# ---- sync_fifo_stream_reader_flat ----
Fig. 1: sync_fifo_stream_reader_flat, clock network drawn from the DEF
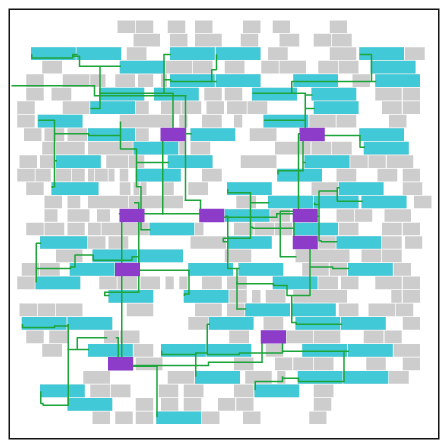

[config.mk]
export PLATFORM = sky130hd
export DESIGN_NAME = sync_fifo_stream_reader_flat
export DESIGN_NICKNAME = d
export VERILOG_FILES = /design/src/rtl/sync_fifo_stream_reader_if.sv /design/src/rtl/sync_fifo_stream_reader.sv /design/src/flat_wrapper.sv
export SDC_FILE = /design/constraint.sdc
export NUM_CORES = 1
export LEC_CHECK = 0
export CORE_MARGIN = 1
export CORE_UTILIZATION = 45
export CTS_CLUSTER_SIZE = 12
export DETAILED_ROUTE_END_ITERATION = 8
export GPL_TIMING_DRIVEN = 0
export PLACE_DENSITY = 0.73
export SYNTH_ARGS = -nofsm -noshare
export SYNTH_HDL_FRONTEND = slang
export SYNTH_SLANG_ARGS = --single-unit
export TNS_END_PERCENT = 50
[constraint.sdc]
create_clock -name clk -period 3.1 [get_ports clk]
set_input_delay 0.465 -clock clk [delete_from_list [all_inputs] [get_ports clk]]
set_output_delay 0.465 -clock clk [all_outputs]
set_load 0.02 [all_outputs]
[src/rtl/sync_fifo_stream_reader_if.sv]
// rtl/sync_fifo_stream_reader_if.sv - FIFO registered-read port plus valid/ready stream bundle
interface sync_fifo_stream_reader_if #(
    parameter int WIDTH = 32
);
    logic             fifo_empty;
    logic [WIDTH-1:0] fifo_r_data;
    logic             fifo_r_data_valid;
    logic             fifo_r_en;
    logic             m_valid;
    logic [WIDTH-1:0] m_data;
    logic             m_ready;

    // The reader drains the FIFO and sources the stream.
    modport master (
        input  fifo_empty,
        input  fifo_r_data,
        input  fifo_r_data_valid,
        output fifo_r_en,
        output m_valid,
        output m_data,
        input  m_ready
    );

    // FIFO plus downstream consumer.
    modport slave (
        output fifo_empty,
        output fifo_r_data,
        output fifo_r_data_valid,
        input  fifo_r_en,
        input  m_valid,
        input  m_data,
        output m_ready
    );
endinterface

[src/rtl/sync_fifo_stream_reader.sv]
// rtl/sync_fifo_stream_reader.sv - drains a registered-read sync FIFO into a valid/ready stream via a skid buffer
module sync_fifo_stream_reader #(
    parameter int WIDTH      = 32,
    parameter int SKID_DEPTH = 2
) (
    input  logic                          clk,
    input  logic                          rst,
    sync_fifo_stream_reader_if.master     bus,
    output logic [$clog2(SKID_DEPTH):0]   buf_count
);
    localparam int PW = $clog2(SKID_DEPTH);
    localparam int CW = PW + 1;
    localparam int SW = PW + 2;

    logic [WIDTH-1:0] skid_mem [SKID_DEPTH];
    logic [PW-1:0]    wr_ptr;
    logic [PW-1:0]    rd_ptr;
    logic [CW-1:0]    count;
    logic             empty_q;
    logic             inflight;
    logic             pop;
    logic             capture;
    logic [SW-1:0]    credit_used;

    assign pop     = bus.m_valid && bus.m_ready;
    assign capture = bus.fifo_r_data_valid && inflight;

    // Credits already committed: held words plus the one in flight, less the one leaving now.
    // pop implies count>=1, so the subtraction never wraps.
    assign credit_used   = SW'(count) + SW'(inflight) - SW'(pop);
    assign bus.fifo_r_en = !empty_q && (credit_used < SW'(SKID_DEPTH));

    assign bus.m_valid = (count != '0);
    assign bus.m_data  = skid_mem[rd_ptr];
    assign buf_count   = count;

    always_ff @(posedge clk or posedge rst) begin
        if (rst) begin
            empty_q  <= 1'b1;
            inflight <= 1'b0;
        end else begin
            empty_q  <= bus.fifo_empty;
            inflight <= bus.fifo_r_en;
        end
    end

    always_ff @(posedge clk or posedge rst) begin
        if (rst) begin
            for (int i = 0; i < SKID_DEPTH; i++) begin
                skid_mem[i] <= '0;
            end
            wr_ptr <= '0;
        end else if (capture) begin
            skid_mem[wr_ptr] <= bus.fifo_r_data;
            wr_ptr           <= wr_ptr + PW'(1);
        end
    end

    always_ff @(posedge clk or posedge rst) begin
        if (rst) begin
            rd_ptr <= '0;
        end else if (pop) begin
            rd_ptr <= rd_ptr + PW'(1);
        end
    end

    always_ff @(posedge clk or posedge rst) begin
        if (rst) begin
            count <= '0;
        end else begin
            case ({capture, pop})
                2'b10:   count <= count + CW'(1);
                2'b01:   count <= count - CW'(1);
                default: count <= count;
            endcase
        end
    end

    a_no_overflow: assert property (@(posedge clk) disable iff (rst)
        !(capture && (count == CW'(SKID_DEPTH)) && !pop));

    a_credit: assert property (@(posedge clk) disable iff (rst)
        (SW'(count) + SW'(inflight)) <= SW'(SKID_DEPTH));
endmodule

[src/flat_wrapper.sv]
// flat-port wrapper written by rule: the top's interface ports become plain ports
module sync_fifo_stream_reader_flat 
#(
    parameter int WIDTH      = 32,
    parameter int SKID_DEPTH = 2
)
  (clk, rst, buf_count, bus_fifo_empty, bus_fifo_r_data, bus_fifo_r_data_valid, bus_fifo_r_en, bus_m_valid, bus_m_data, bus_m_ready);
  sync_fifo_stream_reader_if #(.WIDTH(WIDTH)) bus_i ();
  input  logic clk;
  input  logic rst;
  output logic [$clog2(SKID_DEPTH):0] buf_count;
  input wire logic [$bits(bus_i.fifo_empty)-1:0] bus_fifo_empty;
  input wire logic [$bits(bus_i.fifo_r_data)-1:0] bus_fifo_r_data;
  input wire logic [$bits(bus_i.fifo_r_data_valid)-1:0] bus_fifo_r_data_valid;
  output wire logic [$bits(bus_i.fifo_r_en)-1:0] bus_fifo_r_en;
  output wire logic [$bits(bus_i.m_valid)-1:0] bus_m_valid;
  output wire logic [$bits(bus_i.m_data)-1:0] bus_m_data;
  input wire logic [$bits(bus_i.m_ready)-1:0] bus_m_ready;
  assign bus_i.fifo_empty = bus_fifo_empty;
  assign bus_i.fifo_r_data = bus_fifo_r_data;
  assign bus_i.fifo_r_data_valid = bus_fifo_r_data_valid;
  assign bus_fifo_r_en = bus_i.fifo_r_en;
  assign bus_m_valid = bus_i.m_valid;
  assign bus_m_data = bus_i.m_data;
  assign bus_i.m_ready = bus_m_ready;
  sync_fifo_stream_reader #(.WIDTH(WIDTH), .SKID_DEPTH(SKID_DEPTH)) u_core (.clk(clk), .rst(rst), .bus(bus_i), .buf_count(buf_count));
endmodule
# ---- if_id_buffer ----
[src/rtl/if_id_buffer_pkg.sv]
// Shared IF/ID types: the buffered {pc, inst} entry, the NOP word and a PC+4 helper.
// Latency: none (types and constants only).
// Backpressure: not applicable.
package if_id_buffer_pkg;

    localparam int DATA_WIDTH = 32;

    // addi x0, x0, 0: handed to decode whenever no real instruction is queued
    localparam logic [DATA_WIDTH-1:0] NOP_INST = 32'h0000_0013;

    typedef struct packed {
        logic [DATA_WIDTH-1:0] pc;
        logic [DATA_WIDTH-1:0] inst;
    } if_id_t;

    // Sequential PC of an instruction; wraps modulo 2^DATA_WIDTH
    function automatic logic [DATA_WIDTH-1:0] pc_plus4(input logic [DATA_WIDTH-1:0] pc);
        return pc + DATA_WIDTH'(4);
    endfunction

endpackage

[src/rtl/if_id_buffer.sv]
// Elastic IF/ID boundary: small circular FIFO of {pc, inst} with a valid/ready port toward decode.
// Latency: 1 cycle from an accepted fetch to visibility on id_*; no same-cycle bypass.
// Backpressure: if_ready_o = (count < DEPTH) from registered state only; a pop while full frees space next cycle.
module if_id_buffer
    import if_id_buffer_pkg::*;
#(
    parameter int DEPTH = 2,
    parameter int CNT_W = $clog2(DEPTH + 1)
) (
    input  logic                  clk,
    input  logic                  rst,
    input  logic                  if_valid_i,
    input  logic [DATA_WIDTH-1:0] if_pc_i,
    input  logic [DATA_WIDTH-1:0] if_inst_i,
    output logic                  if_ready_o,
    output logic                  id_valid_o,
    input  logic                  id_ready_i,
    output logic [DATA_WIDTH-1:0] id_pc_o,
    output logic [DATA_WIDTH-1:0] id_pc_plus4_o,
    output logic [DATA_WIDTH-1:0] id_inst_o,
    input  logic                  flush_i,
    output logic [CNT_W-1:0]      occupancy_o
);

    localparam int PTR_W = (DEPTH > 1) ? $clog2(DEPTH) : 1;

    if_id_t           mem [DEPTH];
    logic [PTR_W-1:0] wr_ptr;
    logic [PTR_W-1:0] rd_ptr;
    logic [CNT_W-1:0] count;
    logic             push;
    logic             pop;
    if_id_t           head;

    // Pointers wrap at DEPTH-1 so non-power-of-two depths work
    function automatic logic [PTR_W-1:0] ptr_next(input logic [PTR_W-1:0] p);
        return (p == PTR_W'(DEPTH - 1)) ? '0 : p + PTR_W'(1);
    endfunction

    // Ready depends only on count, so a pop never opens a same-cycle push
    assign if_ready_o = (count < CNT_W'(DEPTH));
    assign id_valid_o = (count != '0);
    assign occupancy_o = count;

    // Flush wins over both handshakes; the fetch word presented with it is dropped
    assign push = if_valid_i & if_ready_o & ~flush_i;
    assign pop  = id_valid_o & id_ready_i & ~flush_i;

    assign head          = mem[rd_ptr];
    assign id_pc_o       = id_valid_o ? head.pc   : '0;
    assign id_inst_o     = id_valid_o ? head.inst : NOP_INST;
    assign id_pc_plus4_o = pc_plus4(id_pc_o);

    // Pointer and occupancy tracking; flush collapses the queue to empty
    always_ff @(posedge clk or posedge rst) begin
        if (rst) begin
            wr_ptr <= '0;
            rd_ptr <= '0;
            count  <= '0;
        end else if (flush_i) begin
            wr_ptr <= '0;
            rd_ptr <= '0;
            count  <= '0;
        end else begin
            if (push) begin
                wr_ptr <= ptr_next(wr_ptr);
            end
            if (pop) begin
                rd_ptr <= ptr_next(rd_ptr);
            end
            if (push && !pop) begin
                count <= count + CNT_W'(1);
            end else if (pop && !push) begin
                count <= count - CNT_W'(1);
            end
        end
    end

    // Entry storage; fetch inputs are captured only on an accepted push
    always_ff @(posedge clk or posedge rst) begin
        if (rst) begin
            for (int i = 0; i < DEPTH; i++) begin
                mem[i] <= '0;
            end
        end else if (push) begin
            mem[wr_ptr] <= '{pc: if_pc_i, inst: if_inst_i};
        end
    end

endmodule

[config.mk]
export PLATFORM = sky130hd
export DESIGN_NAME = if_id_buffer
export DESIGN_NICKNAME = d
export VERILOG_FILES = /design/src/rtl/if_id_buffer_pkg.sv /design/src/rtl/if_id_buffer.sv
export SDC_FILE = /design/constraint.sdc
export NUM_CORES = 1
export LEC_CHECK = 0
export ABC_CLOCK_PERIOD_IN_PS = 5150
export CORE_ASPECT_RATIO = 1.1
export CORE_MARGIN = 5
export CORE_UTILIZATION = 45
export CTS_BUF_LIST = sky130_fd_sc_hd__clkbuf_16
export CTS_CLUSTER_DIAMETER = 50
export DETAILED_ROUTE_END_ITERATION = 10
export PLACE_DENSITY = 0.8
export SLEW_MARGIN = 10
export SYNTH_ARGS = -nofsm -noshare
export SYNTH_HDL_FRONTEND = slang
export SYNTH_SLANG_ARGS = --single-unit
[constraint.sdc]
create_clock -name clk -period 5.15 [get_ports clk]
set_clock_uncertainty 0.1 [all_clocks]
set_input_delay 0.7725 -clock clk [delete_from_list [all_inputs] [get_ports clk]]
set_output_delay 0.7725 -clock clk [all_outputs]
set_load 0.005 [all_outputs]

==> screenshots <==
Port wiring.
(a)
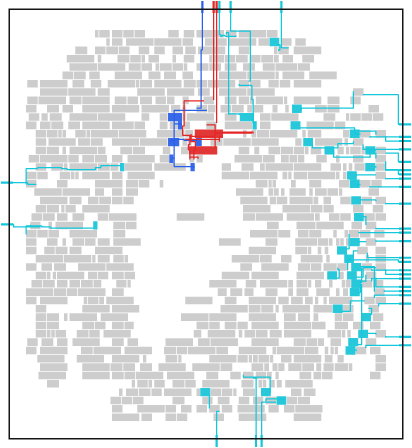
(b)
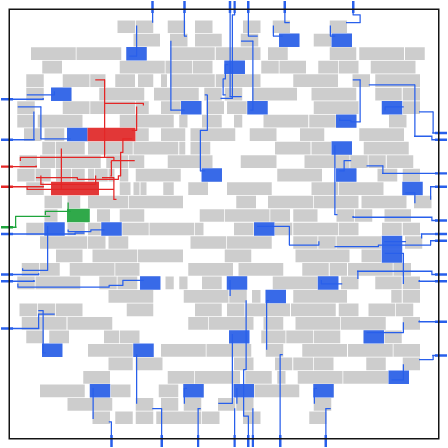
The one with the most cells is (a).
(a): if_id_buffer
(b): sync_fifo_stream_reader_flat

Fig. 2: if_id_buffer, placement view
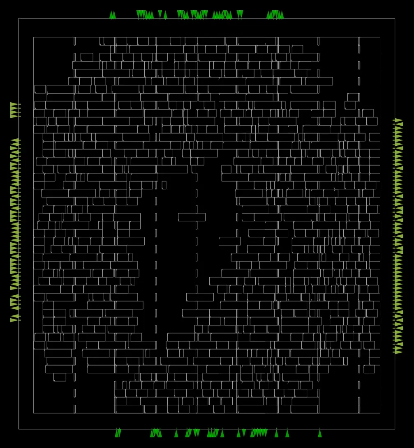
final standard cell utilization of the core: 0.613
tap cell instance count: 196

==> summary.rpt, if_id_buffer <==
FINAL LAYOUT
------------------------------------------------------------------------------
Sequential standard cell area ...................................    3310 um^2
Highest-count logic cell in the final layout .................... clkdlybuf4s50_1

WORST SETUP PATH
------------------------------------------------------------------------------
Critical path launch point type .................................    flip-flop
Setup CP Type ...................................................      reg2out

ROUTING
------------------------------------------------------------------------------
Count of antenna-violating nets left after detailed routing .....            0
DR top layer ....................................................         met4
Number of vias in the routed layout .............................         4957

FINAL TIMING
------------------------------------------------------------------------------
Slew Limit Headroom .............................................        0.424
Final hold violations ...........................................            0

WORST HOLD PATH
------------------------------------------------------------------------------
Class of the tightest hold or removal check .....................      reg2reg
Min-delay src ...................................................      mem[54]

FLOORPLANNING
------------------------------------------------------------------------------
Total die area ..................................................   17900 um^2
I/O Pins ........................................................          169
Horizontal die dimension ........................................       128 um

YOSYS
------------------------------------------------------------------------------
Count leader, synth .............................................      dfrtp_1
Leading area contributor after synthesis ........................      dfrtp_1
Area share, top type ............................................        0.480
Number of different library cells in the post-synthesis netlist .           37
Yosys stat area .................................................    6880 um^2
Mapped Avg Cell Area ............................................    12.3 um^2
Share of synthesized area spent on multiplexers .................        0.300

CLOCKING
------------------------------------------------------------------------------
Root buffer selected by CTS .....................................    clkbuf_16
Total CTS buffers ...............................................           17
Number of setup buffers added after CTS .........................            0
Number of sinks on the clock net ................................          132

RUN
------------------------------------------------------------------------------
Count of tool warnings ..........................................           26

PWR
------------------------------------------------------------------------------
Power Density ...................................................  390 nW/um^2
Overall power ...................................................      3.60 mW

RUN STATUS
------------------------------------------------------------------------------
Status ..........................................................    completed

GRT
------------------------------------------------------------------------------
Busiest layer in global routing .................................         met2

==> if_id_buffer: sequential cells by signal, indices dropped and copies added, names as in the netlist <==
register / count
mem: 128
occupancy_o: 2
rd_ptr: 1
wr_ptr: 1
==> if_id_buffer: cell type report <==
type                            count  share of cell area
Clock buffer                       17              0.0461
Clock inverter                     15              0.0118
Inverter                            7             0.00312
Multi-Input combinational cell    388               0.363
Sequential cell                   132               0.358
Tap cell                          196              0.0266
Timing Repair Buffer              176               0.191
==> if_id_buffer: power by group <==
part	internal (mW)	switching, mW
logic	0.584	0.402
registers	1.33	0.191
clock network	0.616	0.473
total	2.53	1.07
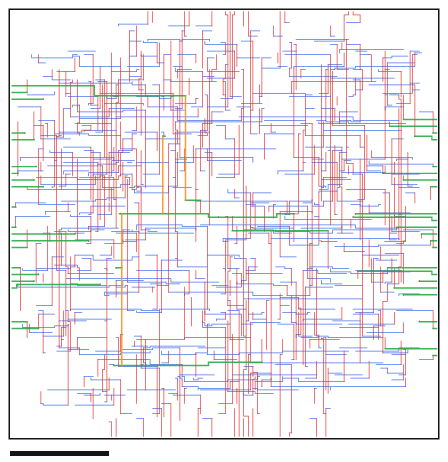
Fig. 3. Signal wires by layer (sync_fifo_stream_reader_flat).
The bar under the picture is 20 um long.
layer	color	wire length
met4	orange	67.3 um
met1	blue	2860 um
met2	red	3010 um
met3	green	379 um
routed length per instance: 16.3 um
number of vias in the routed layout: 1863
total track usage: 0.188
Total Routed Length: 6.31 mm

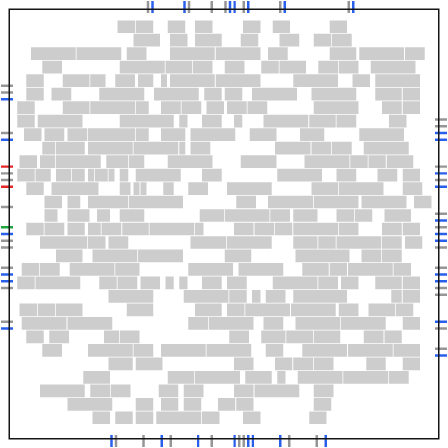
Fig. 4. Pin placement (sync_fifo_stream_reader_flat).
Pins as bars across the die edge, other pins in gray.
port	color	pins	direction	edge
bus_m_data	blue	32	output	11 right, 8 bottom, 7 top, 6 left
bus_fifo_r_en	green	1	output	left
buf_count	red	2	output	left
number of buffers inserted by port buffering: 72
horizontal die dimension: 86.3 um
overall die height: 86.3 um

About Fig. 1:
[cells driving clock nets] purple | count: 9
[clock wires] green | length: 835 um
[flip-flops] cyan | count: 70
flops lie	widely spread
routed clock nets	10

==> summary.rpt, sync_fifo_stream_reader_flat <==
GRT
------------------------------------------------------------------
GR Layer Usage met1 .................................        0.237
Vias in the first global route ......................         2070

YOSYS
------------------------------------------------------------------
Count of library flops with an enable pin ...........            0
Primary flip-flop cell chosen by synthesis mapping ..      dfrtp_1
Yosys stat area .....................................    3200 um^2
Post-Syn Instances ..................................          197

FINAL LAYOUT
------------------------------------------------------------------
Relative area change from synthesis to final layout .        37.2%

FLOORPLANNING
------------------------------------------------------------------
Core outline area ...................................    6830 um^2

CLOCKING
------------------------------------------------------------------
Max clock buf depth .................................            2

PLACEMENT
------------------------------------------------------------------
Placed instance count ...............................          365

WORST SETUP PATH
------------------------------------------------------------------
Critical Path Slowest Stage Cell ....................      dfrtp_2
Sort of element at the end of the critical path .....   output pin

PWR
------------------------------------------------------------------
Leading power group ................................. combinational logic

FINAL TIMING
------------------------------------------------------------------
Final clock skew ....................................   0.00493 ns

ROUTING
------------------------------------------------------------------
Routed wire length on met3 ..........................       378 um
Via density per instance ............................         4.80

RUN STATUS
------------------------------------------------------------------
Status ..............................................    completed

RUN
------------------------------------------------------------------
Max capacitance violation total .....................            0

## sync_fifo_stream_reader_flat: layout make-up
cell class                 instances  area [um^2]
fill                             527         2440
sequential                        70         1760
multi-input combinational        114         1370
timing repair buffer              79          771
clock inverter                     6          134
clock buffer                      10          128
tap                               96          120
buffer                            11          105
inverter                           2         10.0
## sync_fifo_stream_reader_flat: sequential cells by signal, summed over array words and instances, names as in the netlist
name              flops
u_core.buf_count      2
u_core.empty_q        1
u_core.inflight       1
u_core.rd_ptr         1
u_core.skid_mem      64
u_core.wr_ptr         1

# ---- pwm_multichannel ----
Fig. 5: pwm_multichannel, port wiring
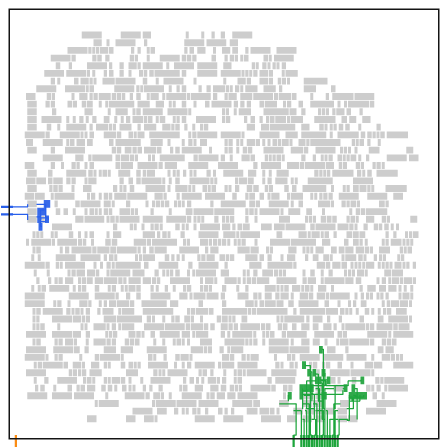

$ cat src/rtl/pwm_pkg.sv
// Shared definitions for the multi-channel PWM generator.
// Latency: n/a (constants and types only).
// Backpressure: n/a.
package pwm_pkg;

   // Default width of the period counter, duty values and period value
   localparam int PWM_CNT_WIDTH_DEFAULT = 16;

   // Smallest period the block will run; shorter written periods are raised to this
   localparam int PWM_MIN_PERIOD = 2;

   // Counting mode latched at each period boundary
   typedef enum logic {
      MODE_EDGE   = 1'b0,
      MODE_CENTER = 1'b1
   } pwm_mode_e;

endpackage

$ cat src/rtl/pwm_channel_cmp.sv
// One PWM channel: duty shadow/active pair, boundary load and registered compare.
// Latency: pwm output lags the shared counter by one clk.
// Backpressure: none; writes are always accepted into the shadow.
module pwm_channel_cmp
   import pwm_pkg::*;
#(
   parameter int CNT_WIDTH = PWM_CNT_WIDTH_DEFAULT
) (
   input  logic                 clk,
   input  logic                 reset,
   input  logic                 i_run,
   input  logic                 i_load,
   input  logic                 i_wr,
   input  logic [CNT_WIDTH-1:0] i_val,
   input  logic [CNT_WIDTH-1:0] i_cnt,
   output logic                 o_pwm,
   output logic                 o_pending
);

   logic [CNT_WIDTH-1:0] r_duty_sh;
   logic [CNT_WIDTH-1:0] r_duty_act;
   logic                 r_pwm;

   // Shadow takes writes, active copies shadow at a boundary, output compares against active
   always_ff @(posedge clk) begin
      if (!reset) begin
         r_duty_sh  <= '0;
         r_duty_act <= '0;
         r_pwm      <= 1'b0;
      end else begin
         if (i_wr) begin
            r_duty_sh <= i_val;
         end
         if (i_load) begin
            r_duty_act <= r_duty_sh;
         end
         // D >= P needs no special case: cnt never reaches P, so cnt < D holds all period
         r_pwm <= i_run && (i_cnt < r_duty_act);
      end
   end

   assign o_pwm     = r_pwm;
   assign o_pending = (r_duty_sh != r_duty_act);

endmodule

$ cat src/rtl/pwm_multichannel.sv
// Multi-channel PWM: shared period counter, double-buffered period/duty applied at period boundaries.
// Latency: pwm_out and period_start lag the counter by one clk; shadow writes land at the next boundary.
// Backpressure: none; period_wr/duty_wr are strobes always accepted. Optional PWM_CENTER_EN adds center-aligned mode.
module pwm_multichannel
   import pwm_pkg::*;
#(
   parameter  int CHANNELS       = 4,
   parameter  int CNT_WIDTH      = PWM_CNT_WIDTH_DEFAULT,
   parameter  int PERIOD_DEFAULT = 2000,
   localparam int CH_W           = (CHANNELS > 1) ? $clog2(CHANNELS) : 1
) (
   input  logic                 clk,
   input  logic                 reset,
   input  logic                 enable,
   input  logic                 period_wr,
   input  logic [CNT_WIDTH-1:0] period_val,
   input  logic                 duty_wr,
   input  logic [CH_W-1:0]      duty_ch,
   input  logic [CNT_WIDTH-1:0] duty_val,
   input  logic                 center,
   output logic [CHANNELS-1:0]  pwm_out,
   output logic                 period_start,
   output logic                 upd_pending
);

   localparam logic [CNT_WIDTH-1:0] LP_MIN_P = CNT_WIDTH'(PWM_MIN_PERIOD);
   localparam logic [CNT_WIDTH-1:0] LP_P_RST = CNT_WIDTH'(PERIOD_DEFAULT);
   localparam logic [CNT_WIDTH-1:0] LP_ONE   = CNT_WIDTH'(1);

   logic [CNT_WIDTH-1:0] r_cnt;
   logic [CNT_WIDTH-1:0] r_per_sh;
   logic [CNT_WIDTH-1:0] r_per_act;
   logic                 r_ps;

   logic [CNT_WIDTH-1:0] w_per_wr;
   logic [CNT_WIDTH-1:0] w_per_m1;
   logic                 w_at_top;
   logic                 w_cnt_zero;
   logic                 w_up;
   logic                 w_boundary;
   logic                 w_load;
   logic [CHANNELS-1:0]  w_pwm;
   logic [CHANNELS-1:0]  w_ch_pend;

   assign w_per_wr   = (period_val < LP_MIN_P) ? LP_MIN_P : period_val;
   assign w_per_m1   = r_per_act - LP_ONE;
   assign w_at_top   = (r_cnt == w_per_m1);
   assign w_cnt_zero = (r_cnt == '0);

`ifdef PWM_CENTER_EN
   pwm_mode_e r_mode;
   logic      r_down;

   assign w_up       = !r_down;
   assign w_boundary = (r_mode == MODE_CENTER) ? (r_down && w_cnt_zero) : w_at_top;

   // Mode follows the center input only at a boundary; direction turns at the top and at zero
   always_ff @(posedge clk) begin
      if (!reset) begin
         r_mode <= MODE_EDGE;
         r_down <= 1'b0;
      end else begin
         if (w_load) begin
            r_mode <= center ? MODE_CENTER : MODE_EDGE;
         end
         if (!enable || (r_mode == MODE_EDGE)) begin
            r_down <= 1'b0;
         end else if (!r_down && w_at_top) begin
            r_down <= 1'b1;
         end else if (r_down && w_cnt_zero) begin
            r_down <= 1'b0;
         end
      end
   end

   // Shared counter: up/down in center mode (holding one cycle at each turnaround), wrap in edge mode
   always_ff @(posedge clk) begin
      if (!reset || !enable) begin
         r_cnt <= '0;
      end else if (r_mode == MODE_CENTER) begin
         if (r_down) begin
            if (!w_cnt_zero) begin
               r_cnt <= r_cnt - LP_ONE;
            end
         end else if (!w_at_top) begin
            r_cnt <= r_cnt + LP_ONE;
         end
      end else begin
         r_cnt <= w_at_top ? '0 : (r_cnt + LP_ONE);
      end
   end
`else
   logic w_unused_center;

   assign w_unused_center = center;
   assign w_up            = 1'b1;
   assign w_boundary      = w_at_top;

   // Shared counter: 0..P-1 then wrap
   always_ff @(posedge clk) begin
      if (!reset || !enable) begin
         r_cnt <= '0;
      end else begin
         r_cnt <= w_at_top ? '0 : (r_cnt + LP_ONE);
      end
   end
`endif

   // While disabled, shadows flow straight into the active copies every cycle
   assign w_load = !enable || w_boundary;

   // Period shadow takes clamped writes; active copy refreshes at each load
   always_ff @(posedge clk) begin
      if (!reset) begin
         r_per_sh  <= LP_P_RST;
         r_per_act <= LP_P_RST;
      end else begin
         if (period_wr) begin
            r_per_sh <= w_per_wr;
         end
         if (w_load) begin
            r_per_act <= r_per_sh;
         end
      end
   end

   // Period-start pulse, registered so it lines up with the first pwm_out cycle of the period
   always_ff @(posedge clk) begin
      if (!reset) begin
         r_ps <= 1'b0;
      end else begin
         r_ps <= enable && w_cnt_zero && w_up;
      end
   end

   for (genvar gi = 0; gi < CHANNELS; gi++) begin : g_ch
      logic w_wr;

      // Select codes at or above CHANNELS match no instance, so those writes drop
      assign w_wr = duty_wr && (duty_ch == CH_W'(gi));

      pwm_channel_cmp #(
         .CNT_WIDTH (CNT_WIDTH)
      ) u_ch (
         .clk       (clk),
         .reset     (reset),
         .i_run     (enable),
         .i_load    (w_load),
         .i_wr      (w_wr),
         .i_val     (duty_val),
         .i_cnt     (r_cnt),
         .o_pwm     (w_pwm[gi]),
         .o_pending (w_ch_pend[gi])
      );
   end

   assign pwm_out      = w_pwm;
   assign period_start = r_ps;
   assign upd_pending  = (r_per_sh != r_per_act) || (|w_ch_pend);

endmodule

$ cat config.mk
export PLATFORM = sky130hd
export DESIGN_NAME = pwm_multichannel
export DESIGN_NICKNAME = d
export VERILOG_FILES = /design/src/rtl/pwm_pkg.sv /design/src/rtl/pwm_channel_cmp.sv /design/src/rtl/pwm_multichannel.sv
export SDC_FILE = /design/constraint.sdc
export NUM_CORES = 1
export LEC_CHECK = 0
export ABC_AREA = 1
export CORE_MARGIN = 5
export CORE_UTILIZATION = 50
export DETAILED_ROUTE_END_ITERATION = 8
export GPL_TIMING_DRIVEN = 0
export PLACE_DENSITY = 0.68
export SLEW_MARGIN = 0
export SYNTH_ARGS = -nofsm -noshare
export SYNTH_HDL_FRONTEND = slang
export SYNTH_SLANG_ARGS = --single-unit
$ cat constraint.sdc
create_clock -name clk -period 2.33 [get_ports clk]
set_input_delay 0.699 -clock clk [delete_from_list [all_inputs] [get_ports clk]]
set_output_delay 0.699 -clock clk [all_outputs]
set_load 0.03 [all_outputs]
# ---- led_afterglow_flat ----
[config.mk]
export PLATFORM = sky130hd
export DESIGN_NAME = led_afterglow_flat
export DESIGN_NICKNAME = d
export VERILOG_FILES = /design/src/rtl/led_afterglow_if.sv /design/src/rtl/led_afterglow.sv /design/src/flat_wrapper.sv
export SDC_FILE = /design/constraint.sdc
export NUM_CORES = 1
export LEC_CHECK = 0
export CAP_MARGIN = 20
export CORE_UTILIZATION = 40
export DETAILED_ROUTE_END_ITERATION = 8
export SLEW_MARGIN = 10
export SYNTH_ARGS = -nofsm -noshare
export SYNTH_HDL_FRONTEND = slang
export SYNTH_SLANG_ARGS = --single-unit
[constraint.sdc]
create_clock -name CLK -period 5.9 [get_ports CLK]
set_clock_uncertainty 0.2 [all_clocks]
set_input_delay 1.77 -clock CLK [delete_from_list [all_inputs] [get_ports CLK]]
set_output_delay 1.77 -clock CLK [all_outputs]
set_load 0.03 [all_outputs]
[src/rtl/led_afterglow_if.sv]
// rtl/led_afterglow_if.sv - chaser pattern in, PWM LED drive out
interface led_afterglow_if #(
    parameter int N_LED = 8
);
    logic [N_LED-1:0] PATTERN;
    logic             ENABLE;
    logic [N_LED-1:0] LED;
    logic             PWM_WRAP;

    // Upstream side: the chaser and the enable source
    modport master (
        output PATTERN,
        output ENABLE,
        input  LED,
        input  PWM_WRAP
    );

    // Afterglow side
    modport slave (
        input  PATTERN,
        input  ENABLE,
        output LED,
        output PWM_WRAP
    );
endinterface

[src/rtl/led_afterglow.sv]
// rtl/led_afterglow.sv - PWM LED driver with linear fade-out afterglow
module led_afterglow #(
    parameter int N_LED      = 8,
    parameter int PWM_BITS   = 8,
    parameter int DECAY_BITS = 16,
    parameter int DECAY_STEP = 8
) (
    input  logic          CLK,
    input  logic          RESET_N,
    led_afterglow_if.slave bus
);
    localparam logic [PWM_BITS-1:0] MAX       = '1;
    localparam int                  MAX_INT   = (2 ** PWM_BITS) - 1;
    // A step larger than full scale can never be subtracted; the saturating branch handles it.
    localparam bit                  STEP_FITS = (DECAY_STEP <= MAX_INT);
    localparam logic [PWM_BITS-1:0] STEP_W    = PWM_BITS'(DECAY_STEP);

    logic [PWM_BITS-1:0]              pwm_cnt_q, pwm_cnt_d;
    logic [DECAY_BITS-1:0]            prescaler_q, prescaler_d;
    logic [N_LED-1:0][PWM_BITS-1:0]   level_q, level_d;
    logic [N_LED-1:0][PWM_BITS-1:0]   duty_q, duty_d;
    logic [N_LED-1:0]                 led_q, led_d;
    logic                             pwm_wrap_q, pwm_wrap_d;
    logic                             decay_tick;
    logic                             period_end;

    // Next-state for counters, per-channel level/duty and the registered outputs
    always_comb begin
        pwm_cnt_d   = pwm_cnt_q + PWM_BITS'(1);
        prescaler_d = prescaler_q + DECAY_BITS'(1);
        decay_tick  = &prescaler_q;
        period_end  = (pwm_cnt_q == MAX);
        pwm_wrap_d  = period_end;
        level_d     = level_q;
        duty_d      = duty_q;
        led_d       = '0;
        for (int i = 0; i < N_LED; i++) begin
            // Duty samples the level as it stood before this cycle's update
            if (period_end) begin
                duty_d[i] = level_q[i];
            end
            // A lit pattern bit always re-arms full brightness, even on a decay tick
            if (bus.PATTERN[i]) begin
                level_d[i] = MAX;
            end else if (decay_tick) begin
                if (STEP_FITS && (level_q[i] >= STEP_W)) begin
                    level_d[i] = level_q[i] - STEP_W;
                end else begin
                    level_d[i] = '0;
                end
            end
            if (bus.ENABLE) begin
                led_d[i] = (duty_q[i] == MAX) || (pwm_cnt_q < duty_q[i]);
            end else begin
                led_d[i] = bus.PATTERN[i];
            end
        end
    end

    // State registers, cleared asynchronously
    always_ff @(posedge CLK or negedge RESET_N) begin
        if (!RESET_N) begin
            pwm_cnt_q   <= '0;
            prescaler_q <= '0;
            level_q     <= '0;
            duty_q      <= '0;
            led_q       <= '0;
            pwm_wrap_q  <= 1'b0;
        end else begin
            pwm_cnt_q   <= pwm_cnt_d;
            prescaler_q <= prescaler_d;
            level_q     <= level_d;
            duty_q      <= duty_d;
            led_q       <= led_d;
            pwm_wrap_q  <= pwm_wrap_d;
        end
    end

    assign bus.LED      = led_q;
    assign bus.PWM_WRAP = pwm_wrap_q;
endmodule
[src/flat_wrapper.sv]
// flat-port wrapper written by rule: the top's interface ports become plain ports
module led_afterglow_flat 
#(
    parameter int N_LED      = 8,
    parameter int PWM_BITS   = 8,
    parameter int DECAY_BITS = 16,
    parameter int DECAY_STEP = 8
)
  (CLK, RESET_N, bus_PATTERN, bus_ENABLE, bus_LED, bus_PWM_WRAP);
  led_afterglow_if #(.N_LED(N_LED)) bus_i ();
  input  logic CLK;
  input  logic RESET_N;
  input wire logic [$bits(bus_i.PATTERN)-1:0] bus_PATTERN;
  input wire logic [$bits(bus_i.ENABLE)-1:0] bus_ENABLE;
  output wire logic [$bits(bus_i.LED)-1:0] bus_LED;
  output wire logic [$bits(bus_i.PWM_WRAP)-1:0] bus_PWM_WRAP;
  assign bus_i.PATTERN = bus_PATTERN;
  assign bus_i.ENABLE = bus_ENABLE;
  assign bus_LED = bus_i.LED;
  assign bus_PWM_WRAP = bus_i.PWM_WRAP;
  led_afterglow #(.N_LED(N_LED), .PWM_BITS(PWM_BITS), .DECAY_BITS(DECAY_BITS), .DECAY_STEP(DECAY_STEP)) u_core (.CLK(CLK), .RESET_N(RESET_N), .bus(bus_i));
endmodule
Fig. 6: pwm_multichannel, placement view
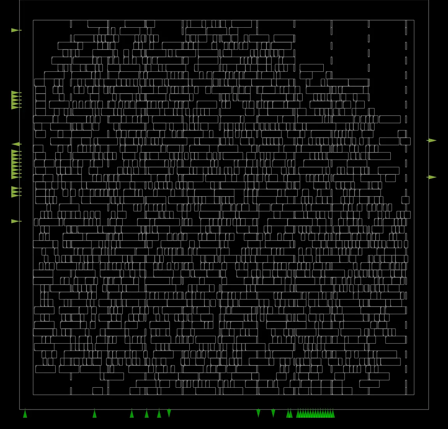
tap cell instance count: 265
fraction of area in registers: 0.313
core outline area: 19600 um^2
Cell Rows: 51

## Picture notes: Fig. 5
port	color	direction	end cells	buffers
duty_ch	blue	input	6	2
period_val	green	input	20	16
center	orange	input	0	0
I/O Pins: 46
number of buffers inserted by port buffering: 42

==> summary.rpt, pwm_multichannel <==
GRT
------------------------------------------------------------------
Routing usage on met2 ...............................        0.442
Busiest layer in global routing .....................         met2
Met3 Use GR .........................................       0.0482

FINAL TIMING
------------------------------------------------------------------
Worst Tran Pin Value ................................     0.841 ns
Max Clk Rate ........................................      379 MHz
Final worst slack ...................................    -0.306 ns
Final setup violation count .........................            1

WORST SETUP PATH
------------------------------------------------------------------
Startpoint of the worst setup timing path ........... r_per_act[4]
Worst Path Arrival ..................................      1.94 ns

YOSYS
------------------------------------------------------------------
Cell total in the yosys stat output .................         1426
Yosys xor share .....................................       0.0759
Count leader, synth .................................       nor2_1

FLOORPLANNING
------------------------------------------------------------------
Total die area ......................................   23000 um^2

RUN STATUS
------------------------------------------------------------------
Violated checks ..................................... setup timing
Status .............................................. finished, violations left

FINAL LAYOUT
------------------------------------------------------------------
Relative area change from synthesis to final layout .        15.9%

ROUTING
------------------------------------------------------------------
Routed length per instance ..........................      17.1 um

-- pwm_multichannel: critical path, cell delays in order (launching register included) --
cell,delay (ns)
dfxtp_1,0.31
buf_6,0.13
xor2_1,0.17
nor4_2,0.28
nand2_1,0.11
nor3_2,0.16
nand4_1,0.17
buf_6,0.18
-- pwm_multichannel: power by group --
part,internal (mW),total (mW),switching [mW]
Clock,1.85,3.16,1.31
Combinational,0.454,1.09,0.636
Sequential,3.26,3.42,0.155
-- pwm_multichannel: what timing repair did --
action	4_1_cts	5_1_grt
endpoints found under the setup margin	92	103
pin swaps	2	3
hold buffers	0	0
resized	28	51
buffers inserted	0	1
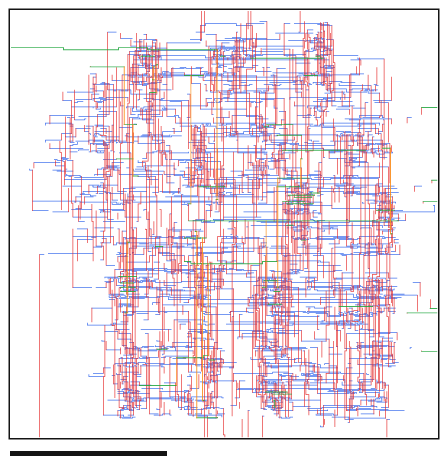
Fig. 7. Signal wires by layer (led_afterglow_flat).
The bar under the picture is 50 um long.
layer	color	wire length
met1	blue	7290 um
met2	red	8360 um
met4	orange	399 um
met3	green	471 um
Total Routed Length: 16.5 mm
total track usage: 0.196
routed length per instance: 17.1 um
number of vias in the routed layout: 5376

==> summary.rpt, led_afterglow_flat <==
WORST HOLD PATH
---------------------------------------------------------------------------------
Number of cells on the worst hold path .............................            1

YOSYS
---------------------------------------------------------------------------------
Most numerous cell types in the synthesized netlist ................ dfrtp_1, inv_1, ha_1, nor2_1, a21oi_1
Share of synthesized cell area in and-or and or-and compound cells .        0.132
Dominant kind of combinational cell ................................ simple AND/OR/NAND/NOR gates
Warning count from the yosys run ...................................            0
Post-Syn Instances .................................................          712
Netlist area before placement ......................................    7190 um^2
Area share, top type ...............................................        0.449

WORST SETUP PATH
---------------------------------------------------------------------------------
Sort of element at the end of the critical path ....................   output pin
Required arrival time at the worst endpoint ........................      3.93 ns
Stages on worst setup path .........................................            1

PLACEMENT
---------------------------------------------------------------------------------
DP Area ............................................................    7600 um^2

RUN STATUS
---------------------------------------------------------------------------------
Status .............................................................    completed

CLOCKING
---------------------------------------------------------------------------------
Root buffer selected by CTS ........................................    clkbuf_16
Maximum level of the CTS H-tree ....................................            4
Reg clk slew, reported paths .......................................      0.05 ns

FINAL LAYOUT
---------------------------------------------------------------------------------
ANT cells ..........................................................            0
Max-area cell class ................................................ combinational gates
Number of non-clock inverters ......................................           79
Number of clock-tree buffers in the layout .........................           22

PWR
---------------------------------------------------------------------------------
Switching share of power ...........................................        0.210
VDD IR-drop max ....................................................       207 uV

GRT
---------------------------------------------------------------------------------
GR Layer Usage met1 ................................................        0.228
Vias in the first global route .....................................         5683

ROUTING
---------------------------------------------------------------------------------
Post-detailed-route DRC marker count ...............................            0
Count of antenna-violating nets left after detailed routing ........            0

FLOORPLANNING
---------------------------------------------------------------------------------
Core Density at Floorplan ..........................................        0.413

FINAL TIMING
---------------------------------------------------------------------------------
Worst Tran Pin Value ...............................................     0.934 ns

==> led_afterglow_flat: state kept, by name, indices dropped and copies added, names as in the netlist <==
signal               count
u_core.pwm_cnt_q         8
u_core.duty_q           48
u_core.prescaler_q      16
u_core.bus.LED           8
u_core.level_q          48
u_core.bus.PWM_WRAP      1
==> led_afterglow_flat: logic make-up after synthesis <==
| family | count (synthesis) |
|---|---|
| adders and majority gates | 66 |
| AOI/OAI and AO/OA | 142 |
| buffers and inverters | 105 |
| and+or+nand+nor | 196 |
| muxes | 54 |
| DFF | 129 |
| xor gates and xnor gates | 20 |

# ---- dual_port_ram_bist ----
Fig. 8: dual_port_ram_bist, pin placement
Pins as bars across the die edge, other pins in gray.
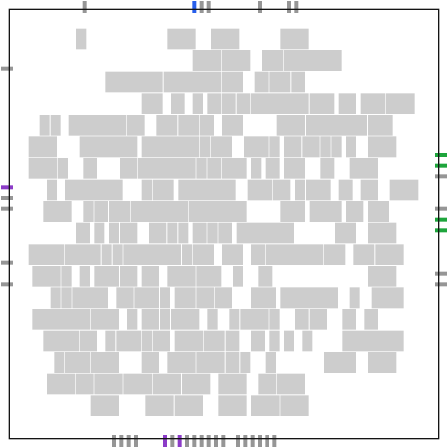

--- src/rtl/dual_port_ram_bist.sv ---
`default_nettype none
// ============================================================================
// Module   : dual_port_ram_bist
// Brief    : Two-pass dual-port write/read-back BIST with collision check.
// Revision : 1.0 - initial release
// ============================================================================
module dual_port_ram_bist #(
  parameter int length   = 4,
  parameter int location = 8
) (
  input  logic                        clk,
  input  logic                        rst,
  input  logic                        start,
  output logic                        busy,
  output logic                        done,
  output logic                        pass,
  output logic [$clog2(location)-1:0] fail_addr,
  output logic                        fail_port,
  output logic                        a_rw,
  output logic                        b_rw,
  output logic [$clog2(location)-1:0] a_w_addr,
  output logic [$clog2(location)-1:0] b_w_addr,
  output logic [$clog2(location)-1:0] a_r_addr,
  output logic [$clog2(location)-1:0] b_r_addr,
  output logic [length-1:0]           a_indata,
  output logic [length-1:0]           b_indata,
  input  logic [length-1:0]           a_outdata,
  input  logic [length-1:0]           b_outdata
);

  localparam int AW = $clog2(location);
  localparam logic [AW-1:0] c_last      = AW'(location - 1);
  localparam logic [AW-1:0] c_half_last = AW'(location / 2 - 1);

  typedef enum logic [2:0] {
    S_IDLE    = 3'd0,
    S_FILL    = 3'd1,
    S_READ    = 3'd2,
    S_DRAIN   = 3'd3,
    S_COL_WR  = 3'd4,
    S_COL_RD  = 3'd5,
    S_COL_CMP = 3'd6,
    S_DONE    = 3'd7
  } state_t;

  state_t            r_state, w_state_nxt;
  logic [AW-1:0]     r_idx;
  logic              r_k;
  logic              r_cmp_en;
  logic [AW-1:0]     r_cmp_addr;
  logic              r_fail;
  logic [AW-1:0]     w_even;
  logic [AW-1:0]     w_chk_addr_a, w_chk_addr_b;
  logic [length-1:0] w_exp_a, w_exp_b;
  logic              w_chk, w_mis_a, w_mis_b;

  // Alternating 1010 pattern, inverted on the second pass, xor'd with the address.
  function automatic logic [length-1:0] exp_word(input logic [AW-1:0] addr, input logic k);
    logic [length-1:0] pat;
    for (int i = 0; i < length; i++) pat[i] = (i % 2 == 1);
    return (k ? ~pat : pat) ^ length'(addr);
  endfunction

  assign w_even = r_idx << 1;

  always_comb begin
    w_state_nxt = r_state;
    busy        = 1'b0;
    done        = 1'b0;
    a_rw        = 1'b0;
    b_rw        = 1'b0;
    a_w_addr    = '0;
    b_w_addr    = '0;
    a_r_addr    = '0;
    b_r_addr    = '0;
    a_indata    = '0;
    b_indata    = '0;
    case (r_state)
      S_IDLE: if (start) w_state_nxt = S_FILL;
      S_FILL: begin
        busy     = 1'b1;
        a_rw     = 1'b1;
        b_rw     = 1'b1;
        a_w_addr = w_even;
        b_w_addr = w_even | AW'(1);
        a_indata = exp_word(w_even, r_k);
        b_indata = exp_word(w_even | AW'(1), r_k);
        if (r_idx == c_half_last) w_state_nxt = S_READ;
      end
      S_READ: begin
        busy     = 1'b1;
        a_r_addr = r_idx;
        b_r_addr = c_last - r_idx;
        if (r_idx == c_last) w_state_nxt = S_DRAIN;
      end
      S_DRAIN: begin
        busy        = 1'b1;
        w_state_nxt = r_k ? S_COL_WR : S_FILL;
      end
      S_COL_WR: begin
        busy        = 1'b1;
        a_rw        = 1'b1;
        b_rw        = 1'b1;
        a_indata    = '1;
        w_state_nxt = S_COL_RD;
      end
      S_COL_RD: begin
        busy        = 1'b1;
        w_state_nxt = S_COL_CMP;
      end
      S_COL_CMP: begin
        busy        = 1'b1;
        w_state_nxt = S_DONE;
      end
      S_DONE: begin
        done        = 1'b1;
        w_state_nxt = S_IDLE;
      end
      default: w_state_nxt = S_IDLE;
    endcase
  end

  // Read data arrives one cycle after the address, so checks use last cycle's address.
  always_comb begin
    w_chk        = r_cmp_en;
    w_chk_addr_a = r_cmp_addr;
    w_chk_addr_b = c_last - r_cmp_addr;
    w_exp_a      = exp_word(w_chk_addr_a, r_k);
    w_exp_b      = exp_word(w_chk_addr_b, r_k);
    if (r_state == S_COL_CMP) begin
      w_chk        = 1'b1;
      w_chk_addr_a = '0;
      w_chk_addr_b = '0;
      w_exp_a      = '1;
      w_exp_b      = '1;
    end
    w_mis_a = w_chk && (a_outdata != w_exp_a);
    w_mis_b = w_chk && (b_outdata != w_exp_b);
  end

  always_ff @(posedge clk) begin
    if (rst) begin
      r_state    <= S_IDLE;
      r_idx      <= '0;
      r_k        <= 1'b0;
      r_cmp_en   <= 1'b0;
      r_cmp_addr <= '0;
      r_fail     <= 1'b0;
      pass       <= 1'b0;
      fail_addr  <= '0;
      fail_port  <= 1'b0;
    end else begin
      r_state    <= w_state_nxt;
      r_cmp_en   <= (r_state == S_READ);
      r_cmp_addr <= r_idx;
      case (r_state)
        S_IDLE: if (start) begin
          r_idx     <= '0;
          r_k       <= 1'b0;
          r_fail    <= 1'b0;
          pass      <= 1'b0;
          fail_addr <= '0;
          fail_port <= 1'b0;
        end
        S_FILL:  r_idx <= (r_idx == c_half_last) ? '0 : r_idx + 1'b1;
        S_READ:  r_idx <= (r_idx == c_last) ? '0 : r_idx + 1'b1;
        S_DRAIN: begin
          r_k   <= 1'b1;
          r_idx <= '0;
        end
        default: ;
      endcase
      // First failure is sticky; port A takes priority on a same-cycle double miss.
      if (!r_fail && (w_mis_a || w_mis_b)) begin
        r_fail    <= 1'b1;
        fail_port <= !w_mis_a;
        fail_addr <= w_mis_a ? w_chk_addr_a : w_chk_addr_b;
      end
      if (r_state == S_COL_CMP) pass <= !(r_fail || w_mis_a || w_mis_b);
    end
  end

endmodule
`default_nettype wire

--- config.mk ---
export PLATFORM = sky130hd
export DESIGN_NAME = dual_port_ram_bist
export DESIGN_NICKNAME = d
export VERILOG_FILES = /design/src/rtl/dual_port_ram_bist.sv
export SDC_FILE = /design/constraint.sdc
export NUM_CORES = 1
export LEC_CHECK = 0
export CAP_MARGIN = 40
export CORE_MARGIN = 2
export CORE_UTILIZATION = 49
export DETAILED_ROUTE_END_ITERATION = 10
export HOLD_SLACK_MARGIN = 0.08
export PLACE_DENSITY = 0.84
export SLEW_MARGIN = 25
export SYNTH_ARGS = -nofsm -noshare
export SYNTH_HDL_FRONTEND = slang
export SYNTH_SLANG_ARGS = --single-unit
--- constraint.sdc ---
create_clock -name clk -period 4.2 [get_ports clk]
set_clock_uncertainty 0.1 [all_clocks]
set_input_delay 1.05 -clock clk [delete_from_list [all_inputs] [get_ports clk]]
set_output_delay 1.05 -clock clk [all_outputs]
set_load 0.02 [all_outputs]
# ---- bcd_check_tx ----
--- src/rtl/bcd_check_tx_pkg.sv ---
// Shared types and helpers for the BCD mod-3 check-digit transmitter.
package bcd_check_tx_pkg;

  typedef logic [1:0] state_t;
  localparam state_t IDLE  = 2'd0;
  localparam state_t SEND  = 2'd1;
  localparam state_t CHECK = 2'd2;

  typedef logic [1:0] residue_t;

  // MOD3_CHECK map: digit that brings a running residue back to 0.
  function automatic residue_t mod3_check(input residue_t r);
    case (r)
      2'd1:    return 2'd2;
      2'd2:    return 2'd1;
      default: return 2'd0;
    endcase
  endfunction

  function automatic residue_t mod3_add(input residue_t a, input residue_t b);
    logic [2:0] s;
    s = {1'b0, a} + {1'b0, b};
    return (s >= 3'd3) ? residue_t'(s - 3'd3) : s[1:0];
  endfunction

endpackage

--- src/rtl/bcd_check_tx_nibble_mod3.sv ---
// Combinational residue (mod 3) of a 4-bit code; covers all 16 codes, not just BCD.
module nibble_mod3
  import bcd_check_tx_pkg::*;
(
  input  logic [3:0] nibble,
  output residue_t   residue
);

  always_comb begin
    residue = 2'd0;
    unique case (nibble)
      4'd0, 4'd3, 4'd6, 4'd9, 4'd12, 4'd15: residue = 2'd0;
      4'd1, 4'd4, 4'd7, 4'd10, 4'd13:       residue = 2'd1;
      4'd2, 4'd5, 4'd8, 4'd11, 4'd14:       residue = 2'd2;
      default:                              residue = 2'd0;
    endcase
  end

endmodule

--- src/rtl/bcd_check_tx.sv ---
// Serialises a BCD word MSD first, one nibble per handshake, then appends a
// check digit that makes the digit sum (and hence the stream value) divisible by 3.
module bcd_check_tx
  import bcd_check_tx_pkg::*;
#(
  parameter int unsigned DIGITS = 4
) (
  input  logic                clk,
  input  logic                reset_n,
  input  logic                start,
  input  logic [4*DIGITS-1:0] value,
  output logic [3:0]          digit,
  output logic                digit_valid,
  input  logic                digit_ready,
  output logic                last,
  output logic                busy,
  output logic                bad_digit
);

  localparam int unsigned W     = 4 * DIGITS;
  localparam int unsigned CNT_W = (DIGITS > 1) ? $clog2(DIGITS) : 1;

  state_t           state_q, state_d;
  logic [W-1:0]     shift_q, shift_d;
  logic [CNT_W-1:0] cnt_q, cnt_d;
  residue_t         residue_q, residue_d;
  residue_t         nib_res, res_sum;
  logic [3:0]       digit_d;
  logic             valid_d, last_d, busy_d, bad_d;
  logic             load_bad;
  logic             fire;

  nibble_mod3 u_nibble_mod3 (
    .nibble  (shift_q[W-1 -: 4]),
    .residue (nib_res)
  );

  assign fire    = digit_valid && digit_ready;
  assign res_sum = mod3_add(residue_q, nib_res);

  always_comb begin
    load_bad = 1'b0;
    for (int unsigned i = 0; i < DIGITS; i++) begin
      if (value[4*i +: 4] > 4'd9) load_bad = 1'b1;
    end
  end

  always_comb begin
    state_d   = state_q;
    shift_d   = shift_q;
    cnt_d     = cnt_q;
    residue_d = residue_q;
    digit_d   = digit;
    valid_d   = digit_valid;
    last_d    = last;
    busy_d    = busy;
    bad_d     = bad_digit;
    case (state_q)
      IDLE: begin
        if (start) begin
          state_d   = SEND;
          shift_d   = value;
          cnt_d     = CNT_W'(DIGITS - 1);
          residue_d = 2'd0;
          digit_d   = value[W-1 -: 4];
          valid_d   = 1'b1;
          busy_d    = 1'b1;
          last_d    = 1'b0;
          bad_d     = load_bad;
        end
      end
      SEND: begin
        if (fire) begin
          residue_d = res_sum;
          shift_d   = shift_q << 4;
          cnt_d     = cnt_q - CNT_W'(1);
          if (cnt_q == '0) begin
            state_d = CHECK;
            cnt_d   = '0;
            digit_d = {2'b00, mod3_check(res_sum)};
            last_d  = 1'b1;
          end else begin
            digit_d = shift_d[W-1 -: 4];
          end
        end
      end
      CHECK: begin
        if (fire) begin
          state_d = IDLE;
          digit_d = 4'd0;
          valid_d = 1'b0;
          last_d  = 1'b0;
          busy_d  = 1'b0;
        end
      end
      default: begin
        state_d = IDLE;
        valid_d = 1'b0;
        last_d  = 1'b0;
        busy_d  = 1'b0;
      end
    endcase
  end

  always_ff @(posedge clk or negedge reset_n) begin
    if (!reset_n) begin
      state_q     <= IDLE;
      shift_q     <= '0;
      cnt_q       <= '0;
      residue_q   <= 2'd0;
      digit       <= 4'd0;
      digit_valid <= 1'b0;
      last        <= 1'b0;
      busy        <= 1'b0;
      bad_digit   <= 1'b0;
    end else begin
      state_q     <= state_d;
      shift_q     <= shift_d;
      cnt_q       <= cnt_d;
      residue_q   <= residue_d;
      digit       <= digit_d;
      digit_valid <= valid_d;
      last        <= last_d;
      busy        <= busy_d;
      bad_digit   <= bad_d;
    end
  end

endmodule

--- config.mk ---
export PLATFORM = sky130hd
export DESIGN_NAME = bcd_check_tx
export DESIGN_NICKNAME = d
export VERILOG_FILES = /design/src/rtl/bcd_check_tx_pkg.sv /design/src/rtl/bcd_check_tx_nibble_mod3.sv /design/src/rtl/bcd_check_tx.sv
export SDC_FILE = /design/constraint.sdc
export NUM_CORES = 1
export LEC_CHECK = 0
export CAP_MARGIN = 20
export CORE_MARGIN = 1.5
export CORE_UTILIZATION = 52
export CTS_CLUSTER_SIZE = 24
export DETAILED_ROUTE_END_ITERATION = 10
export PLACE_DENSITY = 0.85
export SLEW_MARGIN = 25
export SYNTH_ARGS = -nofsm -noshare
export SYNTH_HDL_FRONTEND = slang
export SYNTH_SLANG_ARGS = --single-unit
--- constraint.sdc ---
create_clock -name clk -period 3.4 [get_ports clk]
set_clock_uncertainty 0.15 [all_clocks]
set_input_delay 0.34 -clock clk [delete_from_list [all_inputs] [get_ports clk]]
set_output_delay 0.34 -clock clk [all_outputs]
set_load 0.02 [all_outputs]

==> notes/layouts.md <==
Pictures saved along the way, in no particular order.

Clock network drawn from the DEF.
panel A
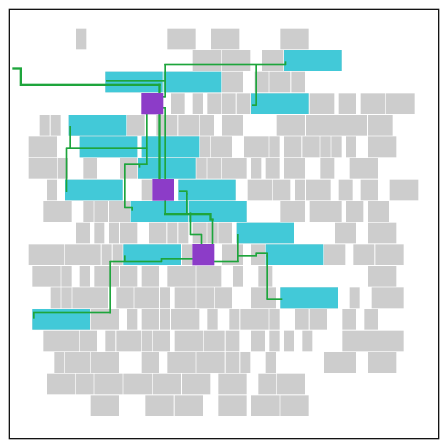
panel B
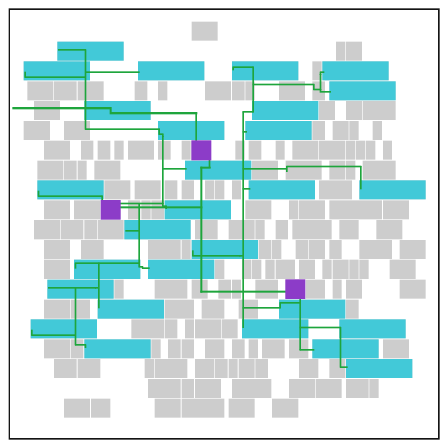
Panel B comes from bcd_check_tx.
Panel A comes from dual_port_ram_bist.

Key to panel A:
[flip-flops] cyan | count: 17
[cells driving clock nets] purple | count: 3
[clock wires] green | length: 195 um
routed clock nets	4

Fig. 9: bcd_check_tx, placement view
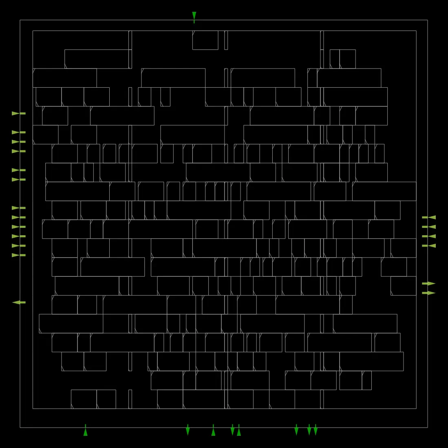
fraction of area in registers: 0.364
core outline area: 3000 um^2
tap cell instance count: 33

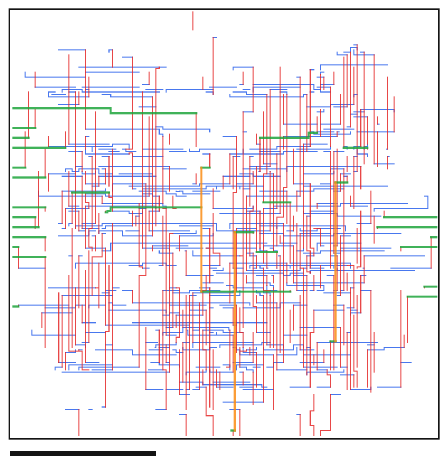
Fig. 10. Signal wires by layer (bcd_check_tx).
The bar under the picture is 20 um long.
layer	color	wire length
met3	green	147 um
met2	red	1780 um
met4	orange	66.0 um
met1	blue	1510 um
total track usage: 0.234
routed length per instance: 15.8 um
number of vias in the routed layout: 1286
Total Routed Length: 3.50 mm

==> summary.rpt, bcd_check_tx <==
FINAL LAYOUT
------------------------------------------------------------------
Number of non-clock inverters .......................            8
Final standard cell utilization of the core .........        0.640
Area of the multi-input gates .......................     830 um^2

YOSYS
------------------------------------------------------------------
Leading area contributor after synthesis ............      dfrtp_1
Dominant kind of combinational cell ................. AND-OR/OR-AND gates
Share of synthesized area spent on multiplexers .....       0.0753
Most numerous cell types in the synthesized netlist . dfrtp_1, nand2_1, o21ai_1
Basic Gates by Area .................................        0.157

ROUTING
------------------------------------------------------------------
Via density per instance ............................         5.79

FINAL TIMING
------------------------------------------------------------------
Final worst slack ...................................     0.396 ns
Total Neg Setup Slack ...............................         0 ns
Final hold violations ...............................            0

RUN STATUS
------------------------------------------------------------------
Status ..............................................    completed

PWR
------------------------------------------------------------------
Power Density ....................................... 1120 nW/um^2
VDD IR-drop max .....................................       754 uV
Leading power group ................................. combinational logic

RUN
------------------------------------------------------------------
Max capacitance violation total .....................            0

GRT
------------------------------------------------------------------
GR Layer Usage met1 .................................        0.311

PLACEMENT
------------------------------------------------------------------
DPL Wire Length .....................................      2.66 mm

WORST SETUP PATH
------------------------------------------------------------------
Worst Path Arrival ..................................      3.12 ns

WORST HOLD PATH
------------------------------------------------------------------
Class of the tightest hold or removal check .........     in2async

-- bcd_check_tx: worst max-delay path, cell delays in order (launching register included) --
cell      delay (ns)
dfrtp_1         0.40
inv_1           0.05
ha_1            0.31
o22ai_1         0.20
nor2_1          0.07
ha_1            0.19
fa_1            0.48
ha_1            0.25
o21ba_2         0.25
nor4b_2         0.26
o211ai_1        0.13
a31oi_1         0.19
-- bcd_check_tx: state kept, by name, summed over array words and instances, names as in the netlist --
name	flops
residue_q	2
last	1
digit	4
state_q	1
shift_q	16
bad_digit	1
busy	1
cnt_q	2
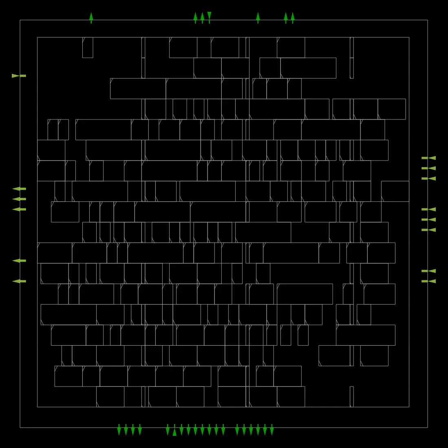
Fig. 11. Placement view (dual_port_ram_bist).
tap cell instance count: 30
core outline area: 2410 um^2

Notes on Fig. 8 above:
port	color	pins	direction	edge
b_outdata	green	4	input	right
a_r_addr	purple	3	output	2 bottom, 1 left
fail_port	blue	1	output	top
all pins by edge	19 bottom, 8 right, 7 top, 6 left
horizontal die dimension: 54.0 um
number of buffers inserted by port buffering: 38
overall die height: 54.0 um

==> summary.rpt, dual_port_ram_bist <==
CLOCKING
------------------------------------------------------------------
Maximum level of the CTS H-tree .....................            1
Hold Buf Count CTS ..................................            0

FINAL LAYOUT
------------------------------------------------------------------
FFs & Latches .......................................           17
Number of nets in the layout ........................          204
Number of clock-tree buffers in the layout ..........            3
Area of all placed cells without fillers ............    1580 um^2
Number of inserted filler cells in the final layout .          203
Number of non-clock inverters .......................            8
Non-Clock Buffer Area Fraction ......................        0.240

GRT
------------------------------------------------------------------
GR Layer Usage met1 .................................        0.277
Vias in the first global route ......................         1035

RUN STATUS
------------------------------------------------------------------
Status ..............................................    completed

WORST HOLD PATH
------------------------------------------------------------------
Min-delay src ....................................... fail_addr[2]

WORST SETUP PATH
------------------------------------------------------------------
Critical register-to-register path startpoint .......   r_state[1]
Critical Path Slowest Stage Cell ....................      dfxtp_1
Largest incremental delay on the critical path ......      0.68 ns

YOSYS
------------------------------------------------------------------
Netlist area before placement .......................    1220 um^2
Cell total in the yosys stat output .................          159
Post-synthesis net count ............................          174

FINAL TIMING
------------------------------------------------------------------
Slew Viols, Final ...................................            0
Slew Limit Headroom .................................        0.576
Final hold violations ...............................            0
Final setup violation count .........................            0

ROUTING
------------------------------------------------------------------
Wire length the detailed router placed on met1 ......      1.30 mm

FLOORPLANNING
------------------------------------------------------------------
Cell Rows ...........................................           18

dual_port_ram_bist: Yosys cell counts (4+ instances only):
cell type	number	area, um^2
nor2b_1	4	25.0
nor2_1	21	78.8
a21oi_1	11	55.1
o22ai_1	4	25.0
clkbuf_1	5	18.8
buf_4	6	45.0
ha_1	4	50.1
nand2b_1	4	25.0
nand3b_1	4	30.0
dfxtp_1	17	340
xor2_1	5	43.8
inv_1	8	30.0
nand2_1	14	52.6
o21ai_1	8	40.0

# ---- traffic_req_conditioner ----
Fig. 12: traffic_req_conditioner, signal wires by layer
The bar under the picture is 20 um long.
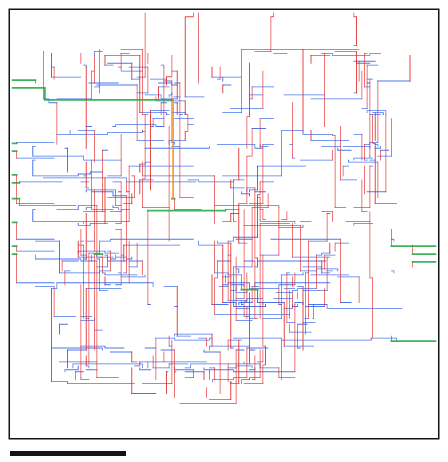

==> config.mk <==
export PLATFORM = sky130hd
export DESIGN_NAME = traffic_req_conditioner
export DESIGN_NICKNAME = d
export VERILOG_FILES = /design/src/rtl/traffic_req_conditioner.sv
export SDC_FILE = /design/constraint.sdc
export NUM_CORES = 1
export LEC_CHECK = 0
export CELL_PAD_IN_SITES_DETAIL_PLACEMENT = 0
export CELL_PAD_IN_SITES_GLOBAL_PLACEMENT = 1
export CORE_MARGIN = 4
export CORE_UTILIZATION = 40
export CTS_CLUSTER_SIZE = 30
export DETAILED_ROUTE_END_ITERATION = 7
export GPL_ROUTABILITY_DRIVEN = 0
export GPL_TIMING_DRIVEN = 0
export PLACE_DENSITY_LB_ADDON = 0.1
export SYNTH_ARGS = -nofsm -noshare
export SYNTH_HDL_FRONTEND = slang
export SYNTH_SLANG_ARGS = --single-unit
==> constraint.sdc <==
create_clock -name clk -period 2.05 [get_ports clk]
set_input_delay 0.41 -clock clk [delete_from_list [all_inputs] [get_ports clk]]
set_output_delay 0.41 -clock clk [all_outputs]
set_load 0.02 [all_outputs]
==> src/rtl/traffic_req_conditioner.sv <==
// Input conditioner for the traffic light controller: synchronizes and debounces the
// vehicle sensors, and turns emergency requests into fixed-length, fairly arbitrated pulses.
module traffic_req_conditioner #(
   parameter int DEB_CYCLES = 4,
   parameter int EMG_HOLD   = 3
) (
   input  logic       clk,
   input  logic       rst,
   input  logic       raw_sa,
   input  logic       raw_sb,
   input  logic       raw_emg_a,
   input  logic       raw_emg_b,
   output logic       SA,
   output logic       SB,
   output logic       Emg_A,
   output logic       Emg_B,
   output logic       emg_busy,
   output logic [7:0] emg_count
);

   localparam logic [3:0] DEB_MAX   = 4'(DEB_CYCLES - 1);
   localparam logic [3:0] HOLD_LOAD = 4'(EMG_HOLD - 1);

   typedef enum logic [1:0] {
      IDLE   = 2'd0,
      HOLD_A = 2'd1,
      HOLD_B = 2'd2
   } state_t;

   // Synchronizer bit order: 0 = sensor A, 1 = sensor B, 2 = emergency A, 3 = emergency B.
   logic [3:0] sync1_q, sync2_q;
   logic [1:0] emg_prev_q;

   logic       s_sa, s_sb, s_emg_a, s_emg_b;
   logic       rise_a, rise_b;

   logic [3:0] deb_a_q, deb_a_d;
   logic [3:0] deb_b_q, deb_b_d;
   logic       sa_q, sa_d;
   logic       sb_q, sb_d;

   state_t     state_q, state_d;
   logic [3:0] hold_q, hold_d;
   logic       pend_a_q, pend_a_d;
   logic       pend_b_q, pend_b_d;
   logic       emg_a_q, emg_a_d;
   logic       emg_b_q, emg_b_d;
   logic       busy_q, busy_d;
   logic [7:0] count_q, count_d;
   logic       enter_a, enter_b;

   assign s_sa    = sync2_q[0];
   assign s_sb    = sync2_q[1];
   assign s_emg_a = sync2_q[2];
   assign s_emg_b = sync2_q[3];

   assign rise_a  = s_emg_a & ~emg_prev_q[0];
   assign rise_b  = s_emg_b & ~emg_prev_q[1];

   // The counter only runs while the synchronized level disagrees with the output,
   // so any disagreement shorter than DEB_CYCLES is forgotten.
   always_comb begin
      deb_a_d = deb_a_q;
      sa_d    = sa_q;
      if (s_sa == sa_q) begin
         deb_a_d = 4'd0;
      end else if (deb_a_q == DEB_MAX) begin
         deb_a_d = 4'd0;
         sa_d    = ~sa_q;
      end else begin
         deb_a_d = deb_a_q + 4'd1;
      end
   end

   always_comb begin
      deb_b_d = deb_b_q;
      sb_d    = sb_q;
      if (s_sb == sb_q) begin
         deb_b_d = 4'd0;
      end else if (deb_b_q == DEB_MAX) begin
         deb_b_d = 4'd0;
         sb_d    = ~sb_q;
      end else begin
         deb_b_d = deb_b_q + 4'd1;
      end
   end

   // Arbiter: decisions use the registered pend flags; on exit the other approach goes first.
   always_comb begin
      state_d = state_q;
      hold_d  = hold_q;
      enter_a = 1'b0;
      enter_b = 1'b0;

      case (state_q)
         IDLE: begin
            if (pend_a_q) begin
               enter_a = 1'b1;
            end else if (pend_b_q) begin
               enter_b = 1'b1;
            end
         end
         HOLD_A: begin
            if (hold_q == 4'd0) begin
               if (pend_b_q) begin
                  enter_b = 1'b1;
               end else if (pend_a_q) begin
                  enter_a = 1'b1;
               end else begin
                  state_d = IDLE;
               end
            end else begin
               hold_d = hold_q - 4'd1;
            end
         end
         HOLD_B: begin
            if (hold_q == 4'd0) begin
               if (pend_a_q) begin
                  enter_a = 1'b1;
               end else if (pend_b_q) begin
                  enter_b = 1'b1;
               end else begin
                  state_d = IDLE;
               end
            end else begin
               hold_d = hold_q - 4'd1;
            end
         end
         default: state_d = IDLE;
      endcase

      // A request edge landing on the entry edge is covered by the pulse starting now.
      pend_a_d = (pend_a_q | rise_a) & ~enter_a;
      pend_b_d = (pend_b_q | rise_b) & ~enter_b;

      if (enter_a) begin
         state_d = HOLD_A;
         hold_d  = HOLD_LOAD;
      end else if (enter_b) begin
         state_d = HOLD_B;
         hold_d  = HOLD_LOAD;
      end

      count_d = count_q;
      if ((enter_a || enter_b) && (count_q != 8'hFF)) begin
         count_d = count_q + 8'd1;
      end

      emg_a_d = (state_d == HOLD_A);
      emg_b_d = (state_d == HOLD_B);
      busy_d  = (state_d != IDLE) | pend_a_d | pend_b_d;
   end

   always_ff @(posedge clk or negedge rst) begin
      if (!rst) begin
         sync1_q    <= 4'd0;
         sync2_q    <= 4'd0;
         emg_prev_q <= 2'd0;
         deb_a_q    <= 4'd0;
         deb_b_q    <= 4'd0;
         sa_q       <= 1'b0;
         sb_q       <= 1'b0;
         state_q    <= IDLE;
         hold_q     <= 4'd0;
         pend_a_q   <= 1'b0;
         pend_b_q   <= 1'b0;
         emg_a_q    <= 1'b0;
         emg_b_q    <= 1'b0;
         busy_q     <= 1'b0;
         count_q    <= 8'd0;
      end else begin
         sync1_q    <= {raw_emg_b, raw_emg_a, raw_sb, raw_sa};
         sync2_q    <= sync1_q;
         emg_prev_q <= {s_emg_b, s_emg_a};
         deb_a_q    <= deb_a_d;
         deb_b_q    <= deb_b_d;
         sa_q       <= sa_d;
         sb_q       <= sb_d;
         state_q    <= state_d;
         hold_q     <= hold_d;
         pend_a_q   <= pend_a_d;
         pend_b_q   <= pend_b_d;
         emg_a_q    <= emg_a_d;
         emg_b_q    <= emg_b_d;
         busy_q     <= busy_d;
         count_q    <= count_d;
      end
   end

   assign SA        = sa_q;
   assign SB        = sb_q;
   assign Emg_A     = emg_a_q;
   assign Emg_B     = emg_b_q;
   assign emg_busy  = busy_q;
   assign emg_count = count_q;

endmodule

# ---- neuron_mac_accumulator_flat ----
`config.mk`:
```
export PLATFORM = sky130hd
export DESIGN_NAME = neuron_mac_accumulator_flat
export DESIGN_NICKNAME = d
export VERILOG_FILES = /design/src/rtl/neuron_mac_accumulator_if.sv /design/src/rtl/neuron_mac_accumulator.sv /design/src/flat_wrapper.sv
export SDC_FILE = /design/constraint.sdc
export NUM_CORES = 1
export LEC_CHECK = 0
export ABC_CLOCK_PERIOD_IN_PS = 7800
export CAP_MARGIN = 20
export CORE_MARGIN = 5
export CORE_UTILIZATION = 55
export DETAILED_ROUTE_END_ITERATION = 8
export GPL_TIMING_DRIVEN = 0
export PLACE_DENSITY = 0.74
export SLEW_MARGIN = 40
export SYNTH_ARGS = -nofsm -noshare
export SYNTH_HDL_FRONTEND = slang
export SYNTH_SLANG_ARGS = --single-unit
```
`constraint.sdc`:
```
create_clock -name clk -period 7.8 [get_ports clk]
set_clock_uncertainty 0.2 [all_clocks]
set_input_delay 1.17 -clock clk [delete_from_list [all_inputs] [get_ports clk]]
set_output_delay 1.17 -clock clk [all_outputs]
set_load 0.005 [all_outputs]
```
`src/rtl/neuron_mac_accumulator_if.sv`:
```
// Term stream in, rescaled Q1.6 result out, for the neuron MAC stage.
// The driver side uses master; the accumulator uses slave.
interface neuron_mac_accumulator_if;
   logic       clear;
   logic       inValid;
   logic [7:0] xIn;
   logic [7:0] wIn;
   logic       lastIn;
   logic [7:0] dataOUT;
   logic       sign;
   logic       ovf;
   logic       outValid;
   logic       busy;

   modport master (
      output clear, inValid, xIn, wIn, lastIn,
      input  dataOUT, sign, ovf, outValid, busy
   );

   modport slave (
      input  clear, inValid, xIn, wIn, lastIn,
      output dataOUT, sign, ovf, outValid, busy
   );
endinterface

```
`src/rtl/neuron_mac_accumulator.sv`:
```
// Three-stage signed Q1.6 multiply-accumulate over a frame, rescaled to Q1.6
// with sign and overflow flags for the downstream saturation stage.
module neuron_mac_accumulator #(
   parameter int MAX_TERMS = 64,
   parameter int ACC_W     = 16 + $clog2(MAX_TERMS)
) (
   input logic clk,
   input logic rst,
   neuron_mac_accumulator_if.slave bus
);

   localparam int CNT_W = $clog2(MAX_TERMS + 2);
   localparam logic [CNT_W-1:0] CNT_MAX = CNT_W'(MAX_TERMS);
   localparam logic [CNT_W-1:0] CNT_SAT = CNT_W'(MAX_TERMS + 1);
   localparam logic signed [ACC_W-1:0] RES_HI = ACC_W'(64);
   localparam logic signed [ACC_W-1:0] RES_LO = -ACC_W'(64);

   typedef enum logic {IDLE, ACCUM} state_t;

   state_t state;
   logic busyReg;

   logic signed [15:0] xExt;
   logic signed [15:0] wExt;
   logic signed [15:0] prodReg;
   logic v1, first1, last1;

   logic signed [ACC_W-1:0] prodExt;
   logic signed [ACC_W-1:0] acc;
   logic [CNT_W-1:0] termCnt;
   logic excess;
   logic v2, last2;

   logic signed [ACC_W-1:0] accSnap;
   logic exSnap;
   logic v3;

   logic signed [ACC_W-1:0] resFull;
   logic ovfNext;

   logic [7:0] dataReg;
   logic signReg, ovfReg, outValidReg;

   assign xExt = 16'($signed(bus.xIn));
   assign wExt = 16'($signed(bus.wIn));
   assign prodExt = ACC_W'(prodReg);

   // Frame tracking: a term seen in IDLE opens a new frame
   always_ff @(posedge clk or posedge rst) begin
      if (rst) begin
         state   <= IDLE;
         busyReg <= 1'b0;
      end else if (bus.clear) begin
         state   <= IDLE;
         busyReg <= 1'b0;
      end else if (bus.inValid) begin
         if (bus.lastIn) begin
            state   <= IDLE;
            busyReg <= 1'b0;
         end else begin
            state   <= ACCUM;
            busyReg <= 1'b1;
         end
      end
   end

   always_ff @(posedge clk or posedge rst) begin
      if (rst) begin
         prodReg <= '0;
         v1      <= 1'b0;
         first1  <= 1'b0;
         last1   <= 1'b0;
      end else if (bus.clear) begin
         v1     <= 1'b0;
         first1 <= 1'b0;
         last1  <= 1'b0;
      end else begin
         v1     <= bus.inValid;
         first1 <= (state == IDLE);
         last1  <= bus.lastIn;
         if (bus.inValid)
            prodReg <= xExt * wExt;
      end
   end

   always_ff @(posedge clk or posedge rst) begin
      if (rst) begin
         acc     <= '0;
         termCnt <= '0;
         excess  <= 1'b0;
         v2      <= 1'b0;
         last2   <= 1'b0;
      end else if (bus.clear) begin
         acc     <= '0;
         termCnt <= '0;
         excess  <= 1'b0;
         v2      <= 1'b0;
         last2   <= 1'b0;
      end else begin
         v2    <= v1;
         last2 <= v1 && last1;
         if (v1) begin
            if (first1) begin
               acc     <= prodExt;
               termCnt <= CNT_W'(1);
               excess  <= 1'b0;
            end else begin
               acc <= acc + prodExt;
               if (termCnt != CNT_SAT)
                  termCnt <= termCnt + CNT_W'(1);
               // this term is number termCnt+1
               if (termCnt >= CNT_MAX)
                  excess <= 1'b1;
            end
         end
      end
   end

   always_ff @(posedge clk or posedge rst) begin
      if (rst) begin
         accSnap <= '0;
         exSnap  <= 1'b0;
         v3      <= 1'b0;
      end else if (bus.clear) begin
         v3 <= 1'b0;
      end else begin
         v3 <= v2 && last2;
         if (v2 && last2) begin
            accSnap <= acc;
            exSnap  <= excess;
         end
      end
   end

   assign resFull = accSnap >>> 6;
   assign ovfNext = (resFull > RES_HI) || (resFull < RES_LO) || exSnap;

   always_ff @(posedge clk or posedge rst) begin
      if (rst) begin
         dataReg     <= '0;
         signReg     <= 1'b0;
         ovfReg      <= 1'b0;
         outValidReg <= 1'b0;
      end else if (bus.clear) begin
         outValidReg <= 1'b0;
      end else begin
         outValidReg <= v3;
         if (v3) begin
            dataReg <= resFull[7:0];
            signReg <= accSnap[ACC_W-1];
            ovfReg  <= ovfNext;
         end
      end
   end

   assign bus.dataOUT  = dataReg;
   assign bus.sign     = signReg;
   assign bus.ovf      = ovfReg;
   assign bus.outValid = outValidReg;
   assign bus.busy     = busyReg;

endmodule

```
`src/flat_wrapper.sv`:
```
// flat-port wrapper written by rule: the top's interface ports become plain ports
module neuron_mac_accumulator_flat 
#(
   parameter int MAX_TERMS = 64,
   parameter int ACC_W     = 16 + $clog2(MAX_TERMS)
)
  (clk, rst, bus_clear, bus_inValid, bus_xIn, bus_wIn, bus_lastIn, bus_dataOUT, bus_sign, bus_ovf, bus_outValid, bus_busy);
  neuron_mac_accumulator_if bus_i ();
  input logic clk;
  input logic rst;
  input wire logic [$bits(bus_i.clear)-1:0] bus_clear;
  input wire logic [$bits(bus_i.inValid)-1:0] bus_inValid;
  input wire logic [$bits(bus_i.xIn)-1:0] bus_xIn;
  input wire logic [$bits(bus_i.wIn)-1:0] bus_wIn;
  input wire logic [$bits(bus_i.lastIn)-1:0] bus_lastIn;
  output wire logic [$bits(bus_i.dataOUT)-1:0] bus_dataOUT;
  output wire logic [$bits(bus_i.sign)-1:0] bus_sign;
  output wire logic [$bits(bus_i.ovf)-1:0] bus_ovf;
  output wire logic [$bits(bus_i.outValid)-1:0] bus_outValid;
  output wire logic [$bits(bus_i.busy)-1:0] bus_busy;
  assign bus_i.clear = bus_clear;
  assign bus_i.inValid = bus_inValid;
  assign bus_i.xIn = bus_xIn;
  assign bus_i.wIn = bus_wIn;
  assign bus_i.lastIn = bus_lastIn;
  assign bus_dataOUT = bus_i.dataOUT;
  assign bus_sign = bus_i.sign;
  assign bus_ovf = bus_i.ovf;
  assign bus_outValid = bus_i.outValid;
  assign bus_busy = bus_i.busy;
  neuron_mac_accumulator #(.MAX_TERMS(MAX_TERMS), .ACC_W(ACC_W)) u_core (.clk(clk), .rst(rst), .bus(bus_i));
endmodule
```

==> notes/layouts.md <==
Pictures saved along the way, in no particular order.

Port wiring.
image #1
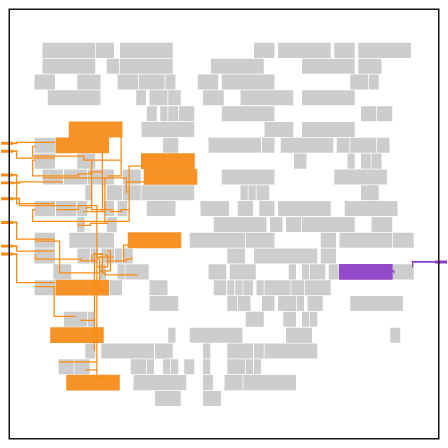
image #2
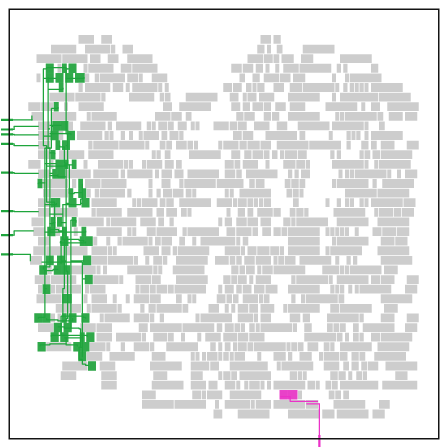
Image #1 comes from traffic_req_conditioner.
Image #2 comes from neuron_mac_accumulator_flat.
The one with the most cells is image #2.

Key to image #1:
port	color	direction	end cells	buffers	wire
Emg_B	purple	output	1	1	5.60 um
emg_count	orange	output	8	8	397 um

Fig. 13: neuron_mac_accumulator_flat, clock network drawn from the DEF
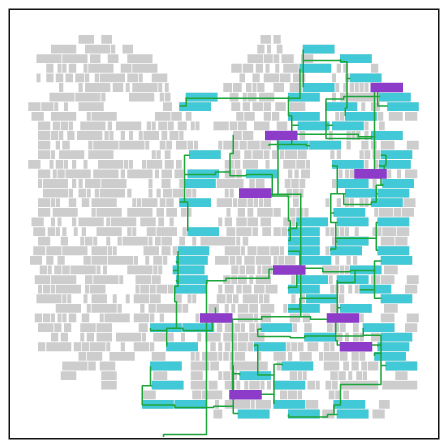
[cells driving clock nets] purple | count: 9
[flip-flops] cyan | count: 81
[clock wires] green | length: 987 um
routed clock nets	10
Worst-Skew Late Latency: 0.34 ns
share of total power in the clock network: 0.238
power of the clock network: 494 uW

==> summary.rpt, neuron_mac_accumulator_flat <==
WORST HOLD PATH
------------------------------------------------------------------
Number of cells on the worst hold path ..............            2
Min-delay src ....................................... u_core.bus.ovf

PWR
------------------------------------------------------------------
Power of the sequential group .......................       536 uW
Sequential fraction of design power .................        0.259

RUN STATUS
------------------------------------------------------------------
Status ..............................................    completed

CLOCKING
------------------------------------------------------------------
Reg clk slew, reported paths ........................      0.06 ns

GRT
------------------------------------------------------------------
Largest net degree at the start of global routing ...           52

FINAL LAYOUT
------------------------------------------------------------------
Sequential standard cell area .......................    2030 um^2
Fraction of layout cells with a size suffix above 1 .       0.0577
Multi-input combinational area share ................        0.565
Post-route insts no fill ............................          948

YOSYS
------------------------------------------------------------------
Warning count from the yosys run ....................            0
Count of library flops with an enable pin ...........            0

ROUTING
------------------------------------------------------------------
Via density per instance ............................         5.48
Wire length the detailed router placed on met1 ......      5.85 mm

FINAL TIMING
------------------------------------------------------------------
Final hold slack ....................................     0.264 ns

PLACEMENT
------------------------------------------------------------------
DPL Wire Length .....................................      11.3 mm

## neuron_mac_accumulator_flat: critical path: stages
cell	delay [ns]
clkdlybuf4s50_1	0.56
and2_1	0.24
fa_1	0.64
inv_1	0.14
fa_1	0.54
inv_1	0.06
fa_1	0.53
inv_1	0.05
fa_1	0.53
inv_1	0.04
ha_1	0.31
inv_1	0.08
o21a_1	0.19
a311oi_1	0.36
o21a_1	0.17
o31ai_1	0.07
## neuron_mac_accumulator_flat: sequential cells by signal, indices dropped and copies added (netlist names), 7 cells and up
register            count
u_core.bus.dataOUT      8
u_core.accSnap         16
u_core.termCnt          7
u_core.prodReg         16
u_core.acc             22
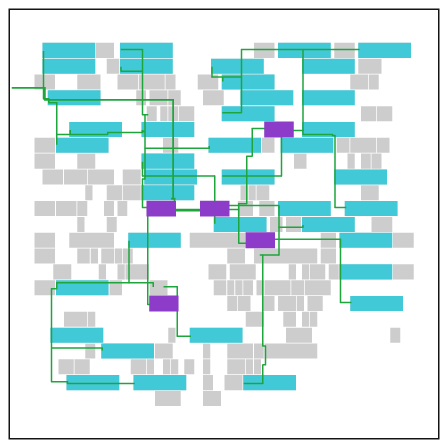
Fig. 14. Clock network drawn from the DEF (traffic_req_conditioner).
[clock wires] green | length: 478 um
[cells driving clock nets] purple | count: 5
[flip-flops] cyan | count: 39
routed clock nets	6

## Picture notes: Fig. 12
layer	color	wire length
met3	green	80.7 um
met4	orange	17.0 um
met2	red	1430 um
met1	blue	1350 um

==> summary.rpt, traffic_req_conditioner <==
YOSYS
--------------------------------------------------------------------------------
Cell total in the yosys stat output ...............................          146
Yosys stat area ...................................................    1720 um^2
Share of the yosys chip area belonging to registers ...............        0.567
Count leader, synth ...............................................      dfrtp_1

FINAL TIMING
--------------------------------------------------------------------------------
Final worst slack .................................................     0.120 ns
Final clock skew ..................................................   0.00345 ns

FINAL LAYOUT
--------------------------------------------------------------------------------
ANT cells .........................................................            0
Sequential standard cell area .....................................     976 um^2

PWR
--------------------------------------------------------------------------------
Leakage component of the power ....................................     0.911 nW
Share of total power in the clock network .........................        0.199

ROUTING
--------------------------------------------------------------------------------
DR top layer ......................................................         met4
Routed length per instance ........................................      12.9 um
Total Routed Length ...............................................      2.88 mm

WORST SETUP PATH
--------------------------------------------------------------------------------
Required arrival time at the worst endpoint .......................      2.21 ns
Cell type group with the largest total delay on the critical path . simple AND/OR/NAND/NOR gates
End of the worst register-to-register path ........................     emg_busy
Critical Path Slowest Stage Cell ..................................       or3b_2

RUN STATUS
--------------------------------------------------------------------------------
Status ............................................................    completed

PLACEMENT
--------------------------------------------------------------------------------
DP Area ...........................................................    1960 um^2
DPL Wire Length ...................................................      2.04 mm

GRT
--------------------------------------------------------------------------------
Largest net degree at the start of global routing .................           40

RUN
--------------------------------------------------------------------------------
Max capacitance violation total ...................................            0

FLOORPLANNING
--------------------------------------------------------------------------------
Tap cell instance count ...........................................           50
Cell Rows .........................................................           23

[traffic_req_conditioner: metrics by stage]
| stage | power, mW | util | setup TNS, ns | hold slack, ns | std cells |
|---|---|---|---|---|---|
| after floorplan | 2.05 | - | 0 | 0.114 | 146 |
| after global placement | 2.43 | 0.480 | -12.75 | 0.333 | 214 |
| after detailed placement | 2.47 | 0.479 | -0.0954 | 0.341 | 214 |
| after CTS | 3.14 | 0.510 | 0 | 0.255 | 224 |
| after global routing | 3.41 | 0.517 | -0.0607 | 0.297 | 224 |
| final | 3.16 | 0.517 | 0 | 0.227 | 224 |

# ---- freq_hop_ram_reader ----
Fig. 15: freq_hop_ram_reader, signal wires by layer
The bar under the picture is 20 um long.
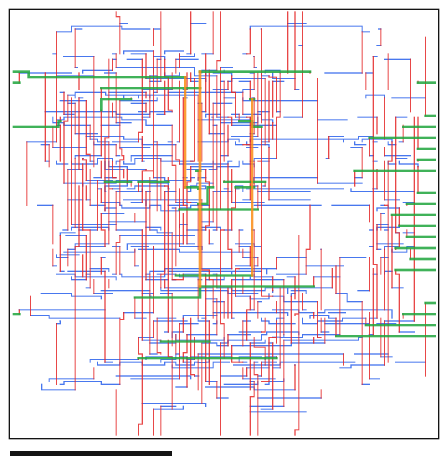

===== src/rtl/freq_hop_ram_reader.sv =====
// freq_hop_ram_reader: strobe-driven hop-code fetch from the two-bank port-B view of the ping-pong RAM.
// Latency: read 1 cycle and valid RD_LAT+2 cycles after hop_strobe_in. Back-to-back strobes give back-to-back valids.
// Backpressure: none toward the DSP. A strobe on an unfilled bank flags underrun. Counter option: FREQ_HOP_UNDERRUN_CNT_EN.
module freq_hop_ram_reader #(
  parameter int HOP_PER_BANK = 512,
  parameter int RD_LAT       = 1
) (
  input  logic        clk_200M_in,
  input  logic        rst_in,
  input  logic        start_in,
  input  logic        stop_in,
  input  logic        bank_ready_in,
  input  logic        bank_ready_sel_in,
  input  logic        hop_strobe_in,
  output logic        ram_rd_en_out,
  output logic [9:0]  ram_addr_rd_out,
  input  logic [7:0]  ram_dout_in,
  output logic [7:0]  dsp_freq_hop_out,
  output logic        dsp_freq_valid_out,
  output logic        bank_done_out,
  output logic        bank_done_sel_out,
  output logic        active_bank_out,
  output logic        underrun_out
`ifdef FREQ_HOP_UNDERRUN_CNT_EN
  ,
  output logic [15:0] underrun_cnt_out
`endif
);

  localparam logic [8:0] LAST_IDX = 9'(HOP_PER_BANK - 1);

  typedef enum logic [1:0] {
    ST_IDLE,
    ST_WAIT_BANK,
    ST_RUN
  } state_t;

  state_t            state_q, state_d;
  logic [8:0]        idx_q, idx_d;
  logic              bank_q, bank_d;
  logic [1:0]        ready_q, ready_d;
  logic [RD_LAT-1:0] rd_vld_sr;

  logic active;
  logic go;
  logic kill;
  logic last_hop;
  logic rd_fire;
  logic underrun_hit;

  assign active   = (state_q != ST_IDLE);
  assign go       = start_in & ~stop_in;
  // A restart from a running state behaves like stop: flush reads and drop ready flags.
  assign kill     = stop_in | (go & active);
  assign last_hop = (idx_q == LAST_IDX);

  // Being in RUN implies ready[bank]; WAIT_BANK serves a strobe in the cycle its flag shows up.
  assign rd_fire      = hop_strobe_in & ~stop_in & ~start_in & active &  ready_q[bank_q];
  assign underrun_hit = hop_strobe_in & ~stop_in & ~start_in & active & ~ready_q[bank_q];

  always_ff @(posedge clk_200M_in) begin
    if (rst_in) begin
      state_q <= ST_IDLE;
    end else begin
      state_q <= state_d;
    end
  end

  always_comb begin
    state_d = state_q;
    idx_d   = idx_q;
    bank_d  = bank_q;
    ready_d = ready_q;

    if (kill) begin
      idx_d   = '0;
      bank_d  = 1'b0;
      ready_d = 2'b00;
    end

    if (stop_in) begin
      state_d = ST_IDLE;
    end else if (start_in) begin
      state_d = ST_WAIT_BANK;
      idx_d   = '0;
      bank_d  = 1'b0;
    end else if (active) begin
      if (rd_fire && last_hop) begin
        idx_d            = '0;
        bank_d           = ~bank_q;
        ready_d[bank_q]  = 1'b0;
        state_d          = ready_q[~bank_q] ? ST_RUN : ST_WAIT_BANK;
      end else begin
        if (rd_fire) begin
          idx_d = idx_q + 9'd1;
        end
        state_d = ready_q[bank_q] ? ST_RUN : ST_WAIT_BANK;
      end
    end

    // Writer's set is applied last so it beats a same-cycle consume or stop.
    if (bank_ready_in) begin
      ready_d[bank_ready_sel_in] = 1'b1;
    end
  end

  always_ff @(posedge clk_200M_in) begin
    if (rst_in) begin
      idx_q              <= '0;
      bank_q             <= 1'b0;
      ready_q            <= 2'b00;
      rd_vld_sr          <= '0;
      ram_rd_en_out      <= 1'b0;
      ram_addr_rd_out    <= '0;
      dsp_freq_hop_out   <= '0;
      dsp_freq_valid_out <= 1'b0;
      bank_done_out      <= 1'b0;
      bank_done_sel_out  <= 1'b0;
      underrun_out       <= 1'b0;
    end else begin
      idx_q   <= idx_d;
      bank_q  <= bank_d;
      ready_q <= ready_d;

      ram_rd_en_out <= rd_fire;
      if (rd_fire) begin
        ram_addr_rd_out <= {bank_q, idx_q};
      end

      bank_done_out <= rd_fire & last_hop;
      if (rd_fire && last_hop) begin
        bank_done_sel_out <= bank_q;
      end

      // Stage RD_LAT-1 lines up with the cycle in which doutb carries the issued read.
      rd_vld_sr          <= kill ? '0 : ((rd_vld_sr << 1) | RD_LAT'(ram_rd_en_out));
      dsp_freq_valid_out <= rd_vld_sr[RD_LAT-1] & ~kill;
      if (rd_vld_sr[RD_LAT-1] && !kill) begin
        dsp_freq_hop_out <= ram_dout_in;
      end

      if (go) begin
        underrun_out <= 1'b0;
      end else if (underrun_hit) begin
        underrun_out <= 1'b1;
      end
    end
  end

  assign active_bank_out = bank_q;

`ifdef FREQ_HOP_UNDERRUN_CNT_EN
  always_ff @(posedge clk_200M_in) begin
    if (rst_in || go) begin
      underrun_cnt_out <= '0;
    end else if (underrun_hit && (underrun_cnt_out != 16'hFFFF)) begin
      underrun_cnt_out <= underrun_cnt_out + 16'd1;
    end
  end
`endif

endmodule

===== config.mk =====
export PLATFORM = sky130hd
export DESIGN_NAME = freq_hop_ram_reader
export DESIGN_NICKNAME = d
export VERILOG_FILES = /design/src/rtl/freq_hop_ram_reader.sv
export SDC_FILE = /design/constraint.sdc
export NUM_CORES = 1
export LEC_CHECK = 0
export CAP_MARGIN = 15
export CORE_UTILIZATION = 61
export CTS_CLUSTER_DIAMETER = 40
export DETAILED_ROUTE_END_ITERATION = 10
export DONT_BUFFER_PORTS = 1
export PLACE_DENSITY = 0.85
export REMOVE_ABC_BUFFERS = 1
export SLEW_MARGIN = 20
export SYNTH_ARGS = -nofsm -noshare
export SYNTH_HDL_FRONTEND = slang
export SYNTH_SLANG_ARGS = --single-unit

===== constraint.sdc =====
create_clock -name clk_200M_in -period 2.5 [get_ports clk_200M_in]
set_input_delay 0.5 -clock clk_200M_in [delete_from_list [all_inputs] [get_ports clk_200M_in]]
set_output_delay 0.5 -clock clk_200M_in [all_outputs]
set_load 0.005 [all_outputs]

# ---- lockstep_mem_initiator ----
### src/rtl/lockstep_mem_initiator.sv
// Lockstep memory initiator: compares duplicated requests from cores A and B and
// issues one memory access per matching pair; a mismatch or excess skew locks the port.
module lockstep_mem_initiator #(
    parameter int ADDR_W   = 8,
    parameter int DATA_W   = 32,
    parameter int SKEW_MAX = 2
) (
    input  logic              clk,
    input  logic              reset_n,
    input  logic              req_valid_a,
    input  logic              req_we_a,
    input  logic [ADDR_W-1:0] req_addr_a,
    input  logic [DATA_W-1:0] req_wdata_a,
    input  logic              req_valid_b,
    input  logic              req_we_b,
    input  logic [ADDR_W-1:0] req_addr_b,
    input  logic [DATA_W-1:0] req_wdata_b,
    output logic              req_ready,
    output logic              rsp_valid,
    output logic [DATA_W-1:0] rsp_rdata,
    input  logic              rsp_ready,
    output logic              mem_en,
    output logic              mem_we,
    output logic [ADDR_W-1:0] mem_addr,
    output logic [DATA_W-1:0] mem_wdata,
    input  logic [DATA_W-1:0] mem_rdata,
    output logic              lockstep_err,
    input  logic              err_clear
);

    localparam logic [2:0] IDLE    = 3'd0;
    localparam logic [2:0] ISSUE   = 3'd1;
    localparam logic [2:0] WAIT_RD = 3'd2;
    localparam logic [2:0] RESP    = 3'd3;
    localparam logic [2:0] ERROR   = 3'd4;

    localparam int CNT_W = (SKEW_MAX < 1) ? 1 : $clog2(SKEW_MAX + 1);
    localparam logic [CNT_W-1:0] SKEW_LIM = CNT_W'(SKEW_MAX);

    logic [2:0]       state, state_nxt;
    logic             running;
    logic [CNT_W-1:0] skew_cnt, skew_cnt_nxt;
    logic             skew_side, skew_side_nxt;
    logic             cap_we;
    logic             both_valid, one_valid, fields_match, accept;

    assign both_valid   = req_valid_a & req_valid_b;
    assign one_valid    = req_valid_a ^ req_valid_b;
    assign fields_match = (req_we_a == req_we_b) && (req_addr_a == req_addr_b) &&
                          (!req_we_a || (req_wdata_a == req_wdata_b));

    // Skew counts consecutive cycles in which the same core is alone; a change
    // of lone core restarts the run at one.
    always_comb begin
        state_nxt     = state;
        skew_cnt_nxt  = '0;
        skew_side_nxt = skew_side;
        accept        = 1'b0;
        case (state)
            IDLE: begin
                if (running) begin
                    if (both_valid) begin
                        if (fields_match) begin
                            accept    = 1'b1;
                            state_nxt = ISSUE;
                        end else begin
                            state_nxt = ERROR;
                        end
                    end else if (one_valid) begin
                        skew_side_nxt = req_valid_b;
                        if ((skew_cnt != '0) && (skew_side != req_valid_b)) begin
                            skew_cnt_nxt = CNT_W'(1);
                        end else if (skew_cnt >= SKEW_LIM) begin
                            state_nxt = ERROR;
                        end else begin
                            skew_cnt_nxt = skew_cnt + 1'b1;
                        end
                    end
                end
            end
            ISSUE:   state_nxt = cap_we ? RESP : WAIT_RD;
            WAIT_RD: state_nxt = RESP;
            RESP:    if (rsp_ready) state_nxt = IDLE;
            ERROR:   if (err_clear) state_nxt = IDLE;
            default: state_nxt = IDLE;
        endcase
    end

    always_ff @(posedge clk or negedge reset_n) begin
        if (!reset_n) begin
            state     <= IDLE;
            running   <= 1'b0;
            skew_cnt  <= '0;
            skew_side <= 1'b0;
            cap_we    <= 1'b0;
            mem_addr  <= '0;
            mem_wdata <= '0;
            rsp_rdata <= '0;
        end else begin
            state     <= state_nxt;
            running   <= 1'b1;
            skew_cnt  <= skew_cnt_nxt;
            skew_side <= skew_side_nxt;
            if (accept) begin
                cap_we    <= req_we_a;
                mem_addr  <= req_addr_a;
                mem_wdata <= req_wdata_a;
            end
            if ((state == ISSUE) && cap_we) rsp_rdata <= '0;
            if (state == WAIT_RD)           rsp_rdata <= mem_rdata;
        end
    end

    // running keeps req_ready low while reset is held even though state is IDLE.
    assign req_ready    = running && (state == IDLE);
    assign mem_en       = (state == ISSUE);
    assign mem_we       = (state == ISSUE) && cap_we;
    assign rsp_valid    = (state == RESP);
    assign lockstep_err = (state == ERROR);

endmodule
### config.mk
export PLATFORM = sky130hd
export DESIGN_NAME = lockstep_mem_initiator
export DESIGN_NICKNAME = d
export VERILOG_FILES = /design/src/rtl/lockstep_mem_initiator.sv
export SDC_FILE = /design/constraint.sdc
export NUM_CORES = 1
export LEC_CHECK = 0
export ABC_AREA = 1
export CAP_MARGIN = 25
export CORE_ASPECT_RATIO = 1.5
export CORE_UTILIZATION = 43
export DETAILED_ROUTE_END_ITERATION = 8
export PLACE_DENSITY = 0.83
export SLEW_MARGIN = 20
export SYNTH_ARGS = -nofsm -noshare
export SYNTH_HDL_FRONTEND = slang
export SYNTH_SLANG_ARGS = --single-unit
### constraint.sdc
create_clock -name clk -period 3.46 [get_ports clk]
set_clock_uncertainty 0.15 [all_clocks]
set_input_delay 0.519 -clock clk [delete_from_list [all_inputs] [get_ports clk]]
set_output_delay 0.519 -clock clk [all_outputs]
set_load 0.05 [all_outputs]
# ---- div_multicycle ----
`config.mk`:
```
export PLATFORM = sky130hd
export DESIGN_NAME = div_multicycle
export DESIGN_NICKNAME = d
export VERILOG_FILES = /design/src/rtl/div_pkg.sv /design/src/rtl/div_step.sv /design/src/rtl/div_multicycle.sv
export SDC_FILE = /design/constraint.sdc
export NUM_CORES = 1
export LEC_CHECK = 0
export ABC_AREA = 1
export ABC_CLOCK_PERIOD_IN_PS = 2600
export CAP_MARGIN = 0
export CORE_ASPECT_RATIO = 0.9
export CORE_UTILIZATION = 25
export CTS_CLUSTER_DIAMETER = 150
export DETAILED_ROUTE_END_ITERATION = 10
export GPL_TIMING_DRIVEN = 0
export PLACE_DENSITY = 0.4
export SLEW_MARGIN = 20
export SYNTH_ARGS = -nofsm -noshare
export SYNTH_HDL_FRONTEND = slang
export SYNTH_SLANG_ARGS = --single-unit
```
`constraint.sdc`:
```
create_clock -name clk -period 2.6 [get_ports clk]
set_clock_uncertainty 0.05 [all_clocks]
set_input_delay 0.26 -clock clk [delete_from_list [all_inputs] [get_ports clk]]
set_output_delay 0.26 -clock clk [all_outputs]
set_load 0.01 [all_outputs]
```
`src/rtl/div_pkg.sv`:
```
// Shared types and helpers for the multi-cycle divider.
package div_pkg;

   localparam int DIV_WIDTH = 32;

   typedef enum logic [1:0] {
      IDLE,
      RUN,
      FIX,
      DONE
   } div_state_t;

   function automatic logic [DIV_WIDTH-1:0] cond_neg(input logic [DIV_WIDTH-1:0] v,
                                                     input logic               neg);
      return neg ? -v : v;
   endfunction

   // Magnitude of v; for unsigned operands the value is returned as is.
   function automatic logic [DIV_WIDTH-1:0] abs_val(input logic [DIV_WIDTH-1:0] v,
                                                    input logic               sgn);
      return cond_neg(v, sgn & v[DIV_WIDTH-1]);
   endfunction

endpackage

```
`src/rtl/div_step.sv`:
```
// One restoring-division iteration: shift in the next dividend bit, subtract if it fits.
module div_step
   import div_pkg::*;
#(
   parameter int WIDTH = DIV_WIDTH
) (
   input  logic [WIDTH:0]   rem_in,
   input  logic             dvd_msb,
   input  logic [WIDTH-1:0] dvs,
   output logic [WIDTH:0]   rem_out,
   output logic             q_bit
);

   logic [WIDTH+1:0] shifted;
   logic [WIDTH:0]   diff;

   assign shifted = {rem_in, dvd_msb};
   assign q_bit   = (shifted >= {2'b00, dvs});
   // The partial remainder stays below the divisor, so the top bit never matters here.
   assign diff    = shifted[WIDTH:0] - {1'b0, dvs};
   assign rem_out = q_bit ? diff : shifted[WIDTH:0];

endmodule

```
`src/rtl/div_multicycle.sv`:
```
// Iterative DIV/DIVU unit: one quotient bit per clock, sign fix-up in a final cycle.
//
//  state | meaning
//  IDLE  | waiting for start; divide-by-zero resolved here directly
//  RUN   | WIDTH restoring steps on operand magnitudes
//  FIX   | apply result signs, register quotient/remainder
//  DONE  | one-cycle completion pulse
module div_multicycle
   import div_pkg::*;
#(
   parameter int WIDTH = DIV_WIDTH,
   parameter int CNT_W = $clog2(WIDTH)
) (
   input  logic             clk,
   input  logic             rst_n,
   input  logic             start,
   input  logic             is_signed,
   input  logic [WIDTH-1:0] dividend,
   input  logic [WIDTH-1:0] divisor,
   output logic             busy,
   output logic             done,
   output logic [WIDTH-1:0] quotient,
   output logic [WIDTH-1:0] remainder,
   output logic             div_by_zero
);

   div_state_t       state, state_d;
   logic [WIDTH-1:0] dvd;
   logic [WIDTH-1:0] dvs;
   logic [WIDTH:0]   rem;
   logic [WIDTH:0]   rem_nxt;
   logic [CNT_W-1:0] count;
   logic             q_neg;
   logic             r_neg;
   logic             q_bit;
   logic             last_step;

   assign last_step = (count == CNT_W'(WIDTH - 1));
   assign busy      = (state == RUN) || (state == FIX);
   assign done      = (state == DONE);

   div_step #(.WIDTH(WIDTH)) u_step (
      .rem_in  (rem),
      .dvd_msb (dvd[WIDTH-1]),
      .dvs     (dvs),
      .rem_out (rem_nxt),
      .q_bit   (q_bit)
   );

   always_ff @(posedge clk or negedge rst_n) begin
      if (!rst_n) state <= IDLE;
      else        state <= state_d;
   end

   always_comb begin
      state_d = state;
      case (state)
         IDLE: if (start) state_d = (divisor == '0) ? DONE : RUN;
         RUN:  if (last_step) state_d = FIX;
         FIX:  state_d = DONE;
         DONE: state_d = IDLE;
         default: state_d = IDLE;
      endcase
   end

   // Quotient bits are shifted into the low end of dvd as the dividend bits leave the top.
   always_ff @(posedge clk or negedge rst_n) begin
      if (!rst_n) begin
         dvd         <= '0;
         dvs         <= '0;
         rem         <= '0;
         count       <= '0;
         q_neg       <= 1'b0;
         r_neg       <= 1'b0;
         quotient    <= '0;
         remainder   <= '0;
         div_by_zero <= 1'b0;
      end else begin
         case (state)
            IDLE: begin
               if (start) begin
                  if (divisor == '0) begin
                     quotient    <= '1;
                     remainder   <= dividend;
                     div_by_zero <= 1'b1;
                  end else begin
                     dvd   <= abs_val(dividend, is_signed);
                     dvs   <= abs_val(divisor, is_signed);
                     q_neg <= is_signed & (dividend[WIDTH-1] ^ divisor[WIDTH-1]);
                     r_neg <= is_signed & dividend[WIDTH-1];
                     rem   <= '0;
                     count <= '0;
                  end
               end
            end
            RUN: begin
               rem   <= rem_nxt;
               dvd   <= {dvd[WIDTH-2:0], q_bit};
               count <= count + 1'b1;
            end
            FIX: begin
               quotient    <= cond_neg(dvd, q_neg);
               remainder   <= cond_neg(rem[WIDTH-1:0], r_neg);
               div_by_zero <= 1'b0;
            end
            default: ;
         endcase
      end
   end

endmodule

```
# ---- bmp_row_loader ----
[src/rtl/glyph_pkg.sv]
// Shared glyph geometry and loader state encoding for the symbol recogniser
// (bmp_row_loader feeds the bitmap, cmpacc consumes it at GLYPH_BITS width).
package glyph_pkg;

   localparam int GLYPH_ROWS = 64;
   localparam int GLYPH_COLS = 24;
   localparam int GLYPH_BITS = GLYPH_ROWS * GLYPH_COLS;

   typedef logic [GLYPH_COLS-1:0] glyph_row_t;

   typedef enum logic [2:0] {
      IDLE,
      FETCH,
      DRAIN,
      WRITE,
      WAIT_CMP
   } loader_state_e;

endpackage

[src/rtl/bmp_row_loader.sv]
// Reads ROWS pixel rows from a 1-cycle-latency memory, packs them row 0 first into
// a flat bitmap and hands it to cmpacc. Build option: BMP_ROW_LOADER_INVERT_EN stores ~rd_data.
module bmp_row_loader
   import glyph_pkg::*;
#(
   parameter int ROWS    = GLYPH_ROWS,
   parameter int COLS    = GLYPH_COLS,
   parameter int AW      = 16,
   parameter int TIMEOUT = 1023
) (
   input  logic                 clk,
   input  logic                 rst,
   input  logic                 start,
   input  logic [AW-1:0]        base_addr,
   output logic                 rd_en,
   output logic [AW-1:0]        rd_addr,
   input  logic [COLS-1:0]      rd_data,
   output logic [ROWS*COLS-1:0] bitmap,
   output logic                 wren,
   input  logic                 cmp_done,
   output logic                 busy,
   output logic                 err
);

   localparam int BITS = ROWS * COLS;
   localparam int RW   = (ROWS > 1) ? $clog2(ROWS) : 1;
   localparam int TW   = $clog2(TIMEOUT + 1);

   loader_state_e   state_q;
   logic [AW-1:0]   addr_q;
   logic [RW-1:0]   row_q;
   logic [TW-1:0]   tmo_q;
   logic            rd_en_q;
   logic            cap_q;
   logic            wren_q;
   logic            busy_q;
   logic [BITS-1:0] bitmap_q;
   logic [COLS-1:0] row_d;
   logic            tmo_hit;

`ifdef BMP_ROW_LOADER_INVERT_EN
   assign row_d = ~rd_data;
`else
   assign row_d = rd_data;
`endif

   // Timeout is decoded from registered state so that a cmp_done arriving on the
   // very cycle the counter expires still suppresses err.
   assign tmo_hit = (state_q == WAIT_CMP) && (tmo_q == TW'(TIMEOUT));

   // NOTE: all state below uses non-blocking assignments so every register samples
   // the pre-edge values of its peers; blocking here would chain updates within one edge.
   always_ff @(posedge clk or posedge rst) begin
      if (rst) begin
         state_q <= IDLE;
         addr_q  <= '0;
         row_q   <= '0;
         tmo_q   <= '0;
         rd_en_q <= 1'b0;
         cap_q   <= 1'b0;
         wren_q  <= 1'b0;
         busy_q  <= 1'b0;
      end else begin
         cap_q  <= rd_en_q;
         wren_q <= 1'b0;
         case (state_q)
            IDLE: begin
               if (start) begin
                  addr_q  <= base_addr;
                  row_q   <= '0;
                  rd_en_q <= 1'b1;
                  busy_q  <= 1'b1;
                  state_q <= FETCH;
               end
            end
            FETCH: begin
               if (row_q == RW'(ROWS - 1)) begin
                  rd_en_q <= 1'b0;
                  state_q <= DRAIN;
               end else begin
                  addr_q <= addr_q + AW'(1);
                  row_q  <= row_q + RW'(1);
               end
            end
            DRAIN: begin
               wren_q  <= 1'b1;
               state_q <= WRITE;
            end
            WRITE: begin
               tmo_q   <= '0;
               state_q <= WAIT_CMP;
            end
            WAIT_CMP: begin
               if (cmp_done || tmo_hit) begin
                  busy_q  <= 1'b0;
                  state_q <= IDLE;
               end else begin
                  tmo_q <= tmo_q + TW'(1);
               end
            end
            default: begin
               rd_en_q <= 1'b0;
               busy_q  <= 1'b0;
               state_q <= IDLE;
            end
         endcase
      end
   end

   // NOTE: the bitmap is a plain register bank, not a RAM, so it takes the async reset
   // and reads as zero after rst; between loads it only moves on capture cycles.
   always_ff @(posedge clk or posedge rst) begin
      if (rst) begin
         bitmap_q <= '0;
      end else if (cap_q) begin
         bitmap_q <= {bitmap_q[BITS-COLS-1:0], row_d};
      end
   end

   assign rd_en   = rd_en_q;
   assign rd_addr = addr_q;
   assign bitmap  = bitmap_q;
   assign wren    = wren_q;
   assign busy    = busy_q;
   assign err     = tmo_hit && !cmp_done;

endmodule

[config.mk]
export PLATFORM = sky130hd
export DESIGN_NAME = bmp_row_loader
export DESIGN_NICKNAME = d
export VERILOG_FILES = /design/src/rtl/glyph_pkg.sv /design/src/rtl/bmp_row_loader.sv
export SDC_FILE = /design/constraint.sdc
export NUM_CORES = 2
export LEC_CHECK = 0
export ABC_AREA = 1
export CORE_AREA = 2 2 631 633
export CTS_CLUSTER_SIZE = 8
export DETAILED_ROUTE_END_ITERATION = 16
export DIE_AREA = 0 0 633 635
export PLACE_DENSITY_LB_ADDON = 0.2
export SLEW_MARGIN = 25
export SYNTH_ARGS = -nofsm -noshare
export SYNTH_HDL_FRONTEND = slang
export SYNTH_SLANG_ARGS = --single-unit
[constraint.sdc]
create_clock -name clk -period 137 [get_ports clk]
set_input_delay 20.55 -clock clk [delete_from_list [all_inputs] [get_ports clk]]
set_output_delay 20.55 -clock clk [all_outputs]
set_load 0.01 [all_outputs]

==> notes/layouts.md <==
Pictures saved along the way, in no particular order.

Signal wires by layer.
Plate I
The bar under the picture is 200 um long.
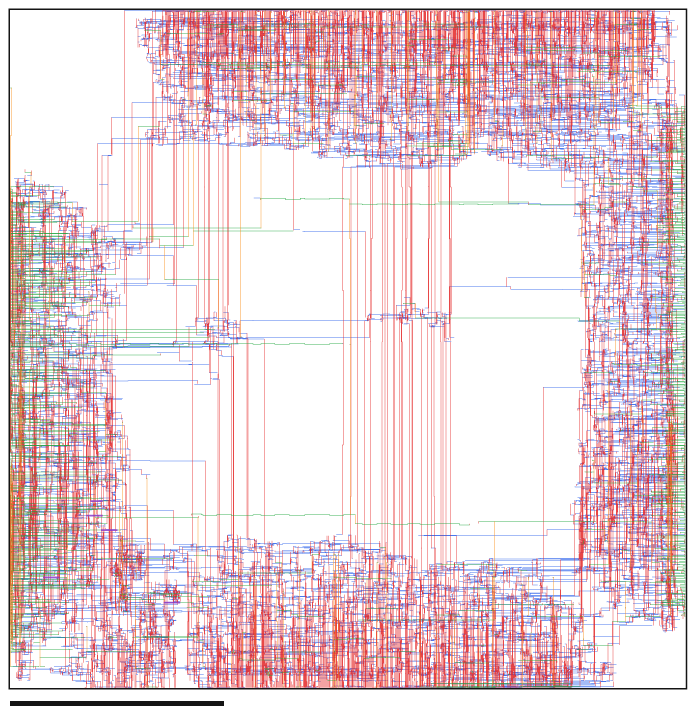
Plate II
The bar under the picture is 50 um long.
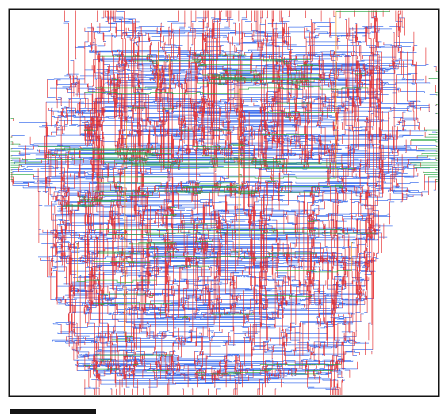
Plate III
The bar under the picture is 20 um long.
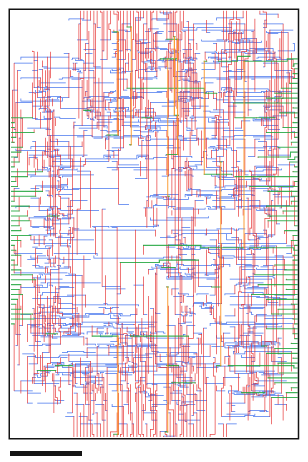
- bmp_row_loader = Plate I
- div_multicycle = Plate II
- lockstep_mem_initiator = Plate III
- most wire: Plate I
- smallest die: Plate III

Key to Plate II:
layer	color	wire length
met4	orange	386 um
met1	blue	31.1 mm
met2	red	23.4 mm
met3	green	3800 um

Fig. 16: lockstep_mem_initiator, clock network drawn from the DEF
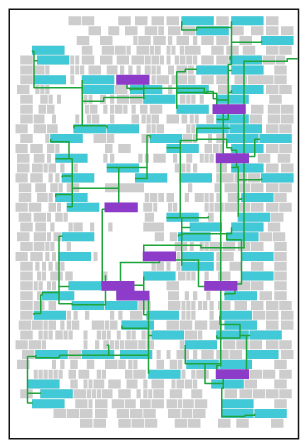
[clock wires] green | length: 960 um
[flip-flops] cyan | count: 80
[cells driving clock nets] purple | count: 9
routed clock nets	10
flops lie	widely spread

==> summary.rpt, lockstep_mem_initiator <==
RUN STATUS
-------------------------------------------------------------------------------
Status ...........................................................    completed

WORST SETUP PATH
-------------------------------------------------------------------------------
Reg2reg setup slack ..............................................      1.28 ns
R2R cell count ...................................................            6
Critical path buffers and inverters ..............................            2

CLOCKING
-------------------------------------------------------------------------------
Reg clk slew, reported paths .....................................      0.06 ns
TritonCTS clock tree .............................................         done
Maximum level of the CTS H-tree ..................................            3

FLOORPLANNING
-------------------------------------------------------------------------------
Core Density at Floorplan ........................................        0.441
I/O Pins .........................................................          197

PLACEMENT
-------------------------------------------------------------------------------
RePlAce Congestion ...............................................        0.799

FINAL TIMING
-------------------------------------------------------------------------------
Final hold slack .................................................   0.00338 ns
Final worst slack ................................................     0.738 ns

ROUTING
-------------------------------------------------------------------------------
Number of vias in the routed layout ..............................         3838
Detailed-routing iteration count for the pre-antenna-repair pass .            7
Post-detailed-route DRC marker count .............................            0

YOSYS
-------------------------------------------------------------------------------
Cell types occupying the most area after synthesis ............... dfrtp_1, nand2_1, a32o_1
Share of flip-flops with an asynchronous set or reset ............         1.00

FINAL LAYOUT
-------------------------------------------------------------------------------
Final standard cell utilization of the core ......................        0.703
Number of nets in the layout .....................................          749
Plain + repair buffers ...........................................          204

PWR
-------------------------------------------------------------------------------
Power of the clock network .......................................       888 uW

[lockstep_mem_initiator: state kept, by name, summed over array words and instances, names as in the netlist]
signal     flops
mem_wdata     32
rsp_rdata     32
mem_addr       8
state          3
skew_cnt       2
cap_we         1
running        1
skew_side      1
[lockstep_mem_initiator: logic make-up after synthesis]
logic type / count (synthesis) / share of synthesized area
buf+inv: 65 / 0.0725
simple gates: 219 / 0.243
flops: 80 / 0.514
xor+xnor: 28 / 0.0629
compound gates: 44 / 0.101
fa+ha+maj: 2 / 0.00642
other cells: 1 / 0.000962
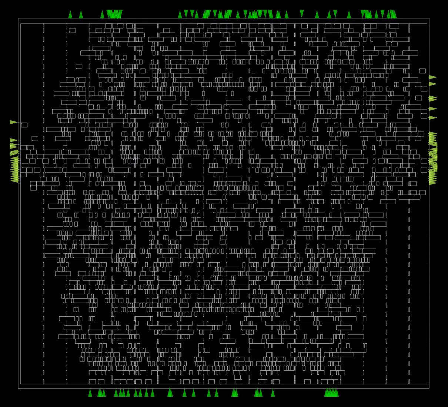
Fig. 17. Placement view (div_multicycle).
final standard cell utilization of the core: 0.320
number of inserted filler cells in the final layout: 6012

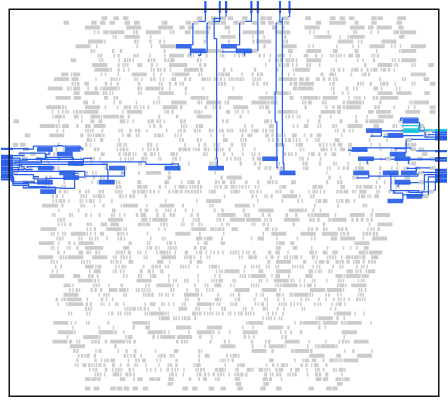
Fig. 18. Port wiring (div_multicycle).
port	color	direction	end cells	buffers	wire
div_by_zero	cyan	output	1	1	21.2 um
remainder	blue	output	32	32	1520 um
number of buffers inserted by port buffering: 134
I/O Pins: 135

==> summary.rpt, div_multicycle <==
FINAL LAYOUT
--------------------------------------------------------------------------------
Area of the multi-input gates .....................................    8290 um^2
Highest-count logic cell in the final layout ......................      nand2_1
Plain + repair buffers ............................................          214

CLOCKING
--------------------------------------------------------------------------------
Quantity of gates resized following cts ...........................           39
Hold Buf Count CTS ................................................            1
Reg clk slew, reported paths ......................................      0.08 ns

YOSYS
--------------------------------------------------------------------------------
Cell total in the yosys stat output ...............................         2189
Ys flops ..........................................................          171
Netlist area before placement .....................................   13600 um^2
Basic Gates by Area ...............................................        0.389

WORST SETUP PATH
--------------------------------------------------------------------------------
Worst Path Arrival ................................................      2.79 ns
Endpoint of the worst setup timing path ........................... remainder[6]
Critical path launch point type ................................... primary input
Cell type group with the largest total delay on the critical path . simple AND/OR/NAND/NOR gates

FLOORPLANNING
--------------------------------------------------------------------------------
Overall die height ................................................       224 um

ROUTING
--------------------------------------------------------------------------------
First-iteration detailed-routing DRC count ........................         1405
Detailed-routing iteration count for the pre-antenna-repair pass ..            5
DR top layer ......................................................         met4

GRT
--------------------------------------------------------------------------------
Number of antenna violations at the first check in global routing .            0
Largest net degree at the start of global routing .................           75

RUN STATUS
--------------------------------------------------------------------------------
Status ............................................................    completed

## div_multicycle: registers in the layout, summed over array words and instances (netlist names)
signal / flops
count: 5
div_by_zero: 1
dvd: 32
dvs: 32
q_neg: 1
quotient: 32
r_neg: 1
rem: 33
remainder: 32
state: 2
## div_multicycle: power by group
group	switching, mW	leakage, nW	internal, mW
combinational	9.30	6.01	5.23
sequential	1.03	2.07	3.85
clock	1.32	0.309	1.55
total	11.6	8.39	10.6
## div_multicycle: layer usage
metal	global-route usage	up-vias
met3	0.0464	18
li1	-	7279
met1	0.339	7001
met5	0	-
met2	0.293	375
met4	0.0330	0
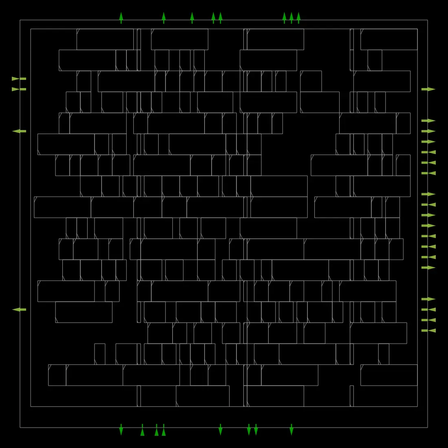
Fig. 19. Placement view (freq_hop_ram_reader).
final standard cell utilization of the core: 0.666
core outline area: 2450 um^2

About Fig. 15:
layer	color	wire length
met4	orange	61.9 um
met2	red	1580 um
met1	blue	1330 um
met3	green	236 um
Total Routed Length: 3.20 mm
number of vias in the routed layout: 1337
total track usage: 0.260
routed length per instance: 14.9 um

==> summary.rpt, freq_hop_ram_reader <==
YOSYS
--------------------------------------------------------------------------------
Ys flops ..........................................................           38
Post-Syn Instances ................................................          188

FINAL TIMING
--------------------------------------------------------------------------------
Final setup violation count .......................................            0

WORST SETUP PATH
--------------------------------------------------------------------------------
Ordered cell list for the critical path ........................... ha_1 > and3_1 > and3_1 > and3_1 > ha_2 > or4_1 > a21oi_1
Required arrival time at the worst endpoint .......................      2.77 ns
Critical path buffers and inverters ...............................            0
Sort of element at the end of the critical path ...................    flip-flop
Cell type group with the largest total delay on the critical path . simple AND/OR/NAND/NOR gates

GRT
--------------------------------------------------------------------------------
First-pass GRT wire length ........................................      5.13 mm
Largest net degree at the start of global routing .................           29

PLACEMENT
--------------------------------------------------------------------------------
Pre-CTS setup slack ...............................................     0.241 ns
Placed instance count .............................................          207

FINAL LAYOUT
--------------------------------------------------------------------------------
Number of clock-tree buffers in the layout ........................            7
Number of nets in the layout ......................................          201
Relative area change from synthesis to final layout ...............        3.73%

PWR
--------------------------------------------------------------------------------
Leading power group ...............................................    registers

WORST HOLD PATH
--------------------------------------------------------------------------------
Class of the tightest hold or removal check .......................       in2reg
Number of cells on the worst hold path ............................            1

RUN STATUS
--------------------------------------------------------------------------------
Status ............................................................    completed

CLOCKING
--------------------------------------------------------------------------------
TritonCTS clock tree ..............................................         done
Worst-Skew Late Latency ...........................................      0.34 ns
Number of setup buffers added after CTS ...........................            0
Hold Buf Count CTS ................................................            0

## freq_hop_ram_reader: synthesized netlist by cell type, types with 2 or more instances
master and number:
dfxtp_1 38, a21oi_1 29, nand2_1 29, nand3_1 17, clkbuf_1 9, and3_1 7
nor2_1 7, o21ai_0 5, inv_1 4, nor3_1 4, and2_1 3, buf_2 3
nand3b_1 3, or3_1 3, ha_1 2, nand2b_1 2, nand4_1 2, or4b_1 2
## freq_hop_ram_reader: cells by family after synthesis
kind of cell / synth area share
xor+xnor: 0.00556
mux: 0.0135
fa+ha+maj: 0.0159
buf+inv: 0.0405
compound gates: 0.164
simple gates: 0.278
flops: 0.483
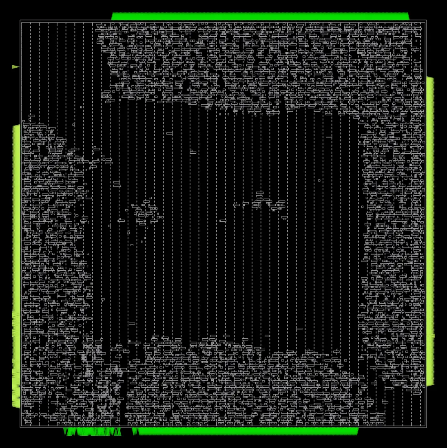
Fig. 20. Placement view (bmp_row_loader).
tap cell instance count: 5242
Cell Rows: 231
final standard cell utilization of the core: 0.219
number of inserted filler cells in the final layout: 43267

==> summary.rpt, bmp_row_loader <==
PWR
---------------------------------------------------------------------------------
Overall power ......................................................      2.59 mW
VDD IR-drop max ....................................................      13.1 uV

FINAL LAYOUT
---------------------------------------------------------------------------------
Clock network area share ...........................................       0.0710
Number of nets in the layout .......................................         7600
Relative area change from synthesis to final layout ................        46.3%
Sequential standard cell area ......................................   39400 um^2
Fraction of area in registers ......................................        0.456

WORST SETUP PATH
---------------------------------------------------------------------------------
Reg2reg setup slack ................................................    130.26 ns

PLACEMENT
---------------------------------------------------------------------------------
DPL Wire Length ....................................................       221 mm

YOSYS
---------------------------------------------------------------------------------
Cell total in the yosys stat output ................................         6021
Share of the yosys chip area belonging to registers ................        0.667
Netlist area before placement ......................................   59100 um^2
Post-synthesis net count ...........................................         6068
Count leader, synth ................................................      dfrtp_1
Share of synthesized cell area in and-or and or-and compound cells .        0.130
Basic Gates by Area ................................................        0.112
Yosys stat area ....................................................   59100 um^2

RUN STATUS
---------------------------------------------------------------------------------
Status .............................................................    completed

CLOCKING
---------------------------------------------------------------------------------
Hold Buf Count CTS .................................................            0
TritonCTS clock tree ...............................................         done

FINAL TIMING
---------------------------------------------------------------------------------
Ratio of final minimum period to clock period ......................        0.310

GRT
---------------------------------------------------------------------------------
Busiest layer in global routing ....................................         met2
Total track usage ..................................................        0.136

RUN
---------------------------------------------------------------------------------
Count of tool warnings .............................................           76

FLOORPLANNING
---------------------------------------------------------------------------------
Total die area .....................................................  402000 um^2

WORST HOLD PATH
---------------------------------------------------------------------------------
Min-delay src ......................................................        rd_en

ROUTING
---------------------------------------------------------------------------------
Post-detailed-route DRC marker count ...............................            0

[bmp_row_loader: report_power, final]
| group | switching (mW) | internal [mW] | leakage (nW) | total (mW) |
|---|---|---|---|---|
| combinational | 0.649 | 0.509 | 15.2 | 1.16 |
| sequential | 0.213 | 0.704 | 18.6 | 0.917 |
| clock | 0.217 | 0.300 | 2.99 | 0.518 |
| total | 1.08 | 1.51 | 36.7 | 2.59 |
[bmp_row_loader: critical path: stages]
cell and delay, ns:
clkdlybuf4s50_1 0.46, nor3_1 0.32, clkdlybuf4s50_1 0.61


==> gallery <==
Pin placement.
Pins as bars across the die edge, other pins in gray.
shot_01.png
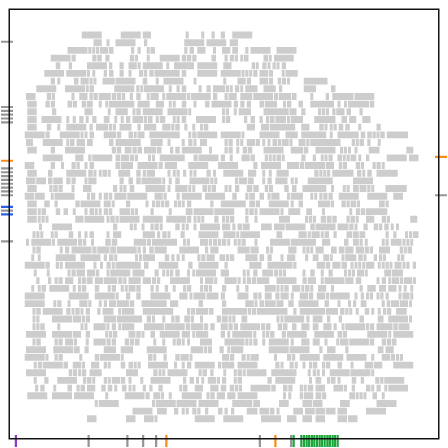
shot_02.png
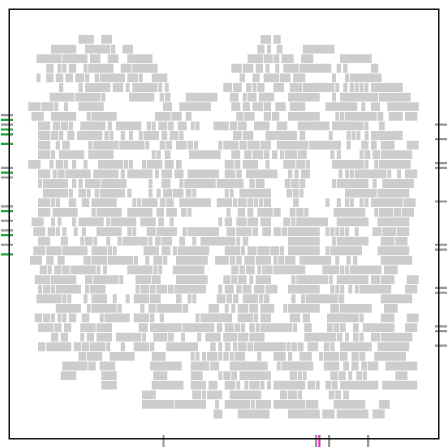
shot_03.png
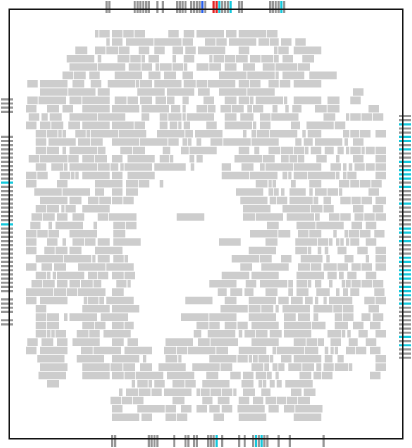
shot_04.png
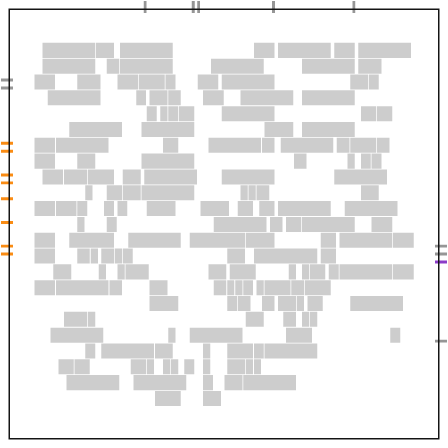
shot_05.png
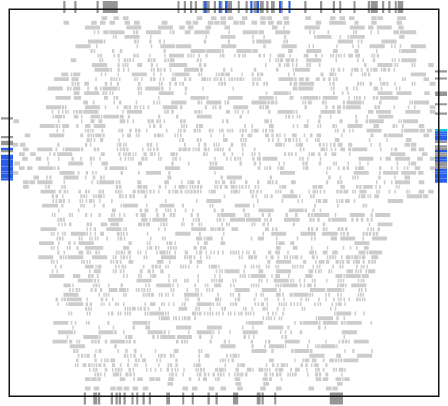
shot_06.png
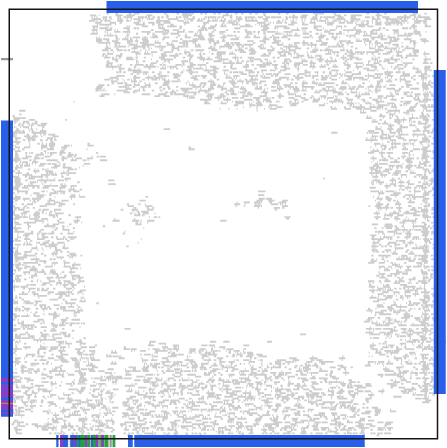
pwm_multichannel is shot_01.png.
div_multicycle is shot_05.png.
if_id_buffer is shot_03.png.
traffic_req_conditioner is shot_04.png.
neuron_mac_accumulator_flat is shot_02.png.
bmp_row_loader is shot_06.png.


## Gallery

Port wiring.
picture 1
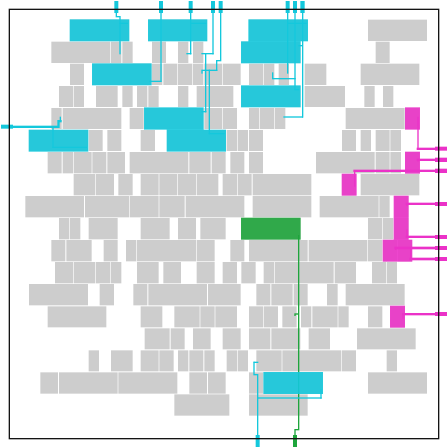
picture 2
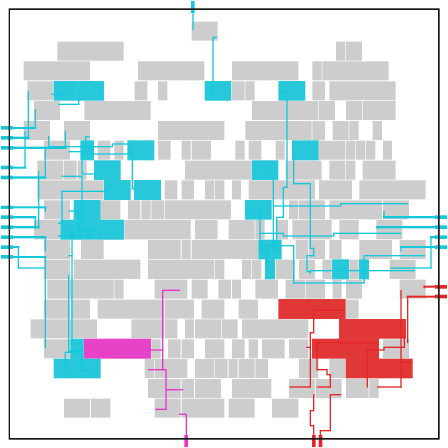
picture 3
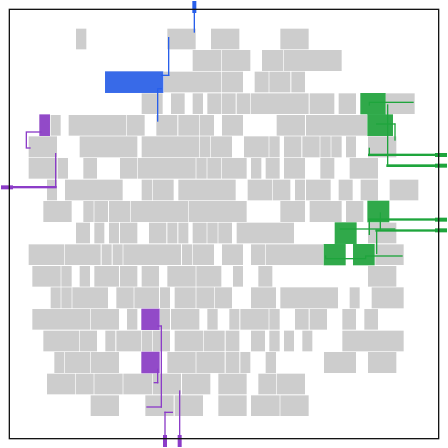
picture 4
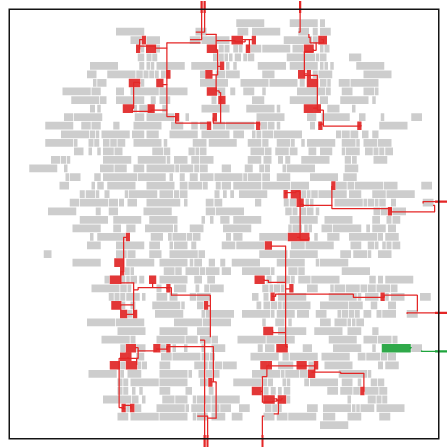
picture 5
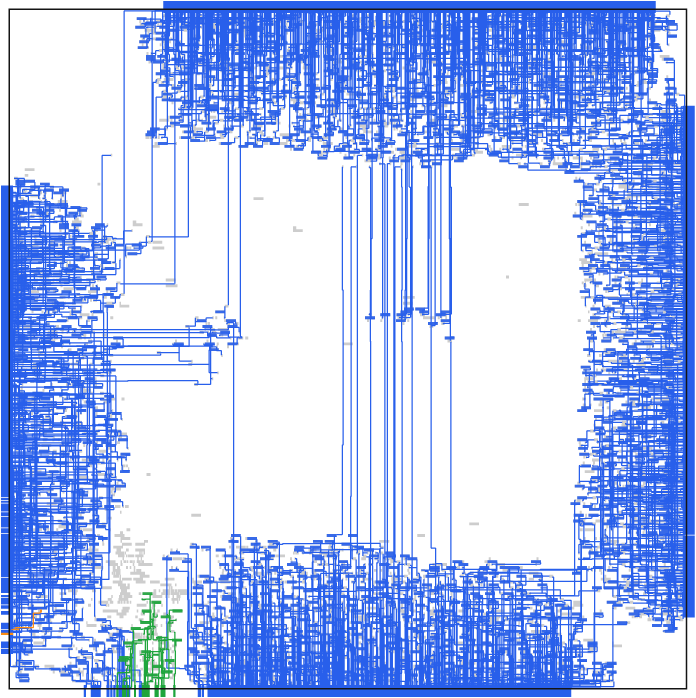
picture 6
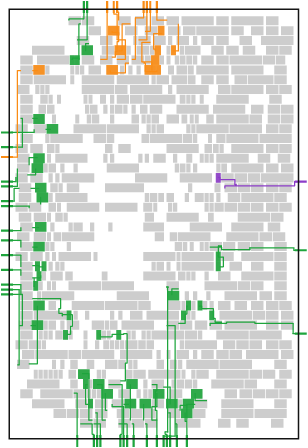
- bcd_check_tx = picture 2
- lockstep_mem_initiator = picture 6
- freq_hop_ram_reader = picture 1
- bmp_row_loader = picture 5
- dual_port_ram_bist = picture 3
- led_afterglow_flat = picture 4
- most cells: picture 5

Key to picture 6:
port	color	direction	end cells	buffers	wire
req_wdata_b	green	input	41	32	591 um
rsp_ready	purple	input	1	1	29.1 um
req_addr_b	orange	input	11	8	170 um

Power is estimated from default activity; no workload was simulated.
